=== bias_fetch_ctrl_flat ===
bias_fetch_ctrl_flat/congestion_map.png
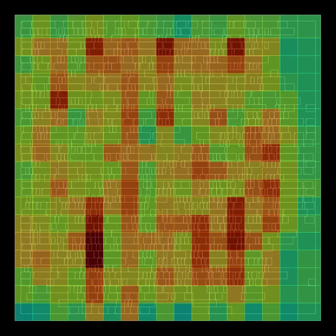
### src/rtl/bias_fetch_ctrl_if.sv
// Bias fetch bus: ROM request/response signals plus the bias vector stream
// toward the systolic array. The controller drives the master modport; the
// ROM and the array consumer together sit on the slave modport.
interface bias_fetch_ctrl_if #(
   parameter int DW      = 8,
   parameter int COLS    = 8,
   parameter int ADDR_DW = 8
);
   logic                 rom_initial_sig;
   logic                 rom_mem_sig;
   logic [ADDR_DW-1:0]   rom_addr;
   logic                 rom_rd_valid;
   logic [15:0]          rom_kernel_num;
   logic [DW*COLS-1:0]   rom_data;
   logic [DW*COLS-1:0]   bias_data;
   logic                 bias_valid;
   logic                 bias_ready;
   logic                 bias_last;

   modport master (
      output rom_initial_sig, rom_addr, rom_rd_valid, rom_kernel_num,
      output bias_data, bias_valid, bias_last,
      input  rom_mem_sig, rom_data, bias_ready
   );

   modport slave (
      input  rom_initial_sig, rom_addr, rom_rd_valid, rom_kernel_num,
      input  bias_data, bias_valid, bias_last,
      output rom_mem_sig, rom_data, bias_ready
   );
endinterface

### src/rtl/bias_fetch_ctrl.sv
// Bias fetch controller: per layer, initialises the bias ROM, reads
// ceil(kernel_num/COLS) bias groups one at a time and presents each as a
// registered valid/ready vector to the systolic array, then pulses done.
// Optional feature: define BIAS_FETCH_STALL_CNT_EN to add the 32-bit
// saturating stall_cnt output (HOLD cycles with bias_ready low).
module bias_fetch_ctrl #(
   parameter int DW      = 8,
   parameter int COLS    = 8,
   parameter int ADDR_DW = 8
) (
   input  logic              clk,
   input  logic              rst_n,
   input  logic              start,
   input  logic              abort,
   input  logic [15:0]       kernel_num,
   output logic              busy,
   output logic              done,
   bias_fetch_ctrl_if.master bus
`ifdef BIAS_FETCH_STALL_CNT_EN
   ,output logic [31:0]      stall_cnt
`endif
);

   // Group counters are wide enough for any 16-bit kernel count and for
   // one more than the largest ROM address.
   localparam int GW = (ADDR_DW + 1 > 17) ? ADDR_DW + 1 : 17;

   localparam logic [2:0] IDLE  = 3'd0;
   localparam logic [2:0] INIT  = 3'd1;
   localparam logic [2:0] ISSUE = 3'd2;
   localparam logic [2:0] WAIT  = 3'd3;
   localparam logic [2:0] HOLD  = 3'd4;
   localparam logic [2:0] DONE  = 3'd5;

   logic [2:0]          state_reg, state_next;
   logic [GW-1:0]       grp_reg;
   logic [GW-1:0]       grp_total_reg;
   logic [GW-1:0]       grp_plus;
   logic [GW-1:0]       grp_calc;
   logic [ADDR_DW-1:0]  rom_addr_reg;
   logic [15:0]         kernel_num_reg;
   logic [DW*COLS-1:0]  bias_data_reg;
   logic                bias_valid_reg;
   logic                bias_last_reg;
   logic                done_reg;
   logic                start_ok;
   logic                handshake;

   assign start_ok  = (state_reg == IDLE) && start && !abort;
   assign handshake = (state_reg == HOLD) && bias_valid_reg && bus.bias_ready;
   assign grp_plus  = grp_reg + GW'(1);
   assign grp_calc  = (GW'(kernel_num) + GW'(COLS - 1)) / GW'(COLS);

   assign busy                = (state_reg != IDLE);
   assign done                = done_reg;
   assign bus.rom_initial_sig = (state_reg == INIT);
   assign bus.rom_rd_valid    = (state_reg == ISSUE);
   assign bus.rom_addr        = rom_addr_reg;
   assign bus.rom_kernel_num  = kernel_num_reg;
   assign bus.bias_data       = bias_data_reg;
   assign bus.bias_valid      = bias_valid_reg;
   assign bus.bias_last       = bias_last_reg;

   // Next-state decode; abort overrides every other condition.
   always_comb begin
      state_next = state_reg;
      if (abort) begin
         state_next = IDLE;
      end else begin
         case (state_reg)
            IDLE:    if (start) state_next = (kernel_num == 16'd0) ? DONE : INIT;
            INIT:    if (bus.rom_mem_sig) state_next = ISSUE;
            ISSUE:   state_next = WAIT;
            WAIT:    state_next = HOLD;
            HOLD:    if (bus.bias_ready) state_next = (grp_plus < grp_total_reg) ? ISSUE : DONE;
            DONE:    state_next = IDLE;
            default: state_next = IDLE;
         endcase
      end
   end

   // State register.
   always_ff @(posedge clk or negedge rst_n) begin
      if (!rst_n) state_reg <= IDLE;
      else        state_reg <= state_next;
   end

   // Layer bookkeeping, ROM address and the registered bias vector.
   always_ff @(posedge clk or negedge rst_n) begin
      if (!rst_n) begin
         grp_reg        <= '0;
         grp_total_reg  <= '0;
         rom_addr_reg   <= '0;
         kernel_num_reg <= '0;
         bias_data_reg  <= '0;
         bias_valid_reg <= 1'b0;
         bias_last_reg  <= 1'b0;
      end else if (abort) begin
         grp_reg        <= '0;
         bias_valid_reg <= 1'b0;
         bias_last_reg  <= 1'b0;
      end else begin
         case (state_reg)
            IDLE: begin
               if (start) begin
                  kernel_num_reg <= kernel_num;
                  grp_total_reg  <= grp_calc;
                  grp_reg        <= '0;
               end
            end
            INIT: begin
               // Address is set up on entry to ISSUE so it is valid with the strobe.
               if (bus.rom_mem_sig) rom_addr_reg <= grp_reg[ADDR_DW-1:0];
            end
            WAIT: begin
               bias_data_reg  <= bus.rom_data;
               bias_valid_reg <= 1'b1;
               bias_last_reg  <= (grp_reg == grp_total_reg - GW'(1));
            end
            HOLD: begin
               if (handshake) begin
                  grp_reg        <= grp_plus;
                  bias_valid_reg <= 1'b0;
                  bias_last_reg  <= 1'b0;
                  if (grp_plus < grp_total_reg) rom_addr_reg <= grp_plus[ADDR_DW-1:0];
               end
            end
            default: ;
         endcase
      end
   end

   // Completion pulse follows the DONE state; suppressed by abort.
   always_ff @(posedge clk or negedge rst_n) begin
      if (!rst_n) done_reg <= 1'b0;
      else        done_reg <= (state_reg == DONE) && !abort;
   end

`ifdef BIAS_FETCH_STALL_CNT_EN
   // Saturating count of HOLD cycles where the consumer is not ready.
   always_ff @(posedge clk or negedge rst_n) begin
      if (!rst_n) begin
         stall_cnt <= '0;
      end else if (start_ok) begin
         stall_cnt <= '0;
      end else if ((state_reg == HOLD) && !bus.bias_ready && (stall_cnt != 32'hFFFF_FFFF)) begin
         stall_cnt <= stall_cnt + 32'd1;
      end
   end
`endif

endmodule

### src/flat_wrapper.sv
// flat-port wrapper written by rule: the top's interface ports become plain ports
module bias_fetch_ctrl_flat 
#(
   parameter int DW      = 8,
   parameter int COLS    = 8,
   parameter int ADDR_DW = 8
)
  (clk, rst_n, start, abort, kernel_num, busy, done, bus_rom_initial_sig, bus_rom_addr, bus_rom_rd_valid, bus_rom_kernel_num, bus_bias_data, bus_bias_valid, bus_bias_last, bus_rom_mem_sig, bus_rom_data, bus_bias_ready);
  bias_fetch_ctrl_if #(.DW(DW), .COLS(COLS), .ADDR_DW(ADDR_DW)) bus_i ();
  input  logic clk;
  input  logic rst_n;
  input  logic start;
  input  logic abort;
  input  logic [15:0] kernel_num;
  output logic busy;
  output logic done;
  output wire logic [$bits(bus_i.rom_initial_sig)-1:0] bus_rom_initial_sig;
  output wire logic [$bits(bus_i.rom_addr)-1:0] bus_rom_addr;
  output wire logic [$bits(bus_i.rom_rd_valid)-1:0] bus_rom_rd_valid;
  output wire logic [$bits(bus_i.rom_kernel_num)-1:0] bus_rom_kernel_num;
  output wire logic [$bits(bus_i.bias_data)-1:0] bus_bias_data;
  output wire logic [$bits(bus_i.bias_valid)-1:0] bus_bias_valid;
  output wire logic [$bits(bus_i.bias_last)-1:0] bus_bias_last;
  input wire logic [$bits(bus_i.rom_mem_sig)-1:0] bus_rom_mem_sig;
  input wire logic [$bits(bus_i.rom_data)-1:0] bus_rom_data;
  input wire logic [$bits(bus_i.bias_ready)-1:0] bus_bias_ready;
  assign bus_rom_initial_sig = bus_i.rom_initial_sig;
  assign bus_rom_addr = bus_i.rom_addr;
  assign bus_rom_rd_valid = bus_i.rom_rd_valid;
  assign bus_rom_kernel_num = bus_i.rom_kernel_num;
  assign bus_bias_data = bus_i.bias_data;
  assign bus_bias_valid = bus_i.bias_valid;
  assign bus_bias_last = bus_i.bias_last;
  assign bus_i.rom_mem_sig = bus_rom_mem_sig;
  assign bus_i.rom_data = bus_rom_data;
  assign bus_i.bias_ready = bus_bias_ready;
  bias_fetch_ctrl #(.DW(DW), .COLS(COLS), .ADDR_DW(ADDR_DW)) u_core (.clk(clk), .rst_n(rst_n), .start(start), .abort(abort), .kernel_num(kernel_num), .busy(busy), .done(done), .bus(bus_i));
endmodule
### config.mk
export PLATFORM = sky130hd
export DESIGN_NAME = bias_fetch_ctrl_flat
export DESIGN_NICKNAME = d
export VERILOG_FILES = /design/src/rtl/bias_fetch_ctrl_if.sv /design/src/rtl/bias_fetch_ctrl.sv /design/src/flat_wrapper.sv
export SDC_FILE = /design/constraint.sdc
export NUM_CORES = 1
export LEC_CHECK = 0
export ABC_AREA = 1
export ABC_CLOCK_PERIOD_IN_PS = 2700
export CAP_MARGIN = 20
export CORE_MARGIN = 2
export CORE_UTILIZATION = 48
export CTS_CLUSTER_SIZE = 25
export DETAILED_ROUTE_END_ITERATION = 10
export PLACE_DENSITY = 0.78
export SETUP_SLACK_MARGIN = 0.02
export SYNTH_ARGS = -nofsm -noshare
export SYNTH_HDL_FRONTEND = slang
export SYNTH_SLANG_ARGS = --single-unit
### constraint.sdc
create_clock -name clk -period 2.7 [get_ports clk]
set_input_delay 0.54 -clock clk [delete_from_list [all_inputs] [get_ports clk]]
set_output_delay 0.54 -clock clk [all_outputs]
set_load 0.02 [all_outputs]
==> run summary <==
Summary of implementation figures.

Setup path
Counting both buffers and inverters, the worst setup path holds a total of 3. The launching point of the worst reg2reg path is u_core.grp_reg[1]. The worst setup path endpoint is u_core.bus.rom_addr[4].

According to the timing report, the critical path is launched from u_core.grp_reg[1]. The cell seen most often among critical-path stages is sky130_fd_sc_hd__nand2_1. The largest stage delay on the critical path is 0.37 ns. The critical path goes through buf_6 > nand2_2 > nor2_4 > nand2_2 > inv_2 > nand4_1 > xor2_1 > inv_1 > ha_1 > nand2_1 > nor2_1 > a211oi_2 > nand2_1 > nand2_2 > nand2_4 > nand2_8 > nand2_8 > nand2_1 > nand2_1.

Die
The area of the placeable core is 13100 µm². The floorplan report gives the top-level pin count as 180.

STA
The clock period minus worst slack is 2.57 ns. On the final layout, the worst clock skew is 0.00773 ns. The flow reports an fmax of 0.389 GHz. The smallest hold slack is 0.0159 ns.

Finish
The number of nets in the layout is 1123.

Route
The via total after detailed routing is 6004. The via density per instance is 4.97. The detailed-route wire length is 17300 µm.

Yosys
Of all flip-flops after synthesis, the portion carrying an async set or reset was 1.00. Of the synthesized area, sequential elements account for 0.490. The area fraction in and, or, nand and nor cells is 0.309.

In this run, synthesis produced a sequential element count of 125.

Place
The final RePlAce weighted congestion is 0.982. The total of buffers placed on input and output ports is 179.

Flow run
The number of max-capacitance violations reported is 0.

CTS
The quantity of gates resized following cts is 2.

Power
The power per standard cell area is 954 nW/µm².

Run status
The flow ran to the end, and the final reports show no timing, DRC or antenna violations.
About bias_fetch_ctrl_flat/congestion_map.png:
met1 capacity usage during global routing: 0.342
gr usage total: 0.254
global routing met2 resource utilization: 0.392
met3 routing resource usage after global routing: 0.0757
most utilized layer in the global route result: met2

-- cell type report --
class | instances | area (µm²) | share of cell area
repair buffers | 199 | 1980 | 0.215
flip-flops and latches | 125 | 3130 | 0.340
clock inverters | 10 | 136 | 0.0148
well taps | 176 | 220 | 0.0239
multi-input cells | 593 | 2950 | 0.320
clock buffers | 22 | 474 | 0.0515
inverters | 84 | 315 | 0.0343
-- metal layers --
| layer | track usage | vias up |
|---|---|---|
| met3 | 0.0757 | 32 |
| met4 | 0.0919 | 0 |
| met1 | 0.342 | 2762 |
| met5 | 0 | - |
| met2 | 0.392 | 218 |
| li1 | - | 2992 |
-- per-stage QoR --
stage | area [µm²] | utilization
floorplan | 6390 | -
global placement | 8450 | 0.643
detailed placement | 8450 | 0.643
CTS | 9070 | 0.690
global route | 9200 | 0.700
finish | 9200 | 0.700
-- power groups by stage --
stage          Sequential, mW  Clock (mW)  Combinational, mW
2_1_floorplan            3.58           0               1.12
3_3_place_gp             2.91           0               3.47
3_5_place_dp             2.91           0               3.50
4_1_cts                  2.91        2.38               3.52
5_1_grt                  2.98        2.48               3.84
6_report                 2.91        2.35               3.53

=== alu_arbiter_flat ===
alu_arbiter_flat/ff_map.png
Scale: 4 px per µm.
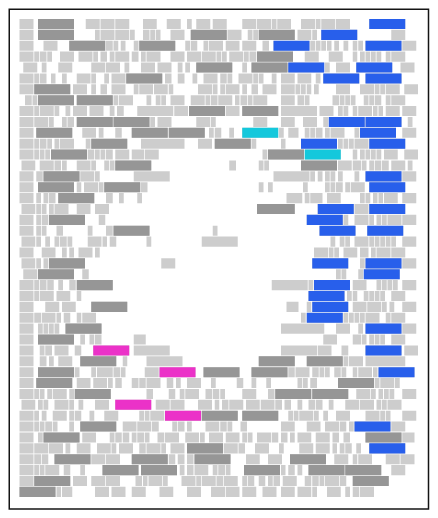
alu_arbiter_flat/congestion_map.png
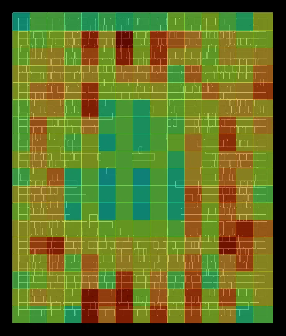
**src/rtl/alu_arbiter_if.sv**
```systemverilog
// Request/response and ALU-drive bundle for alu_arbiter.
// The slave modport is the arbiter side; the master modport is the requesters plus the ALU.
interface alu_arbiter_if #(
  parameter int WIDTH = 32,
  parameter int OPW   = 4
);
  logic             req_valid_0, req_ready_0;
  logic [OPW-1:0]   req_op_0;
  logic [WIDTH-1:0] req_a_0, req_b_0;
  logic             req_valid_1, req_ready_1;
  logic [OPW-1:0]   req_op_1;
  logic [WIDTH-1:0] req_a_1, req_b_1;
  logic             rsp_valid_0, rsp_valid_1;
  logic [WIDTH-1:0] rsp_result;
  logic             rsp_zero, rsp_err;
  logic [OPW-1:0]   alu_ctrl;
  logic [WIDTH-1:0] alu_a, alu_b, alu_result;

  modport slave (
    input  req_valid_0, req_op_0, req_a_0, req_b_0,
    input  req_valid_1, req_op_1, req_a_1, req_b_1, alu_result,
    output req_ready_0, req_ready_1, rsp_valid_0, rsp_valid_1,
    output rsp_result, rsp_zero, rsp_err, alu_ctrl, alu_a, alu_b
  );

  modport master (
    output req_valid_0, req_op_0, req_a_0, req_b_0,
    output req_valid_1, req_op_1, req_a_1, req_b_1, alu_result,
    input  req_ready_0, req_ready_1, rsp_valid_0, rsp_valid_1,
    input  rsp_result, rsp_zero, rsp_err, alu_ctrl, alu_a, alu_b
  );
endinterface

```
**src/rtl/alu_arbiter.sv**
```systemverilog
// Round-robin share of the E-stage ALU between two requesters; issue then capture, 2 cycles per op.
// Optional ALU_ILLEGAL_OP_TRAP_EN: ops 3-5 and 11-15 are trapped and answered with rsp_err.
module alu_arbiter #(
  parameter int WIDTH = 32,
  parameter int OPW   = 4
) (
  input logic         clk,
  input logic         reset,
  alu_arbiter_if.slave bus
);
  typedef enum logic {IDLE, ISSUE} state_t;

  state_t                      state, nstate;
  logic                        last_grant, owner, grant, take, take_ill, cap_ill;
  logic [1:0]                  vld, rsp_vld;
  logic [1:0][OPW-1:0]         op;
  logic [1:0][WIDTH-1:0]       opa, opb;
  logic [OPW-1:0]              ctrl_q;
  logic [WIDTH-1:0]            a_q, b_q, res_q;
  logic                        zero_q;

  assign vld = {bus.req_valid_1, bus.req_valid_0};
  assign op  = {bus.req_op_1, bus.req_op_0};
  assign opa = {bus.req_a_1, bus.req_a_0};
  assign opb = {bus.req_b_1, bus.req_b_0};

  always_comb begin
    nstate = state;
    take   = 1'b0;
    grant  = 1'b0;
    case (state)
      IDLE: if (|vld) begin
        take   = 1'b1;
        // on a tie the port that did not win last time goes next
        grant  = (&vld) ? ~last_grant : vld[1];
        nstate = ISSUE;
      end
      ISSUE:   nstate = IDLE;
      default: nstate = IDLE;
    endcase
  end

  assign bus.req_ready_0 = take & ~grant;
  assign bus.req_ready_1 = take & grant;

`ifdef ALU_ILLEGAL_OP_TRAP_EN
  logic ill_q, err_q;
  assign take_ill = (op[grant] inside {OPW'(3), OPW'(4), OPW'(5)}) || (op[grant] >= OPW'(11));
  assign cap_ill  = ill_q;

  always_ff @(posedge clk or posedge reset) begin
    if (reset) begin
      ill_q <= 1'b0;
      err_q <= 1'b0;
    end else begin
      if (take) ill_q <= take_ill;
      if (state == ISSUE) err_q <= ill_q;
    end
  end
  assign bus.rsp_err = err_q;
`else
  assign take_ill    = 1'b0;
  assign cap_ill     = 1'b0;
  assign bus.rsp_err = 1'b0;
`endif

  always_ff @(posedge clk or posedge reset) begin
    if (reset) begin
      state      <= IDLE;
      last_grant <= 1'b1;
      owner      <= 1'b0;
      ctrl_q     <= '0;
      a_q        <= '0;
      b_q        <= '0;
      res_q      <= '0;
      zero_q     <= 1'b0;
      rsp_vld    <= '0;
    end else begin
      state   <= nstate;
      rsp_vld <= '0;
      if (take) begin
        last_grant <= grant;
        owner      <= grant;
        // trapped ops leave the ALU inputs untouched
        if (!take_ill) begin
          ctrl_q <= op[grant];
          a_q    <= opa[grant];
          b_q    <= opb[grant];
        end
      end
      if (state == ISSUE) begin
        rsp_vld[owner] <= 1'b1;
        res_q          <= cap_ill ? '0 : bus.alu_result;
        zero_q         <= cap_ill | (bus.alu_result == '0);
      end
    end
  end

  assign bus.alu_ctrl    = ctrl_q;
  assign bus.alu_a       = a_q;
  assign bus.alu_b       = b_q;
  assign bus.rsp_result  = res_q;
  assign bus.rsp_zero    = zero_q;
  assign bus.rsp_valid_0 = rsp_vld[0];
  assign bus.rsp_valid_1 = rsp_vld[1];
endmodule

```
**src/flat_wrapper.sv**
```systemverilog
// flat-port wrapper written by rule: the top's interface ports become plain ports
module alu_arbiter_flat 
#(
  parameter int WIDTH = 32,
  parameter int OPW   = 4
)
  (clk, reset, bus_req_valid_0, bus_req_op_0, bus_req_a_0, bus_req_b_0, bus_req_valid_1, bus_req_op_1, bus_req_a_1, bus_req_b_1, bus_alu_result, bus_req_ready_0, bus_req_ready_1, bus_rsp_valid_0, bus_rsp_valid_1, bus_rsp_result, bus_rsp_zero, bus_rsp_err, bus_alu_ctrl, bus_alu_a, bus_alu_b);
  alu_arbiter_if #(.WIDTH(WIDTH), .OPW(OPW)) bus_i ();
  input logic clk;
  input logic reset;
  input wire logic [$bits(bus_i.req_valid_0)-1:0] bus_req_valid_0;
  input wire logic [$bits(bus_i.req_op_0)-1:0] bus_req_op_0;
  input wire logic [$bits(bus_i.req_a_0)-1:0] bus_req_a_0;
  input wire logic [$bits(bus_i.req_b_0)-1:0] bus_req_b_0;
  input wire logic [$bits(bus_i.req_valid_1)-1:0] bus_req_valid_1;
  input wire logic [$bits(bus_i.req_op_1)-1:0] bus_req_op_1;
  input wire logic [$bits(bus_i.req_a_1)-1:0] bus_req_a_1;
  input wire logic [$bits(bus_i.req_b_1)-1:0] bus_req_b_1;
  input wire logic [$bits(bus_i.alu_result)-1:0] bus_alu_result;
  output wire logic [$bits(bus_i.req_ready_0)-1:0] bus_req_ready_0;
  output wire logic [$bits(bus_i.req_ready_1)-1:0] bus_req_ready_1;
  output wire logic [$bits(bus_i.rsp_valid_0)-1:0] bus_rsp_valid_0;
  output wire logic [$bits(bus_i.rsp_valid_1)-1:0] bus_rsp_valid_1;
  output wire logic [$bits(bus_i.rsp_result)-1:0] bus_rsp_result;
  output wire logic [$bits(bus_i.rsp_zero)-1:0] bus_rsp_zero;
  output wire logic [$bits(bus_i.rsp_err)-1:0] bus_rsp_err;
  output wire logic [$bits(bus_i.alu_ctrl)-1:0] bus_alu_ctrl;
  output wire logic [$bits(bus_i.alu_a)-1:0] bus_alu_a;
  output wire logic [$bits(bus_i.alu_b)-1:0] bus_alu_b;
  assign bus_i.req_valid_0 = bus_req_valid_0;
  assign bus_i.req_op_0 = bus_req_op_0;
  assign bus_i.req_a_0 = bus_req_a_0;
  assign bus_i.req_b_0 = bus_req_b_0;
  assign bus_i.req_valid_1 = bus_req_valid_1;
  assign bus_i.req_op_1 = bus_req_op_1;
  assign bus_i.req_a_1 = bus_req_a_1;
  assign bus_i.req_b_1 = bus_req_b_1;
  assign bus_i.alu_result = bus_alu_result;
  assign bus_req_ready_0 = bus_i.req_ready_0;
  assign bus_req_ready_1 = bus_i.req_ready_1;
  assign bus_rsp_valid_0 = bus_i.rsp_valid_0;
  assign bus_rsp_valid_1 = bus_i.rsp_valid_1;
  assign bus_rsp_result = bus_i.rsp_result;
  assign bus_rsp_zero = bus_i.rsp_zero;
  assign bus_rsp_err = bus_i.rsp_err;
  assign bus_alu_ctrl = bus_i.alu_ctrl;
  assign bus_alu_a = bus_i.alu_a;
  assign bus_alu_b = bus_i.alu_b;
  alu_arbiter #(.WIDTH(WIDTH), .OPW(OPW)) u_core (.clk(clk), .reset(reset), .bus(bus_i));
endmodule
```
**config.mk**
```make
export PLATFORM = sky130hd
export DESIGN_NAME = alu_arbiter_flat
export DESIGN_NICKNAME = d
export VERILOG_FILES = /design/src/rtl/alu_arbiter_if.sv /design/src/rtl/alu_arbiter.sv /design/src/flat_wrapper.sv
export SDC_FILE = /design/constraint.sdc
export NUM_CORES = 1
export LEC_CHECK = 0
export ABC_AREA = 1
export ABC_CLOCK_PERIOD_IN_PS = 4400
export CAP_MARGIN = 20
export CORE_ASPECT_RATIO = 1.2
export CORE_MARGIN = 2
export CORE_UTILIZATION = 37
export CTS_CLUSTER_SIZE = 10
export DETAILED_ROUTE_END_ITERATION = 10
export GPL_TIMING_DRIVEN = 0
export PLACE_DENSITY = 0.91
export SKIP_LAST_GASP = 1
export SLEW_MARGIN = 30
export SYNTH_ARGS = -nofsm -noshare
export SYNTH_HDL_FRONTEND = slang
export SYNTH_SLANG_ARGS = --single-unit
export TNS_END_PERCENT = 50
```
**constraint.sdc**
```tcl
create_clock -name clk -period 4.4 [get_ports clk]
set_input_delay 0.44 -clock clk [delete_from_list [all_inputs] [get_ports clk]]
set_output_delay 0.44 -clock clk [all_outputs]
set_load 0.005 [all_outputs]
```
==> run summary <==
Summary of implementation figures.

Power
The final total power is 3.15 mW. The biggest power consumer among the groups is sequential cells.

Route
Nets still carrying antenna violations after routing amount to 0. The iteration-0 DRC count of the detailed router is 169. The post-detailed-route DRC marker count is 0.

Hold path
The start point of the worst min-delay path is u_core.bus.rsp_result[16].

CTS
Looking at the clock tree report, the H-tree level count equals 3. Looking at the clock tree report, the root buffer type is sky130_fd_sc_hd__clkbuf_16.

Place
After its last routability iteration, the placer logged a weighted congestion of 0.879. The HPWL after detailed placement is 12000 µm.

Yosys
The synthesized netlist contains 16 unique library cells.

Setup path
OpenSTA lists the critical path startpoint as bus_req_valid_0. The count of buffer and inverter cells on the critical path is 3. The setup slack on the worst flop-to-flop path is 2.67 ns.

Die
The floorplan core density is 0.375.

Run status
The run finished with clean final reports.

Finish
The number of logic gates is 403. The flow measured a signed area growth from synthesis to layout of 74.1%. Ranked by total area, the top cell class in this layout is non-clock buffers. The share of final layout cell area taken by clock buffers and inverters is 0.0415.
Notes on alu_arbiter_flat/ff_map.png above:
legend:
  u_core.rsp_vld:
    colour: cyan
    flops: 2
  u_core.bus.rsp_result:
    colour: blue
    flops: 32
    where: a vertical strip on the right
  u_core.bus.alu_ctrl:
    colour: magenta
    flops: 4
not coloured: 68
final core area utilization: 0.653
sequential portion of the cell area: 0.340
Power Sequential: 1.29 mW
Flop area: 2650 µm²

Notes on alu_arbiter_flat/congestion_map.png above:
met1 capacity usage during global routing: 0.272
gr usage total: 0.235
met3 routing resource usage after global routing: 0.0738

## per-stage QoR
stage,instances,worst slack (ns)
after floorplan,548,1.17
after global placement,985,-0.393
after detailed placement,986,1.49
after CTS,1002,1.49
after global routing,1002,1.39
final,1002,1.51
## cell usage after synthesis
library cell / n
sky130_fd_sc_hd__nor2_1: 45
sky130_fd_sc_hd__dfrtp_1: 105
sky130_fd_sc_hd__o21ai_1: 25
sky130_fd_sc_hd__o21ai_2: 1
sky130_fd_sc_hd__buf_4: 1
sky130_fd_sc_hd__inv_1: 7
sky130_fd_sc_hd__nand4_1: 3
sky130_fd_sc_hd__dfstp_2: 1
sky130_fd_sc_hd__clkbuf_1: 16
sky130_fd_sc_hd__inv_2: 2
sky130_fd_sc_hd__nand3_1: 44
sky130_fd_sc_hd__nand2_1: 255
sky130_fd_sc_hd__conb_1: 1
sky130_fd_sc_hd__buf_2: 13
sky130_fd_sc_hd__nor2_4: 2
sky130_fd_sc_hd__o21ai_0: 27
## metal layers
layer	vias to the layer above	routed length [µm]	share of wire	track usage
met5	-	0	0	0
met4	0	513	0.034	0.0970
met3	37	1240	0.081	0.0738
met2	236	7560	0.50	0.402
met1	2202	5960	0.39	0.272
li1	2311	-	-	-

=== pal_csync_generator_flat ===
pal_csync_generator_flat/m1.png
Scale: 3 px per µm.
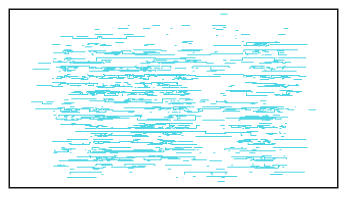
pal_csync_generator_flat/closeup.png
Window x 69 to 94, y 32 to 57 µm. Cells in grey, sequential cells in the stronger grey; small squares are vias.
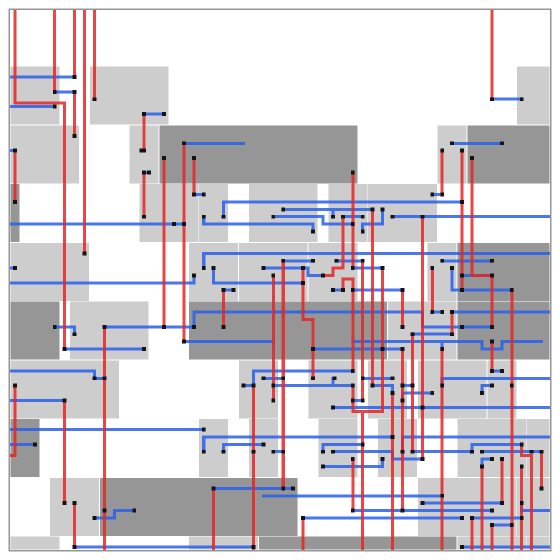
==> config.mk <==
export PLATFORM = sky130hd
export DESIGN_NAME = pal_csync_generator_flat
export DESIGN_NICKNAME = d
export VERILOG_FILES = /design/src/rtl/pal_timing_pkg.sv /design/src/rtl/pal_csync_generator_if.sv /design/src/rtl/pal_halfline_timebase.sv /design/src/rtl/pal_csync_generator.sv /design/src/flat_wrapper.sv
export SDC_FILE = /design/constraint.sdc
export NUM_CORES = 1
export LEC_CHECK = 0
export CAP_MARGIN = 5
export CORE_AREA = 2 2 107 57
export CTS_BUF_LIST = sky130_fd_sc_hd__clkbuf_8 sky130_fd_sc_hd__clkbuf_16
export DETAILED_ROUTE_END_ITERATION = 7
export DIE_AREA = 0 0 109 59
export PLACE_DENSITY = 0.66
export SKIP_CTS_REPAIR_TIMING = 1
export SYNTH_ARGS = -nofsm -noshare
export SYNTH_HDL_FRONTEND = slang
export SYNTH_SLANG_ARGS = --single-unit
==> constraint.sdc <==
create_clock -name clk_100mhz -period 5.92 [get_ports clk_100mhz]
set_input_delay 0.592 -clock clk_100mhz [delete_from_list [all_inputs] [get_ports clk_100mhz]]
set_output_delay 0.592 -clock clk_100mhz [all_outputs]
set_load 0.005 [all_outputs]
==> src/rtl/pal_timing_pkg.sv <==
// Shared PAL timing definitions: pulse-type encoding, default clock counts,
// key half-line indices and the per-half-line pulse-type lookup.
package pal_timing_pkg;

    localparam int unsigned DEF_HALF_LINE_CLKS = 3200;
    localparam int unsigned DEF_HSYNC_CLKS     = 470;
    localparam int unsigned DEF_EQ_CLKS        = 235;
    localparam int unsigned DEF_BROAD_CLKS     = 2730;

    // Half-line indices where each field begins and where the frame wraps
    localparam int unsigned H_FIELD1_START = 0;
    localparam int unsigned H_FIELD2_START = 625;
    localparam int unsigned H_LAST         = 1249;

    typedef enum logic [1:0] {
        PULSE_NONE  = 2'd0,
        PULSE_HSYNC = 2'd1,
        PULSE_EQ    = 2'd2,
        PULSE_BROAD = 2'd3
    } pulse_t;

    // Line number is h/2+1; odd h is the second half of that line.
    function automatic pulse_t pulse_type(input logic [10:0] h);
        logic [9:0] ln;
        logic       s;
        pulse_t     t;
        ln = 10'(h >> 1) + 10'd1;
        s  = h[0];
        if (ln <= 10'd2)        t = PULSE_BROAD;
        else if (ln == 10'd3)   t = s ? PULSE_EQ : PULSE_BROAD;
        else if (ln <= 10'd5)   t = PULSE_EQ;
        else if (ln <= 10'd310) t = s ? PULSE_NONE : PULSE_HSYNC;
        else if (ln <= 10'd312) t = PULSE_EQ;
        else if (ln == 10'd313) t = s ? PULSE_BROAD : PULSE_EQ;
        else if (ln <= 10'd315) t = PULSE_BROAD;
        else if (ln <= 10'd317) t = PULSE_EQ;
        else if (ln == 10'd318) t = s ? PULSE_NONE : PULSE_EQ;
        else if (ln <= 10'd622) t = s ? PULSE_NONE : PULSE_HSYNC;
        else if (ln == 10'd623) t = s ? PULSE_EQ : PULSE_HSYNC;
        else                    t = PULSE_EQ;
        return t;
    endfunction

endpackage

==> src/rtl/pal_csync_generator_if.sv <==
// Sync output bundle: run control into the generator, composite sync and
// line/field position out of it.
interface pal_csync_generator_if;
    logic       enable;
    logic       csync;
    logic [9:0] line_number;
    logic       field;
    logic       line_start;
    logic       field_start;

    modport master (
        input  enable,
        output csync, line_number, field, line_start, field_start
    );

    modport slave (
        output enable,
        input  csync, line_number, field, line_start, field_start
    );
endinterface

==> src/rtl/pal_halfline_timebase.sv <==
// Clock-within-half-line (c) and half-line-within-frame (h) counters.
// Held at the frame origin while enable is low.
module pal_halfline_timebase
    import pal_timing_pkg::*;
#(
    parameter int unsigned HALF_LINE_CLKS = DEF_HALF_LINE_CLKS
) (
    input  logic        clk_100mhz,
    input  logic        reset,
    input  logic        enable,
    output logic [11:0] c,
    output logic [10:0] h,
    output logic        half_wrap
);

    localparam logic [11:0] C_LAST = 12'(HALF_LINE_CLKS - 1);
    localparam logic [10:0] H_MAX  = 11'(H_LAST);

    assign half_wrap = enable && (c == C_LAST);

    always_ff @(posedge clk_100mhz or posedge reset) begin
        if (reset) begin
            c <= '0;
            h <= '0;
        end else if (!enable) begin
            c <= '0;
            h <= '0;
        end else if (half_wrap) begin
            c <= '0;
            h <= (h == H_MAX) ? '0 : h + 11'd1;
        end else begin
            c <= c + 12'd1;
        end
    end

endmodule

==> src/rtl/pal_csync_generator.sv <==
// Interlaced 625-line PAL composite sync generator with registered
// line/field position and start strobes.
module pal_csync_generator
    import pal_timing_pkg::*;
#(
    parameter int unsigned HALF_LINE_CLKS = DEF_HALF_LINE_CLKS,
    parameter int unsigned HSYNC_CLKS     = DEF_HSYNC_CLKS,
    parameter int unsigned EQ_CLKS        = DEF_EQ_CLKS,
    parameter int unsigned BROAD_CLKS     = DEF_BROAD_CLKS
) (
    input  logic                   clk_100mhz,
    input  logic                   reset,
    pal_csync_generator_if.master  sync_if
);

    localparam logic [11:0] LEN_HSYNC = 12'(HSYNC_CLKS);
    localparam logic [11:0] LEN_EQ    = 12'(EQ_CLKS);
    localparam logic [11:0] LEN_BROAD = 12'(BROAD_CLKS);
    localparam logic [10:0] H_F1      = 11'(H_FIELD1_START);
    localparam logic [10:0] H_F2      = 11'(H_FIELD2_START);

    function automatic logic [11:0] pulse_len(input pulse_t t);
        logic [11:0] len;
        case (t)
            PULSE_HSYNC: len = LEN_HSYNC;
            PULSE_EQ:    len = LEN_EQ;
            PULSE_BROAD: len = LEN_BROAD;
            default:     len = 12'd0;
        endcase
        return len;
    endfunction

    logic [11:0] c_p0;
    logic [10:0] h_p0;
    logic        half_wrap_p0;
    logic        half_start_p0;
    pulse_t      type_p0;
    logic [11:0] len_p0;

    logic        csync_p1;
    logic [9:0]  line_number_p1;
    logic        field_p1;
    logic        line_start_p1;
    logic        field_start_p1;

    pal_halfline_timebase #(
        .HALF_LINE_CLKS (HALF_LINE_CLKS)
    ) u_timebase (
        .clk_100mhz (clk_100mhz),
        .reset      (reset),
        .enable     (sync_if.enable),
        .c          (c_p0),
        .h          (h_p0),
        .half_wrap  (half_wrap_p0)
    );

    // Stage p0: counter state decoded into the pulse length for this half line.
    // half_start_p0 tracks c==0: true after reset/hold and the cycle after a wrap.
    always_ff @(posedge clk_100mhz or posedge reset) begin
        if (reset)                half_start_p0 <= 1'b1;
        else if (!sync_if.enable) half_start_p0 <= 1'b1;
        else                      half_start_p0 <= half_wrap_p0;
    end

    assign type_p0 = pulse_type(h_p0);
    assign len_p0  = pulse_len(type_p0);

    // Stage p1: registered outputs, one cycle behind the counters.
    always_ff @(posedge clk_100mhz or posedge reset) begin
        if (reset) begin
            csync_p1       <= 1'b1;
            line_number_p1 <= 10'd1;
            field_p1       <= 1'b0;
            line_start_p1  <= 1'b0;
            field_start_p1 <= 1'b0;
        end else if (!sync_if.enable) begin
            csync_p1       <= 1'b1;
            line_number_p1 <= 10'd1;
            field_p1       <= 1'b0;
            line_start_p1  <= 1'b0;
            field_start_p1 <= 1'b0;
        end else begin
            csync_p1       <= ~(c_p0 < len_p0);
            line_number_p1 <= 10'(h_p0 >> 1) + 10'd1;
            field_p1       <= (h_p0 >= H_F2);
            line_start_p1  <= half_start_p0 && !h_p0[0];
            field_start_p1 <= half_start_p0 && ((h_p0 == H_F1) || (h_p0 == H_F2));
        end
    end

    assign sync_if.csync       = csync_p1;
    assign sync_if.line_number = line_number_p1;
    assign sync_if.field       = field_p1;
    assign sync_if.line_start  = line_start_p1;
    assign sync_if.field_start = field_start_p1;

endmodule

==> src/flat_wrapper.sv <==
// flat-port wrapper written by rule: the top's interface ports become plain ports
module pal_csync_generator_flat import pal_timing_pkg::*;
#(
    parameter int unsigned HALF_LINE_CLKS = DEF_HALF_LINE_CLKS,
    parameter int unsigned HSYNC_CLKS     = DEF_HSYNC_CLKS,
    parameter int unsigned EQ_CLKS        = DEF_EQ_CLKS,
    parameter int unsigned BROAD_CLKS     = DEF_BROAD_CLKS
)
  (clk_100mhz, reset, sync_if_enable, sync_if_csync, sync_if_line_number, sync_if_field, sync_if_line_start, sync_if_field_start);
  pal_csync_generator_if sync_if_i ();
  input  logic clk_100mhz;
  input  logic reset;
  input wire logic [$bits(sync_if_i.enable)-1:0] sync_if_enable;
  output wire logic [$bits(sync_if_i.csync)-1:0] sync_if_csync;
  output wire logic [$bits(sync_if_i.line_number)-1:0] sync_if_line_number;
  output wire logic [$bits(sync_if_i.field)-1:0] sync_if_field;
  output wire logic [$bits(sync_if_i.line_start)-1:0] sync_if_line_start;
  output wire logic [$bits(sync_if_i.field_start)-1:0] sync_if_field_start;
  assign sync_if_i.enable = sync_if_enable;
  assign sync_if_csync = sync_if_i.csync;
  assign sync_if_line_number = sync_if_i.line_number;
  assign sync_if_field = sync_if_i.field;
  assign sync_if_line_start = sync_if_i.line_start;
  assign sync_if_field_start = sync_if_i.field_start;
  pal_csync_generator #(.HALF_LINE_CLKS(HALF_LINE_CLKS), .HSYNC_CLKS(HSYNC_CLKS), .EQ_CLKS(EQ_CLKS), .BROAD_CLKS(BROAD_CLKS)) u_core (.clk_100mhz(clk_100mhz), .reset(reset), .sync_if(sync_if_i));
endmodule
==> run summary <==
Summary of implementation figures.

Finish
Across the whole layout, storage elements account for 955 µm². The most common logic cell in the final layout is sky130_fd_sc_hd__dfrtp_1. The layout has 5 clock buffers. For this run, the post-layout net count is 319. The final non-filler cell total is 366. The number of logic gates is 218.

Flow run
The tally of OpenROAD warnings is 36. The run reported a max-capacitance violation count of 0.

Yosys
The main combinational cell family by area after synthesis is simple AND/OR/NAND/NOR gates. For this run, the leading register cell type out of synthesis is sky130_fd_sc_hd__dfrtp_1.

Run status
The flow ran to the end, and the final reports show no timing, DRC or antenna violations.

CTS
Looking at the worst setup and hold paths, the clock pins of their registers show a slew of 0.08 ns. Counting the buffers created by CTS gives 5.

Global routing
The number of antenna violations at the first check in global routing is 0.

Route
According to the report, the first pass of detailed routing completed in 4 iterations. After the first detailed-routing iteration, the DRC count stood at 114.

STA
Endpoints with negative setup slack in the final report add up to 0. Summed over all failing endpoints, the final setup total negative slack is 0 ns. Hold-check failures listed in the final report amount to 0.

Setup path
The launching point of the worst reg2reg path is u_core.u_timebase.h[2]. The required time at the endpoint of the critical path is 6.13 ns.

Hold path
The end of the worst hold path is u_core.sync_if.line_start. The worst hold path belongs to the class reg -> reg.

Die
The vertical die dimension is 59 µm. Tap insertion was completed with 73 tapcells.

Power
The maximum vdd ir drop is 0.0000760 V. The total combinational power is 21.2 µW.

Place
The final RePlAce weighted congestion is 0.959.
About pal_csync_generator_flat/m1.png:
longest straight run: 43.7 µm
nets with wire on the layer: 295
share of all routed wire: 48%
wirelength, routed: 5680 µm
via count: 2100
met1 capacity usage during global routing: 0.260

About pal_csync_generator_flat/closeup.png:
legend:
  M2:
    colour: red
  M1:
    colour: blue
cells with their middle in the window: 34
most frequent: nor2_1 (5), clkdlybuf4s50_1 (5), nand3_1 (4)
sequential cells in the window: 3
netlist names of flops here include: u_core.u_timebase.c (3)

==> worst max-delay path: stages, from the launching register on <==
cell and delay [ns]:
sky130_fd_sc_hd__dfrtp_1 0.52, sky130_fd_sc_hd__ha_1 0.40, sky130_fd_sc_hd__nand2_1 0.22, sky130_fd_sc_hd__o31ai_1 0.34, sky130_fd_sc_hd__nand3b_1 0.15, sky130_fd_sc_hd__or4b_4 0.57, sky130_fd_sc_hd__o22ai_2 0.16, sky130_fd_sc_hd__o21ai_1 0.12
sky130_fd_sc_hd__a31o_1 0.24, sky130_fd_sc_hd__a31oi_1 0.26, sky130_fd_sc_hd__ha_1 0.24, sky130_fd_sc_hd__ha_1 0.24, sky130_fd_sc_hd__a21o_1 0.15, sky130_fd_sc_hd__a21o_1 0.16, sky130_fd_sc_hd__a21o_1 0.17, sky130_fd_sc_hd__a21oi_1 0.15
sky130_fd_sc_hd__nor2b_1 0.06, sky130_fd_sc_hd__o21ai_0 0.16, sky130_fd_sc_hd__a31oi_1 0.10
==> routing by layer <==
metal  global-route usage  routed length, µm  vias up
li1                     -                  -     1015
met1                0.260               2730     1031
met2                0.330               2620       42
met3               0.0429                215       12
met4               0.0641                106        0
met5                    0                  0        -

=== keccak_squeeze ===
<file path="src/rtl/sha3_pkg.sv">
// ---------------------------------------------------------------------------
// sha3_pkg
// Shared constants and types for the Keccak/SHA3 datapath blocks.
//   LANE_W / NUM_LANES / STATE_W : geometry of the 5x5x64 Keccak state
//   RATE_*                       : lanes per permutation for each SHA3/SHAKE mode
//   squeezeState_e               : squeeze controller states
//   lane()                       : pick lane i (i = x + 5y) out of a flat state
// ---------------------------------------------------------------------------
package sha3_pkg;

   localparam int LANE_W    = 64;
   localparam int NUM_LANES = 25;
   localparam int STATE_W   = 1600;

   localparam int RATE_SHA3_224 = 18;
   localparam int RATE_SHA3_256 = 17;
   localparam int RATE_SHA3_384 = 13;
   localparam int RATE_SHA3_512 = 9;
   localparam int RATE_SHAKE128 = 21;
   localparam int RATE_SHAKE256 = 17;

   typedef enum logic [1:0] {
      ST_IDLE      = 2'd0,
      ST_EMIT      = 2'd1,
      ST_WAIT_PERM = 2'd2
   } squeezeState_e;

   // Lane i lives at bits [64*i+63 : 64*i] of the flat state vector.
   function automatic logic [LANE_W-1:0] lane(input logic [STATE_W-1:0] s,
                                              input int unsigned         i);
      return s[LANE_W*i +: LANE_W];
   endfunction

endpackage

</file>
<file path="src/rtl/keccak_lane_mux.sv">
// ---------------------------------------------------------------------------
// keccak_lane_mux
// Combinational 25:1 lane selector over a flat Keccak state. Kept separate so
// the absorb side can reuse it.
//   state_i : 1600-bit state, lane i at [64*i+63:64*i]
//   idx_i   : lane index 0..24 (out-of-range values yield zero)
//   lane_o  : selected 64-bit lane
// ---------------------------------------------------------------------------
module keccak_lane_mux
   import sha3_pkg::*;
(
   input  logic [STATE_W-1:0] state_i,
   input  logic [4:0]         idx_i,
   output logic [LANE_W-1:0]  lane_o
);

   // One-hot style scan so indices 25..31 fall through to zero instead of
   // reading past the end of the state vector.
   always_comb begin
      lane_o = '0;
      for (int i = 0; i < NUM_LANES; i++) begin
         if (idx_i == 5'(i)) begin
            lane_o = state_i[LANE_W*i +: LANE_W];
         end
      end
   end

endmodule

</file>
<file path="src/rtl/keccak_squeeze.sv">
// ---------------------------------------------------------------------------
// keccak_squeeze
// Captures the post-permutation Keccak state and streams the digest out one
// 64-bit lane per handshake. When more lanes are owed than one rate block
// holds (SHAKE), it pulses perm_req and waits for the permuted state to come
// back through the load port.
//   clk, rst_n            : clock, asynchronous active-low reset
//   load_valid/load_ready : state block handshake from the round core
//   state_in              : 1600-bit state, lane i = A[x][y], i = x+5y
//   out_lanes             : lanes to emit; sampled only on a load in IDLE
//   out_valid/out_ready   : output lane handshake
//   out_data, out_last    : current lane and final-lane flag
//   perm_req              : one-cycle request for another permutation
//   busy                  : high whenever not IDLE
// ---------------------------------------------------------------------------
module keccak_squeeze
   import sha3_pkg::*;
#(
   parameter int RATE_LANES = 17,
   parameter int LEN_W      = 16
) (
   input  logic               clk,
   input  logic               rst_n,
   input  logic               load_valid,
   output logic               load_ready,
   input  logic [STATE_W-1:0] state_in,
   input  logic [LEN_W-1:0]   out_lanes,
   output logic               out_valid,
   input  logic               out_ready,
   output logic [LANE_W-1:0]  out_data,
   output logic               out_last,
   output logic               perm_req,
   output logic               busy
);

   localparam logic [4:0] LAST_IDX = 5'(RATE_LANES - 1);

   squeezeState_e      state_q, state_d;
   logic [STATE_W-1:0] stateReg_q, stateReg_d;
   logic [LEN_W-1:0]   remaining_q, remaining_d;
   logic [4:0]         idx_q, idx_d;
   logic [LANE_W-1:0]  outData_q, outData_d;
   logic               permReq_q, permReq_d;

   logic               loadFire;
   logic               outFire;
   logic               lastLane;
   logic [4:0]         idxNext;
   logic [LANE_W-1:0]  nextLane;

   assign loadFire = load_valid && load_ready;
   assign outFire  = out_valid && out_ready;
   assign lastLane = (remaining_q == LEN_W'(1));
   assign idxNext  = idx_q + 5'd1;

   // The lane after the current one is fetched from the held state so that
   // out_data can be registered and still sustain one lane per cycle.
   keccak_lane_mux uLaneMux (
      .state_i (stateReg_q),
      .idx_i   (idxNext),
      .lane_o  (nextLane)
   );

   // State register for the squeeze controller.
   always_ff @(posedge clk or negedge rst_n) begin
      if (!rst_n) begin
         state_q <= ST_IDLE;
      end else begin
         state_q <= state_d;
      end
   end

   // Next-state logic. A zero-length request is swallowed in IDLE; the end of
   // a rate block only detours through WAIT_PERM if lanes are still owed.
   always_comb begin
      state_d = state_q;
      unique case (state_q)
         ST_IDLE: begin
            if (loadFire && (out_lanes != '0)) state_d = ST_EMIT;
         end
         ST_EMIT: begin
            if (outFire) begin
               if (lastLane)                state_d = ST_IDLE;
               else if (idx_q == LAST_IDX)  state_d = ST_WAIT_PERM;
            end
         end
         ST_WAIT_PERM: begin
            if (loadFire) state_d = ST_EMIT;
         end
         default: state_d = ST_IDLE;
      endcase
   end

   // Output decode straight from the state register; out_data and perm_req
   // come from their own registers below.
   always_comb begin
      load_ready = (state_q == ST_IDLE) || (state_q == ST_WAIT_PERM);
      busy       = (state_q != ST_IDLE);
      out_valid  = (state_q == ST_EMIT);
      out_last   = (state_q == ST_EMIT) && lastLane;
   end

   assign out_data = outData_q;
   assign perm_req = permReq_q;

   // Datapath next values. The remaining count is only taken from out_lanes
   // on the first load; reloads after a permutation keep the running count.
   always_comb begin
      stateReg_d  = stateReg_q;
      remaining_d = remaining_q;
      idx_d       = idx_q;
      outData_d   = outData_q;
      permReq_d   = 1'b0;
      unique case (state_q)
         ST_IDLE: begin
            if (loadFire && (out_lanes != '0)) begin
               stateReg_d  = state_in;
               remaining_d = out_lanes;
               idx_d       = '0;
               outData_d   = lane(state_in, 0);
            end
         end
         ST_EMIT: begin
            if (outFire) begin
               remaining_d = remaining_q - LEN_W'(1);
               if (!lastLane) begin
                  if (idx_q == LAST_IDX) begin
                     permReq_d = 1'b1;
                  end else begin
                     idx_d     = idxNext;
                     outData_d = nextLane;
                  end
               end
            end
         end
         ST_WAIT_PERM: begin
            if (loadFire) begin
               stateReg_d = state_in;
               idx_d      = '0;
               outData_d  = lane(state_in, 0);
            end
         end
         default: ;
      endcase
   end

   // Datapath registers; reset clears everything, abandoning any digest.
   always_ff @(posedge clk or negedge rst_n) begin
      if (!rst_n) begin
         stateReg_q  <= '0;
         remaining_q <= '0;
         idx_q       <= '0;
         outData_q   <= '0;
         permReq_q   <= 1'b0;
      end else begin
         stateReg_q  <= stateReg_d;
         remaining_q <= remaining_d;
         idx_q       <= idx_d;
         outData_q   <= outData_d;
         permReq_q   <= permReq_d;
      end
   end

endmodule

</file>
<file path="config.mk">
export PLATFORM = sky130hd
export DESIGN_NAME = keccak_squeeze
export DESIGN_NICKNAME = d
export VERILOG_FILES = /design/src/rtl/sha3_pkg.sv /design/src/rtl/keccak_lane_mux.sv /design/src/rtl/keccak_squeeze.sv
export SDC_FILE = /design/constraint.sdc
export NUM_CORES = 2
export LEC_CHECK = 0
export CAP_MARGIN = 10
export CORE_AREA = 2 2 658 660
export CTS_BUF_LIST = sky130_fd_sc_hd__clkbuf_4
export CTS_CLUSTER_SIZE = 30
export DETAILED_ROUTE_END_ITERATION = 10
export DIE_AREA = 0 0 660 662
export HOLD_SLACK_MARGIN = 0.05
export MAX_ROUTING_LAYER = met4
export PLACE_DENSITY = 0.44
export SYNTH_ARGS = -nofsm -noshare
export SYNTH_HDL_FRONTEND = slang
export SYNTH_HIERARCHICAL = 1
export SYNTH_SLANG_ARGS = --single-unit
export TNS_END_PERCENT = 1
</file>
<file path="constraint.sdc">
create_clock -name clk -period 3.4 [get_ports clk]
set_input_delay 0.68 -clock clk [delete_from_list [all_inputs] [get_ports clk]]
set_output_delay 0.68 -clock clk [all_outputs]
set_load 0.03 [all_outputs]
</file>
keccak_squeeze/closeup.png
Window x 482 to 507, y 484 to 509 µm. Cells in grey, sequential cells in the stronger grey; small squares are vias.
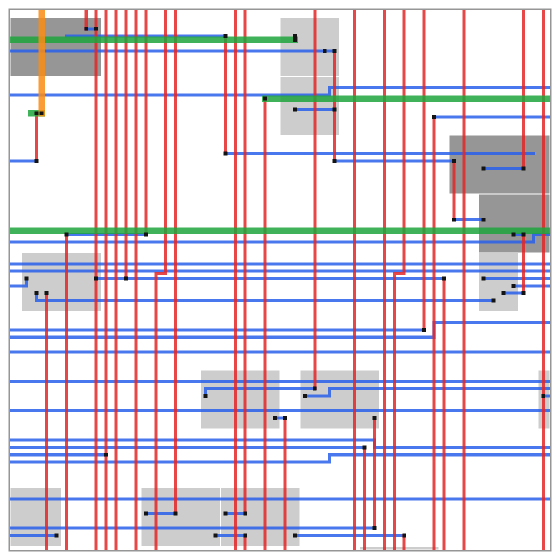
legend:
  M3:
    colour: green
  M2:
    colour: red
  M1:
    colour: blue
  M4:
    colour: orange
netlist names of flops here include: remaining_q (1)
cells with their middle in the window: 10
sequential cells in the window: 1
most frequent: clkdlybuf4s50_1 (5), clkbuf_4 (2)

keccak_squeeze/m1.png
Scale: 1 px per µm.
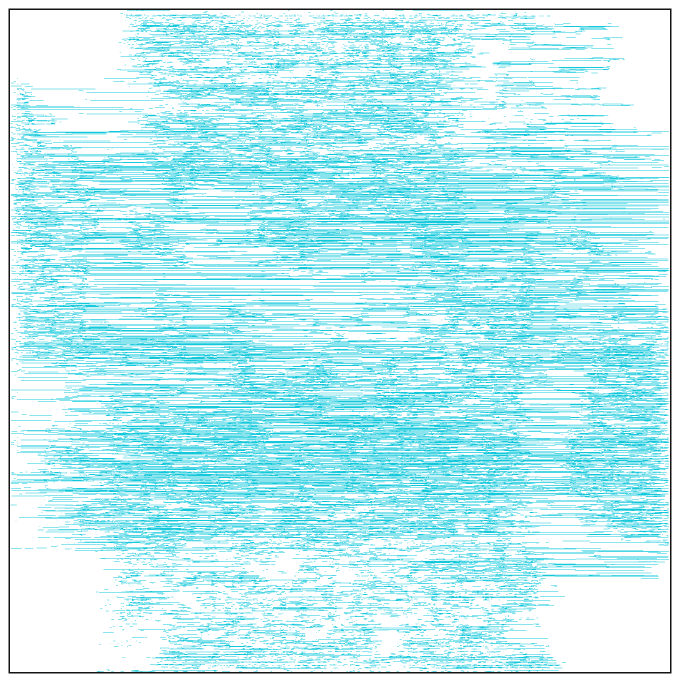
nets with wire on the layer: 11634
share of all routed wire: 40%
wire length on this layer: 265 mm
longest straight run: 310 µm
main direction: horizontal
wirelength, routed: 665000 µm
met1 capacity usage during global routing: 0.354

==> run summary <==
Summary of implementation figures.

Place
The total of buffers placed on input and output ports is 1688. The cell area reported after detailed placement is 112000 µm².

Power
Power attributed to sequential cells is 31.4 mW. IR analysis of the VDD net gives a maximum drop of 0.000506 V. The cell leakage power is 56.7 nW.

The power of the clock network is 21.5 mW.

Global routing
The number of global-route vias before repair was 82700. The most utilized layer in the global route result is met2.

CTS
The quantity of gates resized following cts is 444. The number of buffers added for setup after CTS is 7.

Run status
The final reports fail on negative setup slack. The run finished, with violations left.

Finish
The diode insertion count for antenna repair is 345.

STA
After layout, the worst setup slack is -0.660 ns. Endpoints with negative setup slack in the final report add up to 62.

Hold path
STA shows the worst min-delay path finishing at stateReg_q[1325]. The worst hold path depth is 3.

Route
Summed over all nets, wire length on met3 after detailed routing comes to 47000 µm.

Yosys
The share of synthesized area in the top cell type comes to 0.540.

Setup path
The count of buffer and inverter cells on the critical path is 7.
## logic make-up after synthesis
| group | Yosys count | share of synthesized area |
|---|---|---|
| adders and majority gates | 4 | 0.000640 |
| xor gates and xnor gates | 3 | 0.000336 |
| DFF | 1688 | 0.540 |
| and+or+nand+nor | 768 | 0.0487 |
| muxes | 1762 | 0.255 |
| buffers and inverters | 501 | 0.0331 |
| AOI/OAI and AO/OA | 1476 | 0.122 |
## state kept, by name (all words and copies together), names as in the netlist
signal	flops
idx_q	5
state_q	2
out_data	64
stateReg_q	1600
perm_req	1
remaining_q	16
## metrics by stage
step                power (mW)  worst slack [ns]  TNS [ns]  hold WS, ns  utilization
floorplan                 45.5             0.666         0        0.384            -
global placement          79.4             -1.60   -622.23        0.467        0.261
detailed placement        79.7             -1.61   -570.36        0.470        0.261
CTS                        105            -0.796    -18.08       0.0509        0.318
global route               109            -0.734    -21.54        0.141        0.321
finish                     106            -0.660    -17.68        0.267        0.321
## worst min-delay path: stages
cell and delay [ns]:
sky130_fd_sc_hd__dlygate4sd3_1 0.52, sky130_fd_sc_hd__clkdlybuf4s50_1 0.47, sky130_fd_sc_hd__mux2_2 0.13

=== rr_arbiter_4 ===
**config.mk**
```make
export PLATFORM = sky130hd
export DESIGN_NAME = rr_arbiter_4
export DESIGN_NICKNAME = d
export VERILOG_FILES = /design/src/rtl/rr_arb_pkg.sv /design/src/rtl/arb_grant_dec.sv /design/src/rtl/rr_arbiter_4.sv
export SDC_FILE = /design/constraint.sdc
export NUM_CORES = 1
export LEC_CHECK = 0
export CAP_MARGIN = 5
export CORE_MARGIN = 2
export CORE_UTILIZATION = 45
export CTS_CLUSTER_DIAMETER = 120
export DETAILED_ROUTE_END_ITERATION = 10
export PLACE_DENSITY_LB_ADDON = 0.1
export SLEW_MARGIN = 20
export SYNTH_ARGS = -nofsm -noshare
export SYNTH_HDL_FRONTEND = slang
export SYNTH_SLANG_ARGS = --single-unit
```
**constraint.sdc**
```tcl
create_clock -name clk -period 2 [get_ports clk]
set_input_delay 0.3 -clock clk [delete_from_list [all_inputs] [get_ports clk]]
set_output_delay 0.3 -clock clk [all_outputs]
set_load 0.02 [all_outputs]
```
**src/rtl/rr_arb_pkg.sv**
```systemverilog
// Shared types and the rotate-priority pick function for the 4-way round-robin arbiter.
package rr_arb_pkg;

    localparam int NUM_REQ = 4;
    localparam int IDX_W   = 2;

    typedef enum logic {
        IDLE  = 1'b0,
        GRANT = 1'b1
    } state_e;

    // First set bit scanning ptr, ptr+1, ... with natural IDX_W-bit wrap.
    function automatic logic [IDX_W-1:0] pick(input logic [NUM_REQ-1:0] r,
                                              input logic [IDX_W-1:0]   p);
        logic [IDX_W-1:0] idx;
        logic             found;
        pick  = '0;
        found = 1'b0;
        for (int k = 0; k < NUM_REQ; k++) begin
            idx = p + IDX_W'(k);
            if (!found && r[idx]) begin
                pick  = idx;
                found = 1'b1;
            end
        end
    endfunction

endpackage

```
**src/rtl/arb_grant_dec.sv**
```systemverilog
// Combinational 2-to-4 one-hot decoder with enable; all-zero output when disabled.
module arb_grant_dec
    import rr_arb_pkg::*;
(
    input  logic [IDX_W-1:0]   idx,
    input  logic               en,
    output logic [NUM_REQ-1:0] onehot
);

    always_comb begin
        onehot = '0;
        if (en) onehot[idx] = 1'b1;
    end

endmodule

```
**src/rtl/rr_arbiter_4.sv**
```systemverilog
// Four-requester round-robin arbiter with registered owner index and back-to-back handover.
// Optional per-owner hold limit compiled in with `define ARB_HOLD_LIMIT_EN.
module rr_arbiter_4
    import rr_arb_pkg::*;
#(
    parameter int MAX_HOLD = 8,
    parameter int CNT_W    = 8
) (
    input  logic               clk,
    input  logic               rst,
    input  logic [NUM_REQ-1:0] req,
    output logic [NUM_REQ-1:0] gnt,
    output logic [IDX_W-1:0]   gnt_idx,
    output logic               gnt_valid
);

    if (MAX_HOLD < 2 || MAX_HOLD > 255 || MAX_HOLD >= (1 << CNT_W)) begin : g_bad_cfg
        $error("rr_arbiter_4: MAX_HOLD/CNT_W out of range");
    end

    state_e           state_q, state_d;
    logic [IDX_W-1:0] idx_q, idx_d;
    logic [IDX_W-1:0] ptr_q, ptr_d;
    logic [IDX_W-1:0] nxt_ptr;
    logic [NUM_REQ-1:0] others;
    logic             handover;
`ifdef ARB_HOLD_LIMIT_EN
    logic [CNT_W-1:0] cnt_q, cnt_d;
`endif

    assign gnt_valid = (state_q == GRANT);
    assign gnt_idx   = idx_q;
    assign nxt_ptr   = idx_q + 1'b1;
    // In GRANT, gnt is exactly the owner bit, so this masks out the owner.
    assign others    = req & ~gnt;

    arb_grant_dec u_dec (
        .idx    (idx_q),
        .en     (gnt_valid),
        .onehot (gnt)
    );

    always_comb begin
        state_d  = state_q;
        idx_d    = idx_q;
        ptr_d    = ptr_q;
        handover = 1'b0;
`ifdef ARB_HOLD_LIMIT_EN
        cnt_d    = cnt_q;
`endif
        case (state_q)
            IDLE: begin
                if (|req) begin
                    idx_d   = pick(req, ptr_q);
                    state_d = GRANT;
`ifdef ARB_HOLD_LIMIT_EN
                    cnt_d   = '0;
`endif
                end
            end
            GRANT: begin
                if (req[idx_q]) begin
`ifdef ARB_HOLD_LIMIT_EN
                    if (cnt_q == CNT_W'(MAX_HOLD - 1)) begin
                        if (|others) handover = 1'b1;
                        else         cnt_d    = '0;
                    end else begin
                        cnt_d = cnt_q + 1'b1;
                    end
`endif
                end else if (|others) begin
                    handover = 1'b1;
                end else begin
                    state_d = IDLE;
                    idx_d   = '0;
                    ptr_d   = nxt_ptr;
                end
                // Release and forced hand-off share one rule: releaser drops to lowest priority.
                if (handover) begin
                    ptr_d = nxt_ptr;
                    idx_d = pick(req, nxt_ptr);
`ifdef ARB_HOLD_LIMIT_EN
                    cnt_d = '0;
`endif
                end
            end
            default: state_d = IDLE;
        endcase
    end

    always_ff @(posedge clk) begin
        if (rst) begin
            state_q <= IDLE;
            idx_q   <= '0;
            ptr_q   <= '0;
`ifdef ARB_HOLD_LIMIT_EN
            cnt_q   <= '0;
`endif
        end else begin
            state_q <= state_d;
            idx_q   <= idx_d;
            ptr_q   <= ptr_d;
`ifdef ARB_HOLD_LIMIT_EN
            cnt_q   <= cnt_d;
`endif
        end
    end

endmodule

```
rr_arbiter_4/gates.png
Scale: 6 px per µm.
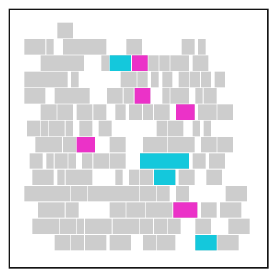
legend:
  non-inverting ao/oa cells:
    colour: magenta
    cells: 5
    most_used: o21a_1
  mux cells:
    colour: cyan
    cells: 4
    most_used: mux2i_1
logic share of the area: 0.568
highest-count logic cell in the final layout: sky130_fd_sc_hd__buf_4

==> run summary <==
Summary of implementation figures.

Run status
The run finished with clean final reports.

Place
The worst setup slack after placement is -0.0749 ns. The total of buffers placed on input and output ports is 12. For this run the detailed placement stage logged an HPWL of 1420 µm.

Route
Detailed routing inserted a total of 760 vias.

Finish
The cell kind with the greatest summed area is multi-input combinational cells. The share of cells above drive strength 1 is 0.235. Summing all multi-input logic gate instances after layout gives 534 µm². The number of nets in the layout is 126. The area taken by flip-flops and latches is 105 µm². The buffer share of cell area is 0.251. In this run the layout overhead on the synthesized area is reported as 38.5%.

Power
The part of the power in the clock network is 0.203. The power of the clock network is 124 µW. Per report_power, the top consumer among the power groups is combinational cells. Power comes to 611 µW.

STA
The most critical hold endpoint after final layout shows a slack of 0.568 ns. Checking max transition, the worst relative margin is 0.722. In the final report, the number of hold violations comes to 0.

Yosys
The mean instance size in the synthesized netlist is 7.63 µm². The synthesized instance count is 89. The proportion of netlist area held by the largest area contributor is 0.147. The number of distinct standard cells referenced by the synthesized netlist is 39.

Looking at area per cell type in the netlist, the leader is sky130_fd_sc_hd__dfxtp_1.

Setup path
The timing report attributes the biggest portion of critical-path delay to buffers and inverters.

CTS
The post-cts hold buffer count is 0. The clock slew seen by the registers of the worst setup and hold paths is 0.04 ns. CTS placed an instance of sky130_fd_sc_hd__clkbuf_4 at the clock tree root.

Global routing
The pin count of the biggest net entering global routing is 15.
[worst min-delay path: cells and delay by family, from the launching register on]
family,cells,cell delay [ns]
flip-flops,1,0.33
AND/OR/NAND/NOR,1,0.05
multiplexers,1,0.14
[cell usage after synthesis, drive strengths merged (4+ instances only)]
cell type / instances
a21oi: 9
nand2b: 8
nor2: 7
and2: 5
dfxtp: 5
inv: 5
buf: 4
ha: 4
nand2: 4
o21ai: 4
[stage by stage]
stage / std cells / area, µm² / utilization
after floorplan: 89 / 684 / -
after global placement: 127 / 911 / 0.627
after detailed placement: 127 / 911 / 0.627
after CTS: 131 / 936 / 0.644
after global routing: 131 / 941 / 0.647
final: 131 / 941 / 0.647
[flip-flops by register name, indices dropped and copies added (netlist names)]
register / count
gnt_valid: 1
ptr_q: 2
gnt_idx: 2
[path summary, 6_finish.rpt]
path         startpoint    endpoint  slack [ns]  depth (start not counted)
max reg2reg  gnt_idx[1]  gnt_idx[0]        0.13                          6
min reg2reg    ptr_q[1]    ptr_q[1]        0.57                          2
max           gnt_valid      gnt[0]        0.10                          2
min            ptr_q[1]    ptr_q[1]        0.57                          2

=== fetch_sequencer ===
fetch_sequencer/ff_map.png
Scale: 3 px per µm.
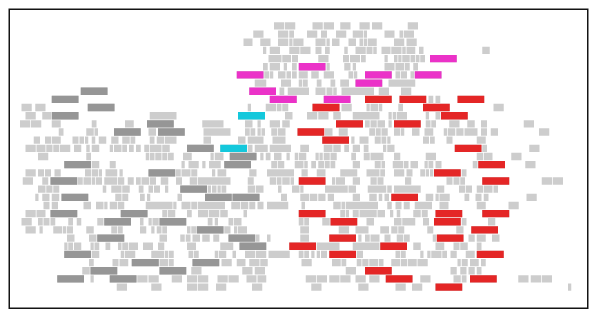
## config.mk

```make
export PLATFORM = sky130hd
export DESIGN_NAME = fetch_sequencer
export DESIGN_NICKNAME = d
export VERILOG_FILES = /design/src/rtl/fetch_sequencer.sv
export SDC_FILE = /design/constraint.sdc
export NUM_CORES = 1
export LEC_CHECK = 0
export CORE_ASPECT_RATIO = 0.5
export CORE_MARGIN = 3
export CORE_UTILIZATION = 28
export CTS_CLUSTER_SIZE = 30
export DETAILED_ROUTE_END_ITERATION = 8
export SYNTH_ARGS = -nofsm -noshare
export SYNTH_HDL_FRONTEND = slang
export SYNTH_SLANG_ARGS = --single-unit
```

## constraint.sdc

```tcl
create_clock -name clk -period 2.3 [get_ports clk]
set_clock_uncertainty 0.05 [all_clocks]
set_input_delay 0.69 -clock clk [delete_from_list [all_inputs] [get_ports clk]]
set_output_delay 0.69 -clock clk [all_outputs]
set_load 0.01 [all_outputs]
```

## src/rtl/fetch_sequencer.sv

```systemverilog
// Program sequencer for the x9 CPU: PC, start/halt control, cycle and retired-instruction counters.
// Optional program-bounds checking is enabled by defining FETCH_BOUNDS_EN.
module fetch_sequencer #(
  parameter int A         = 9,
  parameter int CNT_W     = 32,
  parameter int INSTS_CNT = 512
) (
  input  logic             clk,
  input  logic             reset_n,
  input  logic             start,
  input  logic [A-1:0]     inst_addr_reset,
  input  logic             ctrl_branch,
  input  logic             take_branch,
  input  logic [A-1:0]     inst_addr_in,
  input  logic             halt_req,
  input  logic             stall,
  output logic [A-1:0]     inst_addr_out,
  output logic             fetch_valid,
  output logic             halt,
  output logic [CNT_W-1:0] cycle_ct,
  output logic [CNT_W-1:0] inst_ct,
  output logic             oob_fault
);

  typedef enum logic [1:0] {S_IDLE, S_LOAD, S_RUN, S_HALTED} state_t;

  state_t           state, state_nx;
  logic [A-1:0]     pc_nx;
  logic [CNT_W-1:0] cycle_nx, inst_nx;
  logic             branch_taken;

  // A program longer than the address space can never be fully fetched.
  if (INSTS_CNT < 1 || INSTS_CNT > (2 ** A)) begin : g_bad_insts_cnt
    $error("fetch_sequencer: INSTS_CNT must lie in 1..2**A");
  end

  function automatic logic [CNT_W-1:0] sat_inc(input logic [CNT_W-1:0] v);
    return (&v) ? v : v + 1'b1;
  endfunction

  assign branch_taken = ctrl_branch && take_branch;

`ifdef FETCH_BOUNDS_EN
  localparam logic [A:0] PROG_END = (A+1)'(INSTS_CNT);
  logic       oob_q, oob_nx;
  logic [A:0] bound_next;

  // One extra bit so PC+1 past the top of the address space is still seen as out of range.
  assign bound_next = branch_taken ? {1'b0, inst_addr_in} : {1'b0, inst_addr_out} + 1'b1;
  assign oob_fault  = oob_q;
`else
  assign oob_fault  = 1'b0;
`endif

  // NOTE: every signal written here gets its default first so no path leaves it unassigned (no latch).
  always_comb begin
    state_nx = state;
    pc_nx    = inst_addr_out;
    cycle_nx = cycle_ct;
    inst_nx  = inst_ct;
`ifdef FETCH_BOUNDS_EN
    oob_nx   = oob_q;
`endif
    case (state)
      S_IDLE: if (start) state_nx = S_LOAD;
      S_LOAD: begin
        pc_nx    = inst_addr_reset;
        cycle_nx = '0;
        inst_nx  = '0;
`ifdef FETCH_BOUNDS_EN
        oob_nx   = 1'b0;
`endif
        if (!start) state_nx = S_RUN;
      end
      S_RUN: begin
        if (start) begin
          state_nx = S_LOAD;
        end else begin
          cycle_nx = sat_inc(cycle_ct);
          if (stall) begin
            // PC and retired count hold; halt and branch wait for the stall to clear.
          end else if (halt_req) begin
            state_nx = S_HALTED;
            inst_nx  = sat_inc(inst_ct);
          end else begin
            inst_nx = sat_inc(inst_ct);
`ifdef FETCH_BOUNDS_EN
            if (bound_next >= PROG_END) begin
              oob_nx   = 1'b1;
              state_nx = S_HALTED;
            end else begin
              pc_nx = bound_next[A-1:0];
            end
`else
            pc_nx = branch_taken ? inst_addr_in : inst_addr_out + 1'b1;
`endif
          end
        end
      end
      S_HALTED: if (start) state_nx = S_LOAD;
      default:  state_nx = S_IDLE;
    endcase
  end

  // NOTE: sequential state uses non-blocking assignments so every register samples pre-edge values.
  always_ff @(posedge clk or negedge reset_n) begin
    if (!reset_n) begin
      state         <= S_IDLE;
      inst_addr_out <= '0;
      cycle_ct      <= '0;
      inst_ct       <= '0;
    end else begin
      state         <= state_nx;
      inst_addr_out <= pc_nx;
      cycle_ct      <= cycle_nx;
      inst_ct       <= inst_nx;
    end
  end

`ifdef FETCH_BOUNDS_EN
  always_ff @(posedge clk or negedge reset_n) begin
    if (!reset_n) oob_q <= 1'b0;
    else          oob_q <= oob_nx;
  end
`endif

  assign fetch_valid = (state == S_RUN);
  assign halt        = !fetch_valid;

endmodule
```

==> run summary <==
Summary of implementation figures.

Route
The first detailed-routing pass ran for 5 iterations. The detailed router finished its first iteration with 346 violations. The number of nets still failing antenna checks after routing is 0.

CTS
The tree is rooted in a sky130_fd_sc_hd__clkbuf_16. The number of gates resized after CTS was 3. The maximum count of clock buffers along a single path is 2.

Finish
Leaving out the clock tree, the finished layout contains an inverter count of 18. The total number of sequential cells is 75.

Setup path
The top cell family by delay on the critical path is simple AND/OR/NAND/NOR gates. The maximum fanout encountered on the critical timing path is 6.

Yosys
The area of the synthesized netlist per yosys stat is 4860 µm². Of the total synthesized cell area, the portion taken by AND-OR and OR-AND cells is 0.196. The commonest register cell is sky130_fd_sc_hd__dfrtp_1. The count of flip-flops with a built-in enable after synthesis is 0.

Place
The final RePlAce weighted congestion is 0.809. The cell area reported after detailed placement is 6490 µm².

Power
Of the total power, the clock network draws 0.307. The biggest slice of the total power is consumed by combinational cells.

STA
For the final routed database, the setup TNS stands at 0 ns. Hold timing on the final database bottoms out at a slack of 0.237 ns.

Run status
The flow ran to the end, and the final reports show no timing, DRC or antenna violations.
## Picture notes: fetch_sequencer/ff_map.png
legend:
  state:
    colour: cyan
    flops: 2
  inst_addr_out:
    colour: magenta
    flops: 9
    where: top middle
  inst_ct:
    colour: red
    flops: 32
not coloured: 32
final core area utilization: 0.410
sequential portion of the cell area: 0.274
Flop area: 1880 µm²

==> registers in the layout, summed over array words and instances, names as in the netlist <==
name / count
inst_addr_out: 9
inst_ct: 32
cycle_ct: 32
state: 2
==> layer usage <==
layer  vias to the layer above  share of wire  track usage
met5                         -              0            0
met1                      2476           0.46        0.223
li1                       2426              -            -
met3                        12          0.052       0.0352
met2                       127           0.48        0.278
met4                         0         0.0083       0.0386
==> synth_stat cells (all sizes together), types with 17 or more instances <==
library cell	count	area (µm²)
dfrtp	75	1880
and3	25	156
inv	18	67.6
a31oi	17	121
a21oi	23	115
nand4	31	221
nand2	42	158
nor3	30	183
nand3	41	218
nor2	46	175
o21ai	26	141
==> worst max path at each step <==
| stage | startpoint | endpoint | slack [ns] | cells past startpoint |
|---|---|---|---|---|
| 2_1_floorplan | state[0] | halt | 0.08 | 6 |
| 3_3_place_gp | start | inst_ct[7] | -0.23 | 6 |
| 3_5_place_dp | start | cycle_ct[16] | -0.27 | 6 |
| 4_1_cts | inst_ct[19] | inst_ct[17] | 0.05 | 5 |
| 5_1_grt | start | inst_ct[7] | 0.02 | 6 |
| 6_report | start | inst_ct[7] | 0.1 | 6 |

=== pixel_writer ===
==> config.mk <==
export PLATFORM = sky130hd
export DESIGN_NAME = pixel_writer
export DESIGN_NICKNAME = d
export VERILOG_FILES = /design/src/rtl/pixel_writer_pkg.sv /design/src/rtl/pixel_writer_edge_sync.sv /design/src/rtl/pixel_writer.sv
export SDC_FILE = /design/constraint.sdc
export NUM_CORES = 1
export LEC_CHECK = 0
export CAP_MARGIN = 0
export CORE_AREA = 2 2 82 69
export CTS_CLUSTER_DIAMETER = 120
export DETAILED_ROUTE_END_ITERATION = 8
export DIE_AREA = 0 0 84 71
export PLACE_DENSITY = 0.73
export SETUP_SLACK_MARGIN = 0.05
export SKIP_LAST_GASP = 1
export SLEW_MARGIN = 20
export SYNTH_ARGS = -nofsm -noshare
export SYNTH_HDL_FRONTEND = slang
export SYNTH_SLANG_ARGS = --single-unit
==> constraint.sdc <==
create_clock -name clk -period 1.6 [get_ports clk]
set_input_delay 0.24 -clock clk [delete_from_list [all_inputs] [get_ports clk]]
set_output_delay 0.24 -clock clk [all_outputs]
set_load 0.01 [all_outputs]
==> src/rtl/pixel_writer_pkg.sv <==
// Shared panel geometry, pixel word type and write-side FSM state encoding
// for the SPI-fed framebuffer writer.
package pixel_writer_pkg;

  localparam int unsigned PANEL_W = 64;
  localparam int unsigned PANEL_H = 32;
  localparam int unsigned ADDR_W  = 11;

  typedef logic [15:0] pixel_t;

  typedef enum logic [1:0] {
    ST_IDLE,
    ST_SKIP,
    ST_RECEIVE,
    ST_SWAP
  } state_t;

endpackage

==> src/rtl/pixel_writer_edge_sync.sv <==
// Two-flop synchroniser followed by an edge flop; flags a falling edge of an
// asynchronous input for exactly one clk cycle.
module edge_sync #(
  parameter logic RESET_VAL = 1'b1
) (
  input  logic clk,
  input  logic reset_n,
  input  logic async_in,
  output logic fall
);

  // [0],[1] synchronise, [2] holds the previous synchronised value
  logic [2:0] sync_q;
  logic [2:0] sync_d;

  always_comb begin
    sync_d = {sync_q[1:0], async_in};
  end

  always_ff @(posedge clk or negedge reset_n) begin
    if (!reset_n) begin
      sync_q <= {3{RESET_VAL}};
    end else begin
      sync_q <= sync_d;
    end
  end

  assign fall = sync_q[2] & ~sync_q[1];

endmodule

==> src/rtl/pixel_writer.sv <==
// Writes SPI pixel words into the back half of a double-buffered framebuffer
// and hands the buffer to the scanner through a swap_req/swap_ack handshake.
module pixel_writer #(
  parameter int unsigned PANEL_W = pixel_writer_pkg::PANEL_W,
  parameter int unsigned PANEL_H = pixel_writer_pkg::PANEL_H,
  parameter int unsigned ADDR_W  = pixel_writer_pkg::ADDR_W
) (
  input  logic              clk,
  input  logic              reset_n,
  input  logic              pixel_clk,
  input  logic [15:0]       pixel_data,
  input  logic              spi_ss_n,
  output logic              fb_we,
  output logic [ADDR_W:0]   fb_addr,
  output logic [15:0]       fb_wdata,
  output logic              swap_req,
  input  logic              swap_ack,
  output logic              front_buffer,
  output logic              overrun
);

  import pixel_writer_pkg::*;

  localparam int unsigned NPIX = PANEL_W * PANEL_H;

  logic word_evt;
  logic frame_start;

  edge_sync #(.RESET_VAL(1'b1)) u_pix_sync (
    .clk      (clk),
    .reset_n  (reset_n),
    .async_in (pixel_clk),
    .fall     (word_evt)
  );

  edge_sync #(.RESET_VAL(1'b1)) u_ss_sync (
    .clk      (clk),
    .reset_n  (reset_n),
    .async_in (spi_ss_n),
    .fall     (frame_start)
  );

  state_t            state_q, state_d;
  logic [ADDR_W-1:0] count_q, count_d;
  logic              fb_we_q, fb_we_d;
  logic [ADDR_W:0]   fb_addr_q, fb_addr_d;
  pixel_t            fb_wdata_q, fb_wdata_d;
  logic              swap_req_q, swap_req_d;
  logic              front_q, front_d;
  logic              overrun_q, overrun_d;
  logic              pending_q, pending_d;

  always_comb begin
    state_d    = state_q;
    count_d    = count_q;
    fb_we_d    = 1'b0;
    fb_addr_d  = fb_addr_q;
    fb_wdata_d = fb_wdata_q;
    swap_req_d = swap_req_q;
    front_d    = front_q;
    overrun_d  = overrun_q;
    pending_d  = pending_q;

    case (state_q)
      ST_IDLE, ST_SKIP, ST_RECEIVE: begin
        if (frame_start) begin
          // a word coinciding with the frame start is the one SKIP would drop
          state_d   = word_evt ? ST_RECEIVE : ST_SKIP;
          count_d   = '0;
          overrun_d = 1'b0;
        end else if (word_evt && state_q == ST_SKIP) begin
          state_d = ST_RECEIVE;
        end else if (word_evt && state_q == ST_RECEIVE) begin
          fb_we_d    = 1'b1;
          fb_addr_d  = {~front_q, count_q};
          fb_wdata_d = pixel_data;
          if (count_q == ADDR_W'(NPIX - 1)) begin
            count_d    = '0;
            state_d    = ST_SWAP;
            swap_req_d = 1'b1;
          end else begin
            count_d = count_q + ADDR_W'(1);
          end
        end
      end
      ST_SWAP: begin
        if (frame_start) begin
          pending_d = 1'b1;
          overrun_d = 1'b0;
        end else if (word_evt) begin
          overrun_d = 1'b1;
        end
        if (swap_ack) begin
          front_d    = ~front_q;
          swap_req_d = 1'b0;
          pending_d  = 1'b0;
          state_d    = (pending_q || frame_start) ? ST_SKIP : ST_IDLE;
        end
      end
      default: state_d = ST_IDLE;
    endcase
  end

  always_ff @(posedge clk or negedge reset_n) begin
    if (!reset_n) begin
      state_q    <= ST_IDLE;
      count_q    <= '0;
      fb_we_q    <= 1'b0;
      fb_addr_q  <= '0;
      fb_wdata_q <= '0;
      swap_req_q <= 1'b0;
      front_q    <= 1'b0;
      overrun_q  <= 1'b0;
      pending_q  <= 1'b0;
    end else begin
      state_q    <= state_d;
      count_q    <= count_d;
      fb_we_q    <= fb_we_d;
      fb_addr_q  <= fb_addr_d;
      fb_wdata_q <= fb_wdata_d;
      swap_req_q <= swap_req_d;
      front_q    <= front_d;
      overrun_q  <= overrun_d;
      pending_q  <= pending_d;
    end
  end

  assign fb_we        = fb_we_q;
  assign fb_addr      = fb_addr_q;
  assign fb_wdata     = fb_wdata_q;
  assign swap_req     = swap_req_q;
  assign front_buffer = front_q;
  assign overrun      = overrun_q;

endmodule

pixel_writer/ff_map.png
Scale: 6 px per µm.
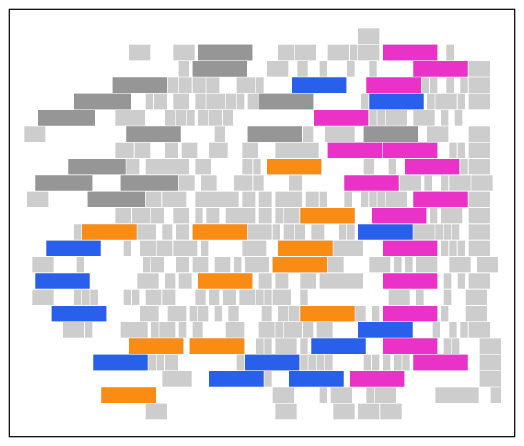
legend:
  fb_wdata:
    colour: magenta
    flops: 16
  count_q:
    colour: orange
    flops: 11
  fb_addr:
    colour: blue
    flops: 12
    where: all over the die
Flop area: 1310 µm²
Power Sequential: 1.79 mW
final core area utilization: 0.600
sequential portion of the cell area: 0.420

==> run summary <==
Summary of implementation figures.

Run status
The flow ran to the end, but the final reports show violations. The final reports fail on negative setup slack.

Setup path
By startpoint and endpoint, the worst setup path is classified as reg -> reg. The kind of cell with the highest combined delay along the critical path is simple AND/OR/NAND/NOR gates. The number of cells on the worst reg-to-reg path is 5. The count of buffer and inverter cells on the critical path is 1. The startpoint type of the worst setup path is a register.

Place
The worst setup slack after placement is -0.121 ns.

Finish
0 antenna diodes ended up in the layout. The share of cells above drive strength 1 is 0.176.

Route
The via density per instance is 4.95.

STA
The minimum setup slack in the final design is -0.0104 ns. The number of endpoints failing setup at the final stage is 2. The smallest hold slack is 0.322 ns.

Die
The floorplan has 24 rows.

CTS
TritonCTS built the clock tree.

Yosys
Of the post-synthesis cell area, the dominant cell type holds 0.527. Per the Yosys statistics, synthesis produced 232 cells. The mean instance size in the synthesized netlist is 9.42 µm².

Per the synth stats, the proportion of register bits with asynchronous set or reset is 1.00. Ranked by total cell area, the synthesized netlist is headed by sky130_fd_sc_hd__dfrtp_1 (53%), sky130_fd_sc_hd__nand2_1 (16%), sky130_fd_sc_hd__dfstp_2 (7.2%), sky130_fd_sc_hd__o21ai_0 (3.0%), sky130_fd_sc_hd__nand3_1 (2.7%).

Power
The internal power is 2.75 mW. The power of the clock network is 783 µW. The highest supply drop recorded on VDD is 0.000801 V.
[kinds of logic (layout without fill, tap and decap cells)]
group,count (synthesis),count (layout)
compound gates,30,30
xor+xnor,2,2
fa+ha+maj,1,1
buf+inv,17,92
flops,52,52
simple gates,130,130
[layout by cell type, fill, tap and decap left out, types with 3 or more instances in the layout]
cell                               n
sky130_fd_sc_hd__buf_4            21
sky130_fd_sc_hd__o21ai_0           8
sky130_fd_sc_hd__dfstp_2           6
sky130_fd_sc_hd__a21oi_1           5
sky130_fd_sc_hd__clkbuf_8          5
sky130_fd_sc_hd__buf_12            4
sky130_fd_sc_hd__nand2_1          89
sky130_fd_sc_hd__dfrtp_1          46
sky130_fd_sc_hd__nand4_1           5
sky130_fd_sc_hd__nand3_1          11
sky130_fd_sc_hd__inv_1             3
sky130_fd_sc_hd__a31oi_1           4
sky130_fd_sc_hd__o21ai_1           3
sky130_fd_sc_hd__clkdlybuf4s50_1  51
sky130_fd_sc_hd__nand2b_1          3
[area by class of cell]
class                      count  area (µm²)
fill                         457        2080
sequential                    52        1310
multi-input combinational    163         831
timing repair buffer          80         786
tap                           65        81.3
clock buffer                   5        68.8
clock inverter                 3        25.0
inverter                       4        15.0

=== parking_gate_controller_flat ===
parking_gate_controller_flat/ff_map.png
Scale: 8 px per µm.
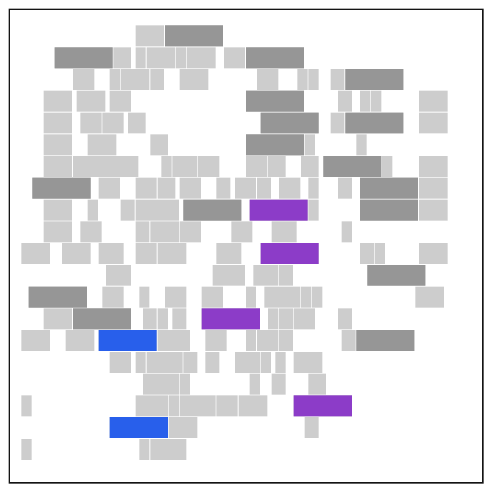
parking_gate_controller_flat/m1.png
Scale: 4 px per µm.
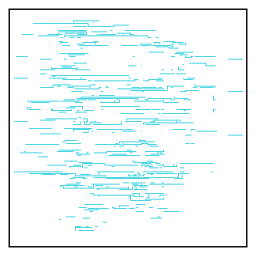
$ cat src/rtl/parking_gate_if.sv
// parking_gate_if: gate sensor and slot manager signals seen by parking_gate_controller
interface parking_gate_if #(parameter int NUM_SLOTS = 4);
    logic                 entry_req;
    logic                 exit_req;
    logic [3:0]           exit_slot;
    logic [NUM_SLOTS-1:0] slot_status;
    logic                 gate_open;
    logic [3:0]           slot_update;
    logic                 timer_status;
    logic                 upd_valid;
    logic [3:0]           assigned_slot;
    logic                 entry_denied;
    logic                 exit_error;
    logic                 busy;
    modport master (
        output entry_req, exit_req, exit_slot, slot_status,
        input  gate_open, slot_update, timer_status, upd_valid, assigned_slot, entry_denied, exit_error, busy
    );
    modport slave (
        input  entry_req, exit_req, exit_slot, slot_status,
        output gate_open, slot_update, timer_status, upd_valid, assigned_slot, entry_denied, exit_error, busy
    );
endinterface

$ cat src/rtl/parking_gate_controller.sv
// parking_gate_controller: gate sequencing and slot allocation; PARK_ROUND_ROBIN_EN selects rotating allocation
module parking_gate_controller #(
    parameter int NUM_SLOTS        = 4,
    parameter int GATE_OPEN_CYCLES = 8
) (
    input logic           clk,
    input logic           reset,
    parking_gate_if.slave bus
);
    localparam int CW = $clog2(GATE_OPEN_CYCLES + 1);
    localparam logic [1:0] IDLE = 2'd0, OPEN = 2'd1, COMMIT = 2'd2, SETTLE = 2'd3;
    logic [1:0]    state;
    logic [CW-1:0] cnt;
    logic          dir;
    logic [3:0]    idx;
    logic [15:0]   occ;
    logic [4:0]    j;
    logic [3:0]    free_idx;
    logic [3:0]    ptr;
    logic          exit_ok;
    logic          lot_full;
    logic          accept;
`ifdef PARK_ROUND_ROBIN_EN
    logic [3:0] rr_ptr;
    // rotate the allocation start past each committed entrance
    always_ff @(posedge clk) begin
        if (reset)
            rr_ptr <= 4'd0;
        else if (state == COMMIT && dir)
            rr_ptr <= (idx == 4'(NUM_SLOTS - 1)) ? 4'd0 : idx + 4'd1;
    end
    assign ptr = rr_ptr;
`else
    assign ptr = 4'd0;
`endif
    // request qualification and first free slot at or after ptr, wrapping
    always_comb begin
        occ      = 16'(bus.slot_status);
        exit_ok  = ({1'b0, bus.exit_slot} < 5'(NUM_SLOTS)) && occ[bus.exit_slot];
        lot_full = &bus.slot_status;
        accept   = bus.exit_req ? exit_ok : (bus.entry_req && !lot_full);
        j        = 5'd0;
        free_idx = 4'd0;
        for (int k = NUM_SLOTS - 1; k >= 0; k--) begin
            j = 5'((int'(ptr) + k) % NUM_SLOTS);
            if (!occ[j[3:0]]) free_idx = j[3:0];
        end
    end
    // IDLE -> OPEN -> COMMIT -> SETTLE sequencer with registered outputs
    always_ff @(posedge clk) begin
        if (reset) begin
            state             <= IDLE;
            cnt               <= '0;
            dir               <= 1'b0;
            idx               <= 4'd0;
            bus.gate_open     <= 1'b0;
            bus.slot_update   <= 4'd0;
            bus.timer_status  <= 1'b0;
            bus.upd_valid     <= 1'b0;
            bus.assigned_slot <= 4'd0;
            bus.entry_denied  <= 1'b0;
            bus.exit_error    <= 1'b0;
            bus.busy          <= 1'b0;
        end else begin
            bus.entry_denied <= 1'b0;
            bus.exit_error   <= 1'b0;
            bus.upd_valid    <= 1'b0;
            case (state)
                IDLE: begin
                    bus.exit_error   <= bus.exit_req && !exit_ok;
                    bus.entry_denied <= !bus.exit_req && bus.entry_req && lot_full;
                    if (accept) begin
                        state         <= OPEN;
                        cnt           <= CW'(GATE_OPEN_CYCLES - 1);
                        dir           <= !bus.exit_req;
                        idx           <= bus.exit_req ? bus.exit_slot : free_idx;
                        bus.gate_open <= 1'b1;
                        bus.busy      <= 1'b1;
                        if (!bus.exit_req) bus.assigned_slot <= free_idx;
                    end
                end
                OPEN: begin
                    if (cnt == '0) begin
                        state            <= COMMIT;
                        bus.gate_open    <= 1'b0;
                        bus.upd_valid    <= 1'b1;
                        bus.slot_update  <= idx;
                        bus.timer_status <= dir;
                    end else begin
                        cnt <= cnt - 1'b1;
                    end
                end
                COMMIT: state <= SETTLE;
                default: begin
                    state    <= IDLE;
                    bus.busy <= 1'b0;
                end
            endcase
        end
    end
endmodule
$ cat src/flat_wrapper.sv
// flat-port wrapper written by rule: the top's interface ports become plain ports
module parking_gate_controller_flat 
#(
    parameter int NUM_SLOTS        = 4,
    parameter int GATE_OPEN_CYCLES = 8
)
  (clk, reset, bus_entry_req, bus_exit_req, bus_exit_slot, bus_slot_status, bus_gate_open, bus_slot_update, bus_timer_status, bus_upd_valid, bus_assigned_slot, bus_entry_denied, bus_exit_error, bus_busy);
  parking_gate_if #(.NUM_SLOTS(NUM_SLOTS)) bus_i ();
  input logic clk;
  input logic reset;
  input wire logic [$bits(bus_i.entry_req)-1:0] bus_entry_req;
  input wire logic [$bits(bus_i.exit_req)-1:0] bus_exit_req;
  input wire logic [$bits(bus_i.exit_slot)-1:0] bus_exit_slot;
  input wire logic [$bits(bus_i.slot_status)-1:0] bus_slot_status;
  output wire logic [$bits(bus_i.gate_open)-1:0] bus_gate_open;
  output wire logic [$bits(bus_i.slot_update)-1:0] bus_slot_update;
  output wire logic [$bits(bus_i.timer_status)-1:0] bus_timer_status;
  output wire logic [$bits(bus_i.upd_valid)-1:0] bus_upd_valid;
  output wire logic [$bits(bus_i.assigned_slot)-1:0] bus_assigned_slot;
  output wire logic [$bits(bus_i.entry_denied)-1:0] bus_entry_denied;
  output wire logic [$bits(bus_i.exit_error)-1:0] bus_exit_error;
  output wire logic [$bits(bus_i.busy)-1:0] bus_busy;
  assign bus_i.entry_req = bus_entry_req;
  assign bus_i.exit_req = bus_exit_req;
  assign bus_i.exit_slot = bus_exit_slot;
  assign bus_i.slot_status = bus_slot_status;
  assign bus_gate_open = bus_i.gate_open;
  assign bus_slot_update = bus_i.slot_update;
  assign bus_timer_status = bus_i.timer_status;
  assign bus_upd_valid = bus_i.upd_valid;
  assign bus_assigned_slot = bus_i.assigned_slot;
  assign bus_entry_denied = bus_i.entry_denied;
  assign bus_exit_error = bus_i.exit_error;
  assign bus_busy = bus_i.busy;
  parking_gate_controller #(.NUM_SLOTS(NUM_SLOTS), .GATE_OPEN_CYCLES(GATE_OPEN_CYCLES)) u_core (.clk(clk), .reset(reset), .bus(bus_i));
endmodule
$ cat config.mk
export PLATFORM = sky130hd
export DESIGN_NAME = parking_gate_controller_flat
export DESIGN_NICKNAME = d
export VERILOG_FILES = /design/src/rtl/parking_gate_if.sv /design/src/rtl/parking_gate_controller.sv /design/src/flat_wrapper.sv
export SDC_FILE = /design/constraint.sdc
export NUM_CORES = 1
export LEC_CHECK = 0
export CAP_MARGIN = 10
export CORE_UTILIZATION = 35
export CTS_CLUSTER_DIAMETER = 80
export DETAILED_ROUTE_END_ITERATION = 16
export GPL_ROUTABILITY_DRIVEN = 0
export PLACE_DENSITY = 0.62
export SYNTH_ARGS = -nofsm -noshare
export SYNTH_HDL_FRONTEND = slang
export SYNTH_SLANG_ARGS = --single-unit
$ cat constraint.sdc
create_clock -name clk -period 2.4 [get_ports clk]
set_input_delay 0.48 -clock clk [delete_from_list [all_inputs] [get_ports clk]]
set_output_delay 0.48 -clock clk [all_outputs]
set_load 0.03 [all_outputs]
==> run summary <==
Summary of implementation figures.

Finish
In the final layout, the registers with the most flip-flops are u_core.bus.slot_update x4, u_core.cnt x4, u_core.idx x4. The number of fill cells is 294.

Yosys
The most common cell in the synthesized netlist is sky130_fd_sc_hd__dfxtp_1. The mean instance size in the synthesized netlist is 9.25 µm². The cell count listed in synth_stat.txt is 123. The area of the synthesized netlist per yosys stat is 1140 µm².

Setup path
STA classifies the critical path endpoint as a register. Setup slack on the worst reg-to-reg path comes out at 0.33 ns. The critical path runs through a total of 5 cells.

Per the timing report, the most critical flop-to-flop path originates at u_core.cnt[0]. The top cell family by delay on the critical path is AND-OR/OR-AND gates.

Die
The area of the placeable core is 3080 µm². The number of core rows is 20. The horizontal die dimension reported for this design is 59.0 µm.

STA
The worst path needs 2.10 ns of the cycle, external delays included. The maximum frequency from static timing analysis is 0.475 GHz.

Power
Summing internal, switching and leakage power gives 1.29 mW. The script computed a power per unit cell area of 881 nW/µm². Summed over all cells, the static leakage comes to 0.561 nW.

Run status
The run finished with clean final reports.

Global routing
The number of antenna violations at the first check in global routing is 0. Summed over all routing layers, the global router reports a total usage of 0.150. The first global-routing pass estimated 4000 µm of wire.

Place
The total placed cells including tap cells is 195.

CTS
After clock tree synthesis, the flow added hold-fix buffers numbering 0.

Hold path
The classification of the worst-slack hold path is reg -> reg.

Route
The iteration-0 DRC count of the detailed router is 20.
Notes on parking_gate_controller_flat/ff_map.png above:
legend:
  u_core.state:
    colour: blue
    flops: 2
  u_core.cnt:
    colour: purple
    flops: 4
Flop area: 460 µm²
final core area utilization: 0.477
Power Sequential: 508 µW
sequential portion of the cell area: 0.314

Notes on parking_gate_controller_flat/m1.png above:
wire length on this layer: 1120 µm
longest straight run: 20.9 µm
main direction: horizontal
met1 capacity usage during global routing: 0.195
via count: 1007
wirelength, routed: 2350 µm

-- area by class of cell --
type	count	area share
clock buffer	3	0.0153
clock inverter	1	0.00341
inverter	7	0.0179
multi-input combinational	87	0.399
sequential	23	0.314
tap	44	0.0375
timing repair buffer	34	0.213
-- power groups by stage --
stage          Clock (mW)  Sequential [mW]  Combinational [mW]
2_1_floorplan           0            0.546               0.415
3_3_place_gp            0            0.512               0.595
3_5_place_dp            0            0.516               0.608
4_1_cts             0.193            0.508               0.609
5_1_grt             0.202            0.520               0.675
6_report            0.179            0.508               0.605
-- kinds of logic after synthesis --
logic type / synth area share
AOI/OAI and AO/OA: 0.196
adders and majority gates: 0.0550
buffers and inverters: 0.0836
DFF: 0.405
muxes: 0.0561
other: 0.00330
and+or+nand+nor: 0.201
-- layer usage --
layer  up-vias  part of all wire  track usage
met2        31              0.47        0.245
met4         0            0.0094       0.0612
li1        502                 -            -
met3         4             0.041       0.0284
met5         -                 0            0
met1       470              0.48        0.195

=== vote_debounce_filter ===
$ cat config.mk
export PLATFORM = sky130hd
export DESIGN_NAME = vote_debounce_filter
export DESIGN_NICKNAME = d
export VERILOG_FILES = /design/src/rtl/vote_debounce_filter_pkg.sv /design/src/rtl/vote_debounce_filter_sat_counter.sv /design/src/rtl/vote_debounce_filter.sv
export SDC_FILE = /design/constraint.sdc
export NUM_CORES = 1
export LEC_CHECK = 0
export CORE_UTILIZATION = 49
export CTS_BUF_LIST = sky130_fd_sc_hd__clkbuf_8
export CTS_CLUSTER_DIAMETER = 30
export CTS_CLUSTER_SIZE = 14
export DETAILED_ROUTE_END_ITERATION = 6
export MAX_ROUTING_LAYER = met4
export PLACE_DENSITY = 0.85
export SETUP_SLACK_MARGIN = 0.1
export SLEW_MARGIN = 0
export SYNTH_ARGS = -nofsm -noshare
export SYNTH_HDL_FRONTEND = slang
export SYNTH_SLANG_ARGS = --single-unit
$ cat constraint.sdc
create_clock -name clk -period 2.39 [get_ports clk]
set_clock_uncertainty 0.05 [all_clocks]
set_input_delay 0.478 -clock clk [delete_from_list [all_inputs] [get_ports clk]]
set_output_delay 0.478 -clock clk [all_outputs]
set_load 0.01 [all_outputs]
$ cat src/rtl/vote_debounce_filter_pkg.sv
// Shared types and helpers for the vote debounce filter: FSM state encoding
// and the 2-of-3 majority function used to cross-check the upstream detector.
package vote_pkg;

    typedef enum logic [1:0] {
        LO_STABLE = 2'd0,
        PEND_HI   = 2'd1,
        HI_STABLE = 2'd2,
        PEND_LO   = 2'd3
    } vote_state_t;

    function automatic logic maj3(input logic a, input logic b, input logic c);
        return (a & b) | (a & c) | (b & c);
    endfunction

endpackage

$ cat src/rtl/vote_debounce_filter_sat_counter.sv
// Up-counter that sticks at all-ones instead of wrapping; a synchronous
// clear beats an increment on the same edge.
module sat_counter #(
    parameter int W = 8
) (
    input  logic         clk,
    input  logic         reset,
    input  logic         inc,
    input  logic         clr,
    output logic [W-1:0] count
);

    logic [W-1:0] count_q;
    logic [W-1:0] count_d;

    always_comb begin
        count_d = count_q;
        if (clr) begin
            count_d = '0;
        end else if (inc && (count_q != {W{1'b1}})) begin
            count_d = count_q + W'(1);
        end
    end

    always_ff @(posedge clk or negedge reset) begin
        if (!reset) begin
            count_q <= '0;
        end else begin
            count_q <= count_d;
        end
    end

    assign count = count_q;

endmodule

$ cat src/rtl/vote_debounce_filter.sv
// Debounces the majority-detector vote into a stable level with rise/fall
// pulses, counts non-unanimous samples and flags votes that disagree with maj3.
module vote_debounce_filter
    import vote_pkg::*;
#(
    parameter int DEBOUNCE_N = 4,
    parameter int CNT_W      = 8
) (
    input  logic             clk,
    input  logic             reset,
    input  logic             in_val,
    input  logic             in0,
    input  logic             in1,
    input  logic             in2,
    input  logic             vote,
    input  logic             fault_clr,
    output logic             stable,
    output logic             rise,
    output logic             fall,
    output logic [CNT_W-1:0] fault_count,
    output logic             vote_err
);

    localparam int RUN_W = $clog2(DEBOUNCE_N + 1);
    localparam logic [RUN_W-1:0] RUN_DONE = RUN_W'(DEBOUNCE_N);

    vote_state_t      state_q, state_d;
    logic [RUN_W-1:0] run_q, run_d, runInc;
    logic             stable_q, stable_d;
    logic             rise_q, rise_d;
    logic             fall_q, fall_d;
    logic             voteErr_q, voteErr_d;
    logic             nonUnanimous;

    assign runInc       = run_q + RUN_W'(1);
    assign nonUnanimous = (in0 ^ in1) | (in1 ^ in2);

    // In a STABLE state run is zero, so runInc is 1 and DEBOUNCE_N=1 commits at once.
    always_comb begin
        state_d = state_q;
        run_d   = run_q;
        if (in_val) begin
            case (state_q)
                LO_STABLE, PEND_HI: begin
                    if (vote) begin
                        if (runInc == RUN_DONE) begin
                            state_d = HI_STABLE;
                            run_d   = '0;
                        end else begin
                            state_d = PEND_HI;
                            run_d   = runInc;
                        end
                    end else begin
                        state_d = LO_STABLE;
                        run_d   = '0;
                    end
                end
                HI_STABLE, PEND_LO: begin
                    if (!vote) begin
                        if (runInc == RUN_DONE) begin
                            state_d = LO_STABLE;
                            run_d   = '0;
                        end else begin
                            state_d = PEND_LO;
                            run_d   = runInc;
                        end
                    end else begin
                        state_d = HI_STABLE;
                        run_d   = '0;
                    end
                end
                default: begin
                    state_d = LO_STABLE;
                    run_d   = '0;
                end
            endcase
        end
    end

    always_comb begin
        stable_d = (state_d == HI_STABLE) || (state_d == PEND_LO);
        rise_d   = stable_d & ~stable_q;
        fall_d   = ~stable_d & stable_q;
    end

    always_comb begin
        voteErr_d = voteErr_q;
        if (fault_clr) begin
            voteErr_d = 1'b0;
        end else if (in_val && (vote != maj3(in0, in1, in2))) begin
            voteErr_d = 1'b1;
        end
    end

    always_ff @(posedge clk or negedge reset) begin
        if (!reset) begin
            state_q   <= LO_STABLE;
            run_q     <= '0;
            stable_q  <= 1'b0;
            rise_q    <= 1'b0;
            fall_q    <= 1'b0;
            voteErr_q <= 1'b0;
        end else begin
            state_q   <= state_d;
            run_q     <= run_d;
            stable_q  <= stable_d;
            rise_q    <= rise_d;
            fall_q    <= fall_d;
            voteErr_q <= voteErr_d;
        end
    end

    sat_counter #(
        .W(CNT_W)
    ) u_faultCnt (
        .clk  (clk),
        .reset(reset),
        .inc  (in_val & nonUnanimous),
        .clr  (fault_clr),
        .count(fault_count)
    );

    assign stable   = stable_q;
    assign rise     = rise_q;
    assign fall     = fall_q;
    assign vote_err = voteErr_q;

endmodule

vote_debounce_filter/gates.png
Scale: 6 px per µm.
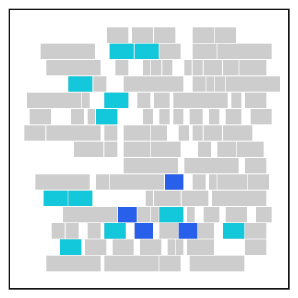
legend:
  xor and xnor cells:
    colour: blue
    cells: 4
    where: bottom middle
  mux cells:
    colour: cyan
    cells: 11
    most_used: mux2_2
final standard cell count with taps included and fillers excluded: 136
highest-count logic cell in the final layout: sky130_fd_sc_hd__clkdlybuf4s50_1

vote_debounce_filter/congestion_map.png
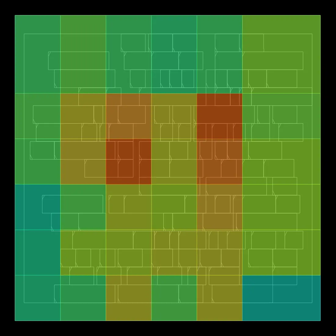
global routing met2 resource utilization: 0.314
met3 routing resource usage after global routing: 0.0824
gr usage total: 0.212
final core area utilization: 0.693
wire length per cell: 13.4 µm

[power by group through the flow]
stage          Clock, mW  Combinational, mW  Sequential (mW)
6_report           0.238              0.255            0.376
3_3_place_gp           0              0.250            0.381
5_1_grt            0.260              0.282            0.386
2_1_floorplan          0              0.147            0.389
4_1_cts            0.248              0.259            0.377
3_5_place_dp           0              0.258            0.382
[state kept, by name, indices dropped and copies added (netlist names)]
| name | flops |
|---|---|
| stable | 1 |
| vote_err | 1 |
| u_faultCnt.count | 8 |
| run_q | 3 |
| rise | 1 |
| state_q | 1 |
| fall | 1 |
[worst max-delay path, stage by stage]
cell and delay, ns:
sky130_fd_sc_hd__clkdlybuf4s50_1 0.44, sky130_fd_sc_hd__ha_1 0.35, sky130_fd_sc_hd__o21ai_2 0.13, sky130_fd_sc_hd__a2111oi_4 0.30, sky130_fd_sc_hd__mux2_1 0.36
[cells in the final DEF (no fill, tap or decap), drive strengths merged, types with 3 or more instances in the layout]
cell / n
clkdlybuf4s50: 19
dfrtp: 16
nand2b: 7
mux2: 7
inv: 5
a21oi: 5
ha: 5
mux2i: 4
nor2b: 4
clkbuf: 4
nand3: 3
nor3: 3
nor2: 3
a211oi: 3
nand2: 3
==> run summary <==
Summary of implementation figures.

Place
In this run the tool buffered the top-level ports with 19 buffer cells.

Power
The maximum vdd ir drop is 0.000521 V. The power report lists cell-internal power as 622 µW.

Yosys
Per the synth stats, the flop cell with the highest instance count is sky130_fd_sc_hd__dfrtp_1.

Finish
The logic gate fraction of the total cell area is 0.431. The share of final layout cell area taken by clock buffers and inverters is 0.0446. The share of cell area taken by flip-flops and latches is 0.324. The multi-input combinational cells in the finished layout cover a total of 532 µm². Across the whole layout, storage elements account for 400 µm².

Route
For this block, the initial DRC count from the detailed router was 17. After detailed routing, the number of remaining DRC violations is 0. The detailed-route wire length is 1820 µm. The top routing layer in use is met4.

Hold path
The worst hold path depth is 1.

Global routing
The number of antenna violations at the first check in global routing is 0.

Run status
The flow ran to the end, and the final reports show no timing, DRC or antenna violations.

Setup path
Across all register-to-register paths, the minimum setup slack is 0.57 ns.

Die
The floorplan step defined a die boundary enclosing 2150 µm².

=== iterative_shifter ===
File: src/rtl/iterative_shifter.sv
// Multicycle shift unit: SLL/SRL/SRA one bit per clock, start/done handshake.
// data_out only changes on entry to DONE and otherwise holds the last result.
module iterative_shifter #(
    parameter int WIDTH   = 32,
    parameter int SHAMT_W = 5
) (
    input  logic               clk,
    input  logic               reset,
    input  logic               start,
    input  logic [1:0]         op,
    input  logic [SHAMT_W-1:0] shamt,
    input  logic [WIDTH-1:0]   data_in,
    output logic               busy,
    output logic               done,
    output logic [WIDTH-1:0]   data_out
);

    typedef enum logic [1:0] {
        IDLE  = 2'd0,
        SHIFT = 2'd1,
        DONE  = 2'd2
    } state_t;

    state_t             state, state_next;
    logic [WIDTH-1:0]   work, work_next;
    logic [WIDTH-1:0]   shifted;
    logic [WIDTH-1:0]   data_out_next;
    logic [SHAMT_W-1:0] count, count_next;
    logic [1:0]         op_q, op_next;

    // One-bit step of the latched operation; pass-through never reaches SHIFT.
    always_comb begin
        shifted = work;
        case (op_q)
            2'b00:   shifted = {work[WIDTH-2:0], 1'b0};
            2'b01:   shifted = {1'b0, work[WIDTH-1:1]};
            2'b10:   shifted = {work[WIDTH-1], work[WIDTH-1:1]};
            default: shifted = work;
        endcase
    end

    always_comb begin
        state_next    = state;
        work_next     = work;
        count_next    = count;
        op_next       = op_q;
        data_out_next = data_out;
        case (state)
            IDLE: begin
                if (start) begin
                    work_next  = data_in;
                    op_next    = op;
                    count_next = shamt;
                    if (shamt == '0 || op == 2'b11) begin
                        state_next    = DONE;
                        data_out_next = data_in;
                    end else begin
                        state_next = SHIFT;
                    end
                end
            end
            SHIFT: begin
                work_next  = shifted;
                count_next = count - 1'b1;
                if (count == 1) begin
                    state_next    = DONE;
                    data_out_next = shifted;
                end
            end
            DONE: begin
                state_next = IDLE;
            end
            default: begin
                state_next = IDLE;
            end
        endcase
    end

    always_ff @(posedge clk) begin
        if (reset) begin
            state    <= IDLE;
            work     <= '0;
            count    <= '0;
            op_q     <= 2'b00;
            data_out <= '0;
        end else begin
            state    <= state_next;
            work     <= work_next;
            count    <= count_next;
            op_q     <= op_next;
            data_out <= data_out_next;
        end
    end

    assign busy = (state != IDLE);
    assign done = (state == DONE);

endmodule

File: config.mk
export PLATFORM = sky130hd
export DESIGN_NAME = iterative_shifter
export DESIGN_NICKNAME = d
export VERILOG_FILES = /design/src/rtl/iterative_shifter.sv
export SDC_FILE = /design/constraint.sdc
export NUM_CORES = 1
export LEC_CHECK = 0
export CORE_MARGIN = 10
export CORE_UTILIZATION = 50
export DETAILED_ROUTE_END_ITERATION = 10
export GPL_TIMING_DRIVEN = 0
export PLACE_DENSITY = 0.78
export SLEW_MARGIN = 5
export SYNTH_ARGS = -nofsm -noshare
export SYNTH_HDL_FRONTEND = slang
export SYNTH_SLANG_ARGS = --single-unit
File: constraint.sdc
create_clock -name clk -period 2 [get_ports clk]
set_clock_uncertainty 0.1 [all_clocks]
set_input_delay 0.4 -clock clk [delete_from_list [all_inputs] [get_ports clk]]
set_output_delay 0.4 -clock clk [all_outputs]
set_load 0.02 [all_outputs]
iterative_shifter/closeup.png
Window x 69 to 94, y 69 to 94 µm. Cells in grey, sequential cells in the stronger grey; small squares are vias.
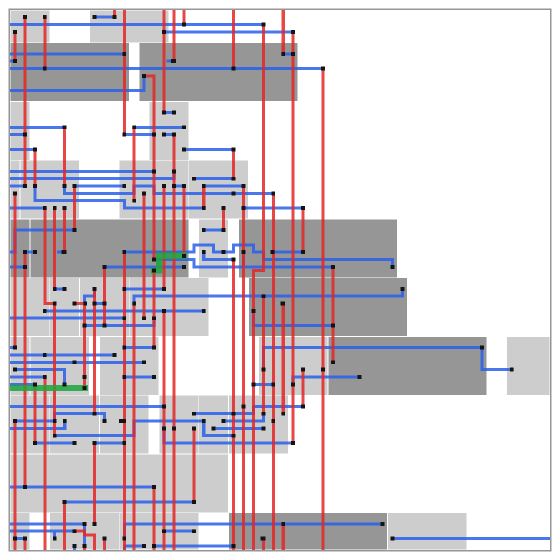
legend:
  M1:
    colour: blue
  M2:
    colour: red
  M3:
    colour: green
cells with their middle in the window: 31
netlist names of flops here include: work (4), data_out (3)
most frequent: dfxtp_1 (7)
sequential cells in the window: 7

==> run summary <==
Summary of implementation figures.

STA
The flow reports an fmax of 0.515 GHz.

CTS
The post-cts hold buffer count is 0. The longest clock path from root to sink contains 2 buffers.

Die
The I/O pin count is 76. The floorplan step set the die width to 108 µm.

Setup path
STA puts the critical path data required time at 2.14 ns. The critical path maximum fanout is 10.

Place
The total placed cells including tap cells is 616. RePlAce ended its routability-driven mode at a weighted congestion of 0.857.

Yosys
Of the combinational cells, the family taking the most area is AND-OR/OR-AND gates. The mean instance size in the synthesized netlist is 8.80 µm². In this run, the synthesized area fraction spent on adder and majority cells is recorded as 0.00646. Of the total synthesized cell area, the portion taken by AND-OR and OR-AND cells is 0.350.

Run status
The run finished with clean final reports.

Finish
The most common logic cells in the final layout are sky130_fd_sc_hd__dfxtp_1 (72), sky130_fd_sc_hd__clkdlybuf4s50_1 (71), sky130_fd_sc_hd__nor2_1 (39). Excluding fillers, the count of instances in the completed layout stands at 636.
iterative_shifter/m1.png
Scale: 2 px per µm.
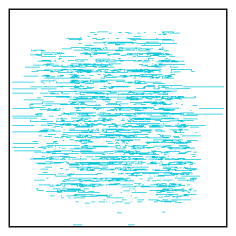
wire length on this layer: 5180 µm
nets with wire on the layer: 541
wirelength, routed: 11400 µm
met1 capacity usage during global routing: 0.255
via count: 3742

[path summary, 6_finish.rpt]
check	endpoint	start	slack [ns]	depth (start not counted)
hold / removal	count[1]	shamt[1]	0.34	3
hold reg to reg	data_out[24]	data_out[24]	0.37	1
setup / recovery	data_out[21]	shamt[4]	0.06	7
setup reg to reg	data_out[21]	count[0]	0.08	7
[flip-flops by register name (all words and copies together) (netlist names)]
name      cells
state         2
data_out     32
count         5
work         32
op_q          2
[critical path, delay by kind of cell]
kind | cells | cell delay [ns]
AOI/OAI and AO/OA | 3 | 0.41
buffers and inverters | 3 | 0.73
and+or+nand+nor | 1 | 0.53
[power breakdown]
part           internal, mW  leakage [nW]  switching (mW)
clock network         0.635         0.102           0.557
logic                 0.520          1.05           0.632
registers              1.62         0.602           0.153
total                  2.77          1.75            1.34
[final cells by class]
type,instances,share of cell area
inverters,9,0.00747
multi-input cells,315,0.439
plain buffers,43,0.0451
clock buffers,12,0.0309
clock inverters,3,0.00797
flip-flops and latches,73,0.291
repair buffers,79,0.153
well taps,102,0.0254
[repair_timing]
item	4_1_cts	5_1_grt
pin swaps	2	3
endpoints found under the setup margin	43	66
gates cloned	0	0
buffers inserted	1	4
gates resized	12	29

=== isa_io_cycle ===
### src/rtl/isa_io_cycle_pkg.sv
// Shared definitions for the ISA I/O cycle engine and the DSP init sequencers.
// Latency: none (types and constants only).
// Backpressure: n/a.
package isa_io_cycle_pkg;

    typedef enum logic [2:0] {
        ST_IDLE    = 3'd0,
        ST_ADDR    = 3'd1,
        ST_CMD     = 3'd2,
        ST_WAIT    = 3'd3,
        ST_RECOVER = 3'd4
    } state_t;

    // Sound Blaster DSP register offsets from the card base address.
    localparam logic [3:0] DSP_RESET_OFS  = 4'h6;
    localparam logic [3:0] DSP_READ_OFS   = 4'hA;
    localparam logic [3:0] DSP_WRITE_OFS  = 4'hC;
    localparam logic [3:0] DSP_STATUS_OFS = 4'hE;

    // Byte returned to the sequencer when IOCHRDY never came back.
    localparam logic [7:0] TIMEOUT_READ_BYTE = 8'hFF;

    function automatic logic [15:0] dsp_port(input logic [15:0] base, input logic [3:0] ofs);
        return base + {12'h000, ofs};
    endfunction

endpackage

### src/rtl/isa_io_cycle_counter.sv
// Saturating up-counter with synchronous active-low clear.
// Latency: q updates on the sys_clock edge after count_en / reset_n.
// Backpressure: none; holds at all-ones instead of wrapping.
//   sys_clock : clock
//   reset_n   : synchronous clear, active low (wins over count_en)
//   count_en  : advance by one this edge
//   q         : current count
module isa_io_cycle_counter #(
    parameter int WIDTH = 8
) (
    input  logic             sys_clock,
    input  logic             reset_n,
    input  logic             count_en,
    output logic [WIDTH-1:0] q
);

    always_ff @(posedge sys_clock) begin
        if (!reset_n) begin
            q <= '0;
        end else if (count_en && (q != {WIDTH{1'b1}})) begin
            q <= q + WIDTH'(1);
        end
    end

endmodule

### src/rtl/isa_io_cycle.sv
// Runs one 8-bit ISA I/O read or write per request: BALE, IOR#/IOW#, IOCHRDY wait states.
// Latency: request to cycle_done = 1 + CMD_TICKS + RECOVERY_TICKS bus ticks plus IOCHRDY extension.
// Backpressure: requester holds cycle_req and operands until cycle_done; IOCHRDY low stretches the strobe.
//   sys_clock/reset/bus_clock : clock, sync active-high reset, tick enable
//   cycle_req/address/data_dir/data_out : request from the sequencer
//   data_in/cycle_done/timeout : completion status back to the sequencer
//   isa_* : ISA bus pins
module isa_io_cycle
    import isa_io_cycle_pkg::*;
#(
    parameter int CMD_TICKS      = 4,
    parameter int RECOVERY_TICKS = 1,
    parameter int TIMEOUT_TICKS  = 64
) (
    input  logic        sys_clock,
    input  logic        reset,
    input  logic        bus_clock,
    input  logic        cycle_req,
    input  logic [15:0] address,
    input  logic        data_dir,
    input  logic [15:0] data_out,
    output logic [15:0] data_in,
    output logic        cycle_done,
    output logic        timeout,
    output logic [15:0] isa_sa,
    output logic [7:0]  isa_sd_out,
    output logic        isa_sd_oe,
    input  logic [7:0]  isa_sd_in,
    output logic        isa_bale,
    output logic        isa_aen,
    output logic        isa_ior_n,
    output logic        isa_iow_n,
    input  logic        isa_iochrdy
);

    // The counter holds "ticks already spent in this state", so the final
    // tick of a state is the one where it equals the length minus one.
    localparam logic [7:0] CMD_LAST = 8'(CMD_TICKS - 1);
    localparam logic [7:0] REC_LAST = 8'(RECOVERY_TICKS - 1);
    localparam logic [7:0] TO_LAST  = 8'(TIMEOUT_TICKS - 1);

    state_t      state;
    state_t      state_nxt;
    logic [7:0]  tick_cnt;
    logic        cnt_clear_n;
    logic        cap_write;
    logic        to_flag;
    logic [7:0]  rd_byte;
    logic        unused_data_hi;

    assign unused_data_hi = ^data_out[15:8];

    // Restart the tick count on every state change so each state times itself.
    assign cnt_clear_n = !(reset || (bus_clock && (state_nxt != state)));

    isa_io_cycle_counter #(.WIDTH(8)) u_tick_cnt (
        .sys_clock (sys_clock),
        .reset_n   (cnt_clear_n),
        .count_en  (bus_clock),
        .q         (tick_cnt)
    );

    always_ff @(posedge sys_clock) begin
        if (reset) begin
            state <= ST_IDLE;
        end else if (bus_clock) begin
            state <= state_nxt;
        end
    end

    always_comb begin
        state_nxt = state;
        case (state)
            ST_IDLE:    if (cycle_req) state_nxt = ST_ADDR;
            ST_ADDR:    state_nxt = ST_CMD;
            ST_CMD:     if (tick_cnt == CMD_LAST) state_nxt = isa_iochrdy ? ST_RECOVER : ST_WAIT;
            ST_WAIT:    if (isa_iochrdy || (tick_cnt == TO_LAST)) state_nxt = ST_RECOVER;
            ST_RECOVER: if (tick_cnt == REC_LAST) state_nxt = ST_IDLE;
            default:    state_nxt = ST_IDLE;
        endcase
    end

    always_comb begin
        isa_bale  = 1'b0;
        isa_aen   = 1'b1;
        isa_ior_n = 1'b1;
        isa_iow_n = 1'b1;
        isa_sd_oe = 1'b0;
        case (state)
            ST_ADDR: begin
                isa_bale = 1'b1;
                isa_aen  = 1'b0;
            end
            ST_CMD, ST_WAIT: begin
                isa_aen   = 1'b0;
                isa_ior_n = cap_write;
                isa_iow_n = !cap_write;
                isa_sd_oe = cap_write;
            end
            ST_RECOVER: begin
                isa_aen   = 1'b0;
                isa_sd_oe = cap_write;
            end
            default: ;
        endcase
    end

    always_ff @(posedge sys_clock) begin
        if (reset) begin
            isa_sa     <= '0;
            isa_sd_out <= '0;
            cap_write  <= 1'b0;
            to_flag    <= 1'b0;
            rd_byte    <= '0;
            data_in    <= '0;
            cycle_done <= 1'b0;
            timeout    <= 1'b0;
        end else begin
            cycle_done <= 1'b0;
            timeout    <= 1'b0;
            if (bus_clock) begin
                case (state)
                    ST_IDLE: begin
                        if (cycle_req) begin
                            isa_sa     <= address;
                            isa_sd_out <= data_out[7:0];
                            cap_write  <= data_dir;
                            to_flag    <= 1'b0;
                        end
                    end
                    ST_CMD, ST_WAIT: begin
                        // Leaving WAIT with IOCHRDY still low can only be the expiry path.
                        if (state_nxt == ST_RECOVER) begin
                            if ((state == ST_WAIT) && !isa_iochrdy) begin
                                to_flag <= 1'b1;
                                rd_byte <= TIMEOUT_READ_BYTE;
                            end else begin
                                rd_byte <= isa_sd_in;
                            end
                        end
                    end
                    ST_RECOVER: begin
                        if (state_nxt == ST_IDLE) begin
                            cycle_done <= 1'b1;
                            timeout    <= to_flag;
                            if (!cap_write) begin
                                data_in <= {8'h00, rd_byte};
                            end
                        end
                    end
                    default: ;
                endcase
            end
        end
    end

endmodule

### config.mk
export PLATFORM = sky130hd
export DESIGN_NAME = isa_io_cycle
export DESIGN_NICKNAME = d
export VERILOG_FILES = /design/src/rtl/isa_io_cycle_pkg.sv /design/src/rtl/isa_io_cycle_counter.sv /design/src/rtl/isa_io_cycle.sv
export SDC_FILE = /design/constraint.sdc
export NUM_CORES = 1
export LEC_CHECK = 0
export ABC_AREA = 1
export CAP_MARGIN = 20
export CORE_ASPECT_RATIO = 1.25
export CORE_MARGIN = 3
export CORE_UTILIZATION = 25
export DETAILED_ROUTE_END_ITERATION = 10
export HOLD_SLACK_MARGIN = 0.03
export PLACE_DENSITY = 0.53
export SLEW_MARGIN = 40
export SYNTH_ARGS = -nofsm -noshare
export SYNTH_HDL_FRONTEND = slang
export SYNTH_SLANG_ARGS = --single-unit
### constraint.sdc
create_clock -name sys_clock -period 4.32 [get_ports sys_clock]
set_clock_uncertainty 0.1 [all_clocks]
set_input_delay 0.864 -clock sys_clock [delete_from_list [all_inputs] [get_ports sys_clock]]
set_output_delay 0.864 -clock sys_clock [all_outputs]
set_load 0.01 [all_outputs]
isa_io_cycle/closeup.png
Window x 60 to 85, y 77 to 102 µm. Cells in grey, sequential cells in the stronger grey; small squares are vias.
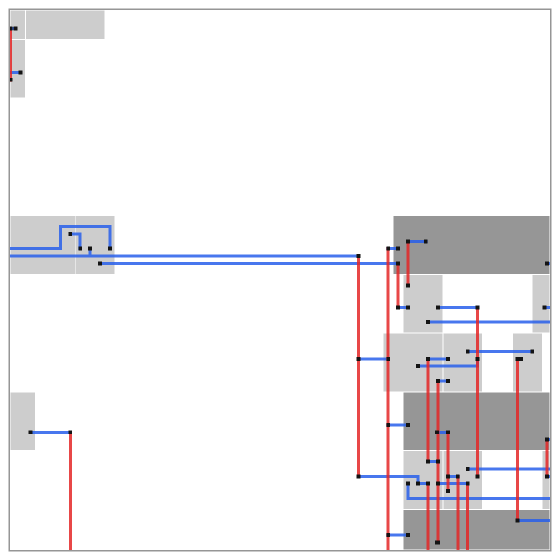
legend:
  M2:
    colour: red
  M1:
    colour: blue
netlist names of flops here include: isa_sd_out (3)
most frequent: a21oi_1 (3), dfxtp_1 (3)
sequential cells in the window: 3
cells with their middle in the window: 12

isa_io_cycle/m1.png
Scale: 2 px per µm.
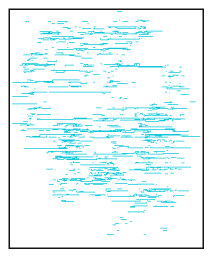
nets with wire on the layer: 402
main direction: horizontal
via count: 2260
wirelength, routed: 6070 µm
met1 capacity usage during global routing: 0.132

==> run summary <==
Summary of implementation figures.

Yosys
The synthesized area is 2540 µm². The proportion of netlist area held by the largest area contributor is 0.433. The main combinational cell family by area after synthesis is simple AND/OR/NAND/NOR gates.

Setup path
Among the stages of the critical path, the cell type that occurs most often is sky130_fd_sc_hd__nand2_1. The endpoint of the worst register-to-register path is rd_byte[7]. The logic depth of the worst path, buffers included is 6.

STA
The maximum frequency from static timing analysis is 0.363 GHz. The number of endpoints failing setup at the final stage is 0.

CTS
TritonCTS created 5 clock buffers. The maximum count of clock buffers along a single path is 2. Looking at the post-CTS report, the setup buffer insertion count equals 0. The quantity of gates resized following cts is 0.

Hold path
Looking at hold timing, the worst path starts from isa_sa[10].

Power
The power report attributes to the clock group a share of 0.364. The part of the total power dissipated in sequential elements is 0.480.

Die
The floorplan core density is 0.261.

Run status
The run finished with clean final reports.

Finish
The flip-flop count of the largest register, all copies and words added is 16.
isa_io_cycle/ff_map.png
Scale: 4 px per µm.
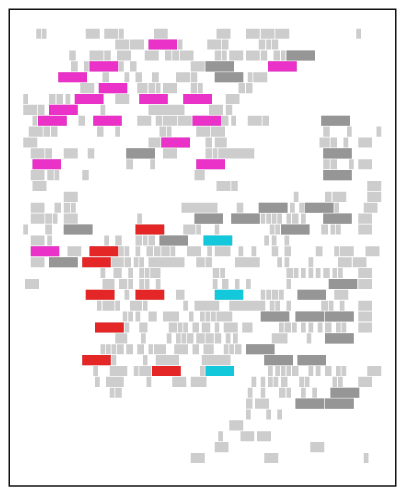
legend:
  isa_sa:
    colour: magenta
    flops: 16
  state:
    colour: cyan
    flops: 3
  u_tick_cnt.q:
    colour: red
    flops: 8
    where: left middle
final core area utilization: 0.365
Flop area: 1100 µm²
sequential portion of the cell area: 0.309
Power Sequential: 539 µW

[final cells by class]
cell class                 count  area share
inverter                      63      0.0667
sequential                    55       0.309
clock buffer                   5      0.0351
clock inverter                 3     0.00702
timing repair buffer          80       0.222
multi-input combinational    219       0.316
tap                          126      0.0442
[routing by layer]
layer | global-route usage | share of wire
met5 | 0 | 0
met4 | 0.0267 | 0.0076
met3 | 0.0280 | 0.062
met2 | 0.179 | 0.50
met1 | 0.132 | 0.43
[Yosys cell counts, drive strengths merged]
master / instances
nor4: 1
nand4: 4
o211ai: 1
clkinv: 1
conb: 1
xor2: 6
buf: 14
dfxtp: 55
a21oi: 31
ha: 2
nor3: 5
clkbuf: 6
nor2: 56
nand2: 50
o21ai: 37
inv: 62
nand3: 18
[tightest hold or removal path, delay by kind of cell (launching register included)]
family          cells  cell delay (ns)
compound gates      1             0.05
buf+inv             1             0.04
flops               1             0.31
[per-stage QoR]
stage	cells	setup slack, ns	cell area (µm²)
finish	551	1.56	3560
global route	551	1.44	3560
CTS	551	1.53	3560
detailed placement	543	1.24	3410
global placement	543	1.28	3410
floorplan	357	2.19	2570


==> screenshots <==
Signal wires on met1.
panel A
Scale: 2 px per µm.
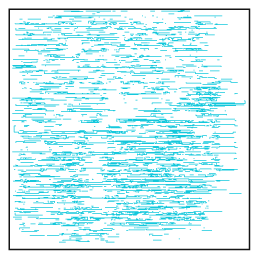
panel B
Scale: 6 px per µm.
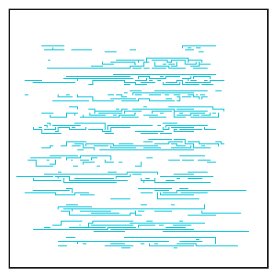
panel C
Scale: 3 px per µm.
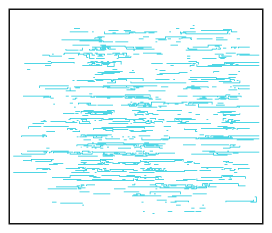
panel D
Scale: 2 px per µm.
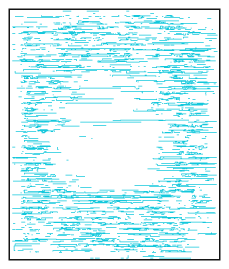
panel E
Scale: 6 px per µm.
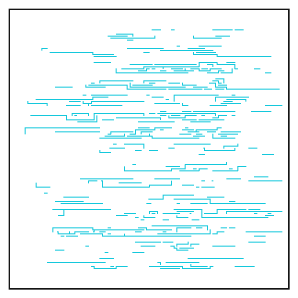
panel F
Scale: 2 px per µm.
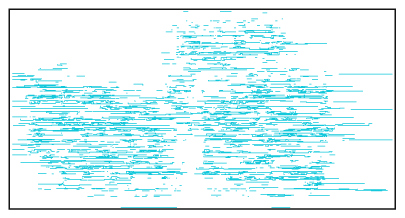
Panel E is vote_debounce_filter.
Panel F is fetch_sequencer.
Panel D is alu_arbiter_flat.
Panel B is rr_arbiter_4.
Panel A is bias_fetch_ctrl_flat.
Panel C is pixel_writer.
The one with the largest die is panel F.

Key to panel B:
share of all routed wire: 51%
main direction: horizontal
wire length on this layer: 978 µm
longest straight run: 23.5 µm


==> gallery <==
Selected gate families.
shot_01.png
Scale: 2 px per µm.
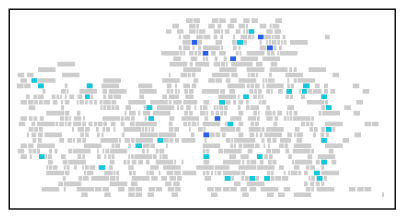
shot_02.png
Scale: 3 px per µm.
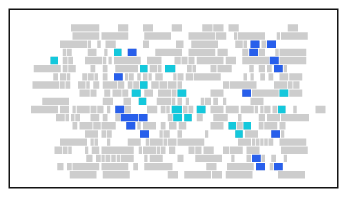
shot_03.png
Scale: 4 px per µm.
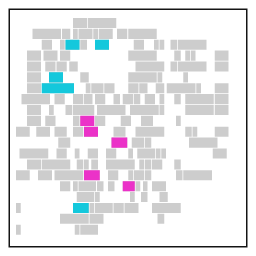
shot_04.png
Scale: 2 px per µm.
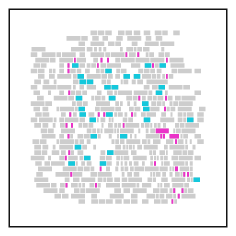
shot_05.png
Scale: 2 px per µm.
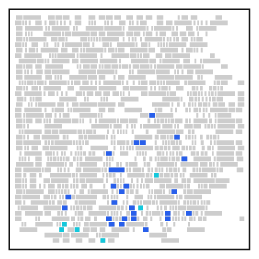
shot_06.png
Scale: 3 px per µm.
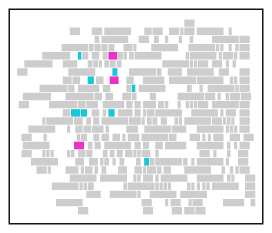
| from | picture |
|---|---|
| pixel_writer | shot_06.png |
| iterative_shifter | shot_04.png |
| pal_csync_generator_flat | shot_02.png |
| parking_gate_controller_flat | shot_03.png |
| fetch_sequencer | shot_01.png |
| bias_fetch_ctrl_flat | shot_05.png |
The one with the largest die is shot_01.png.
The one with the most cells is shot_05.png.

Key to shot_03.png:
legend:
  mux cells:
    colour: cyan
    cells: 5
    most_used: mux2i_1
  non-inverting ao/oa cells:
    colour: magenta
    cells: 5

No activity file was given, so power comes from the tool's default toggle rates.
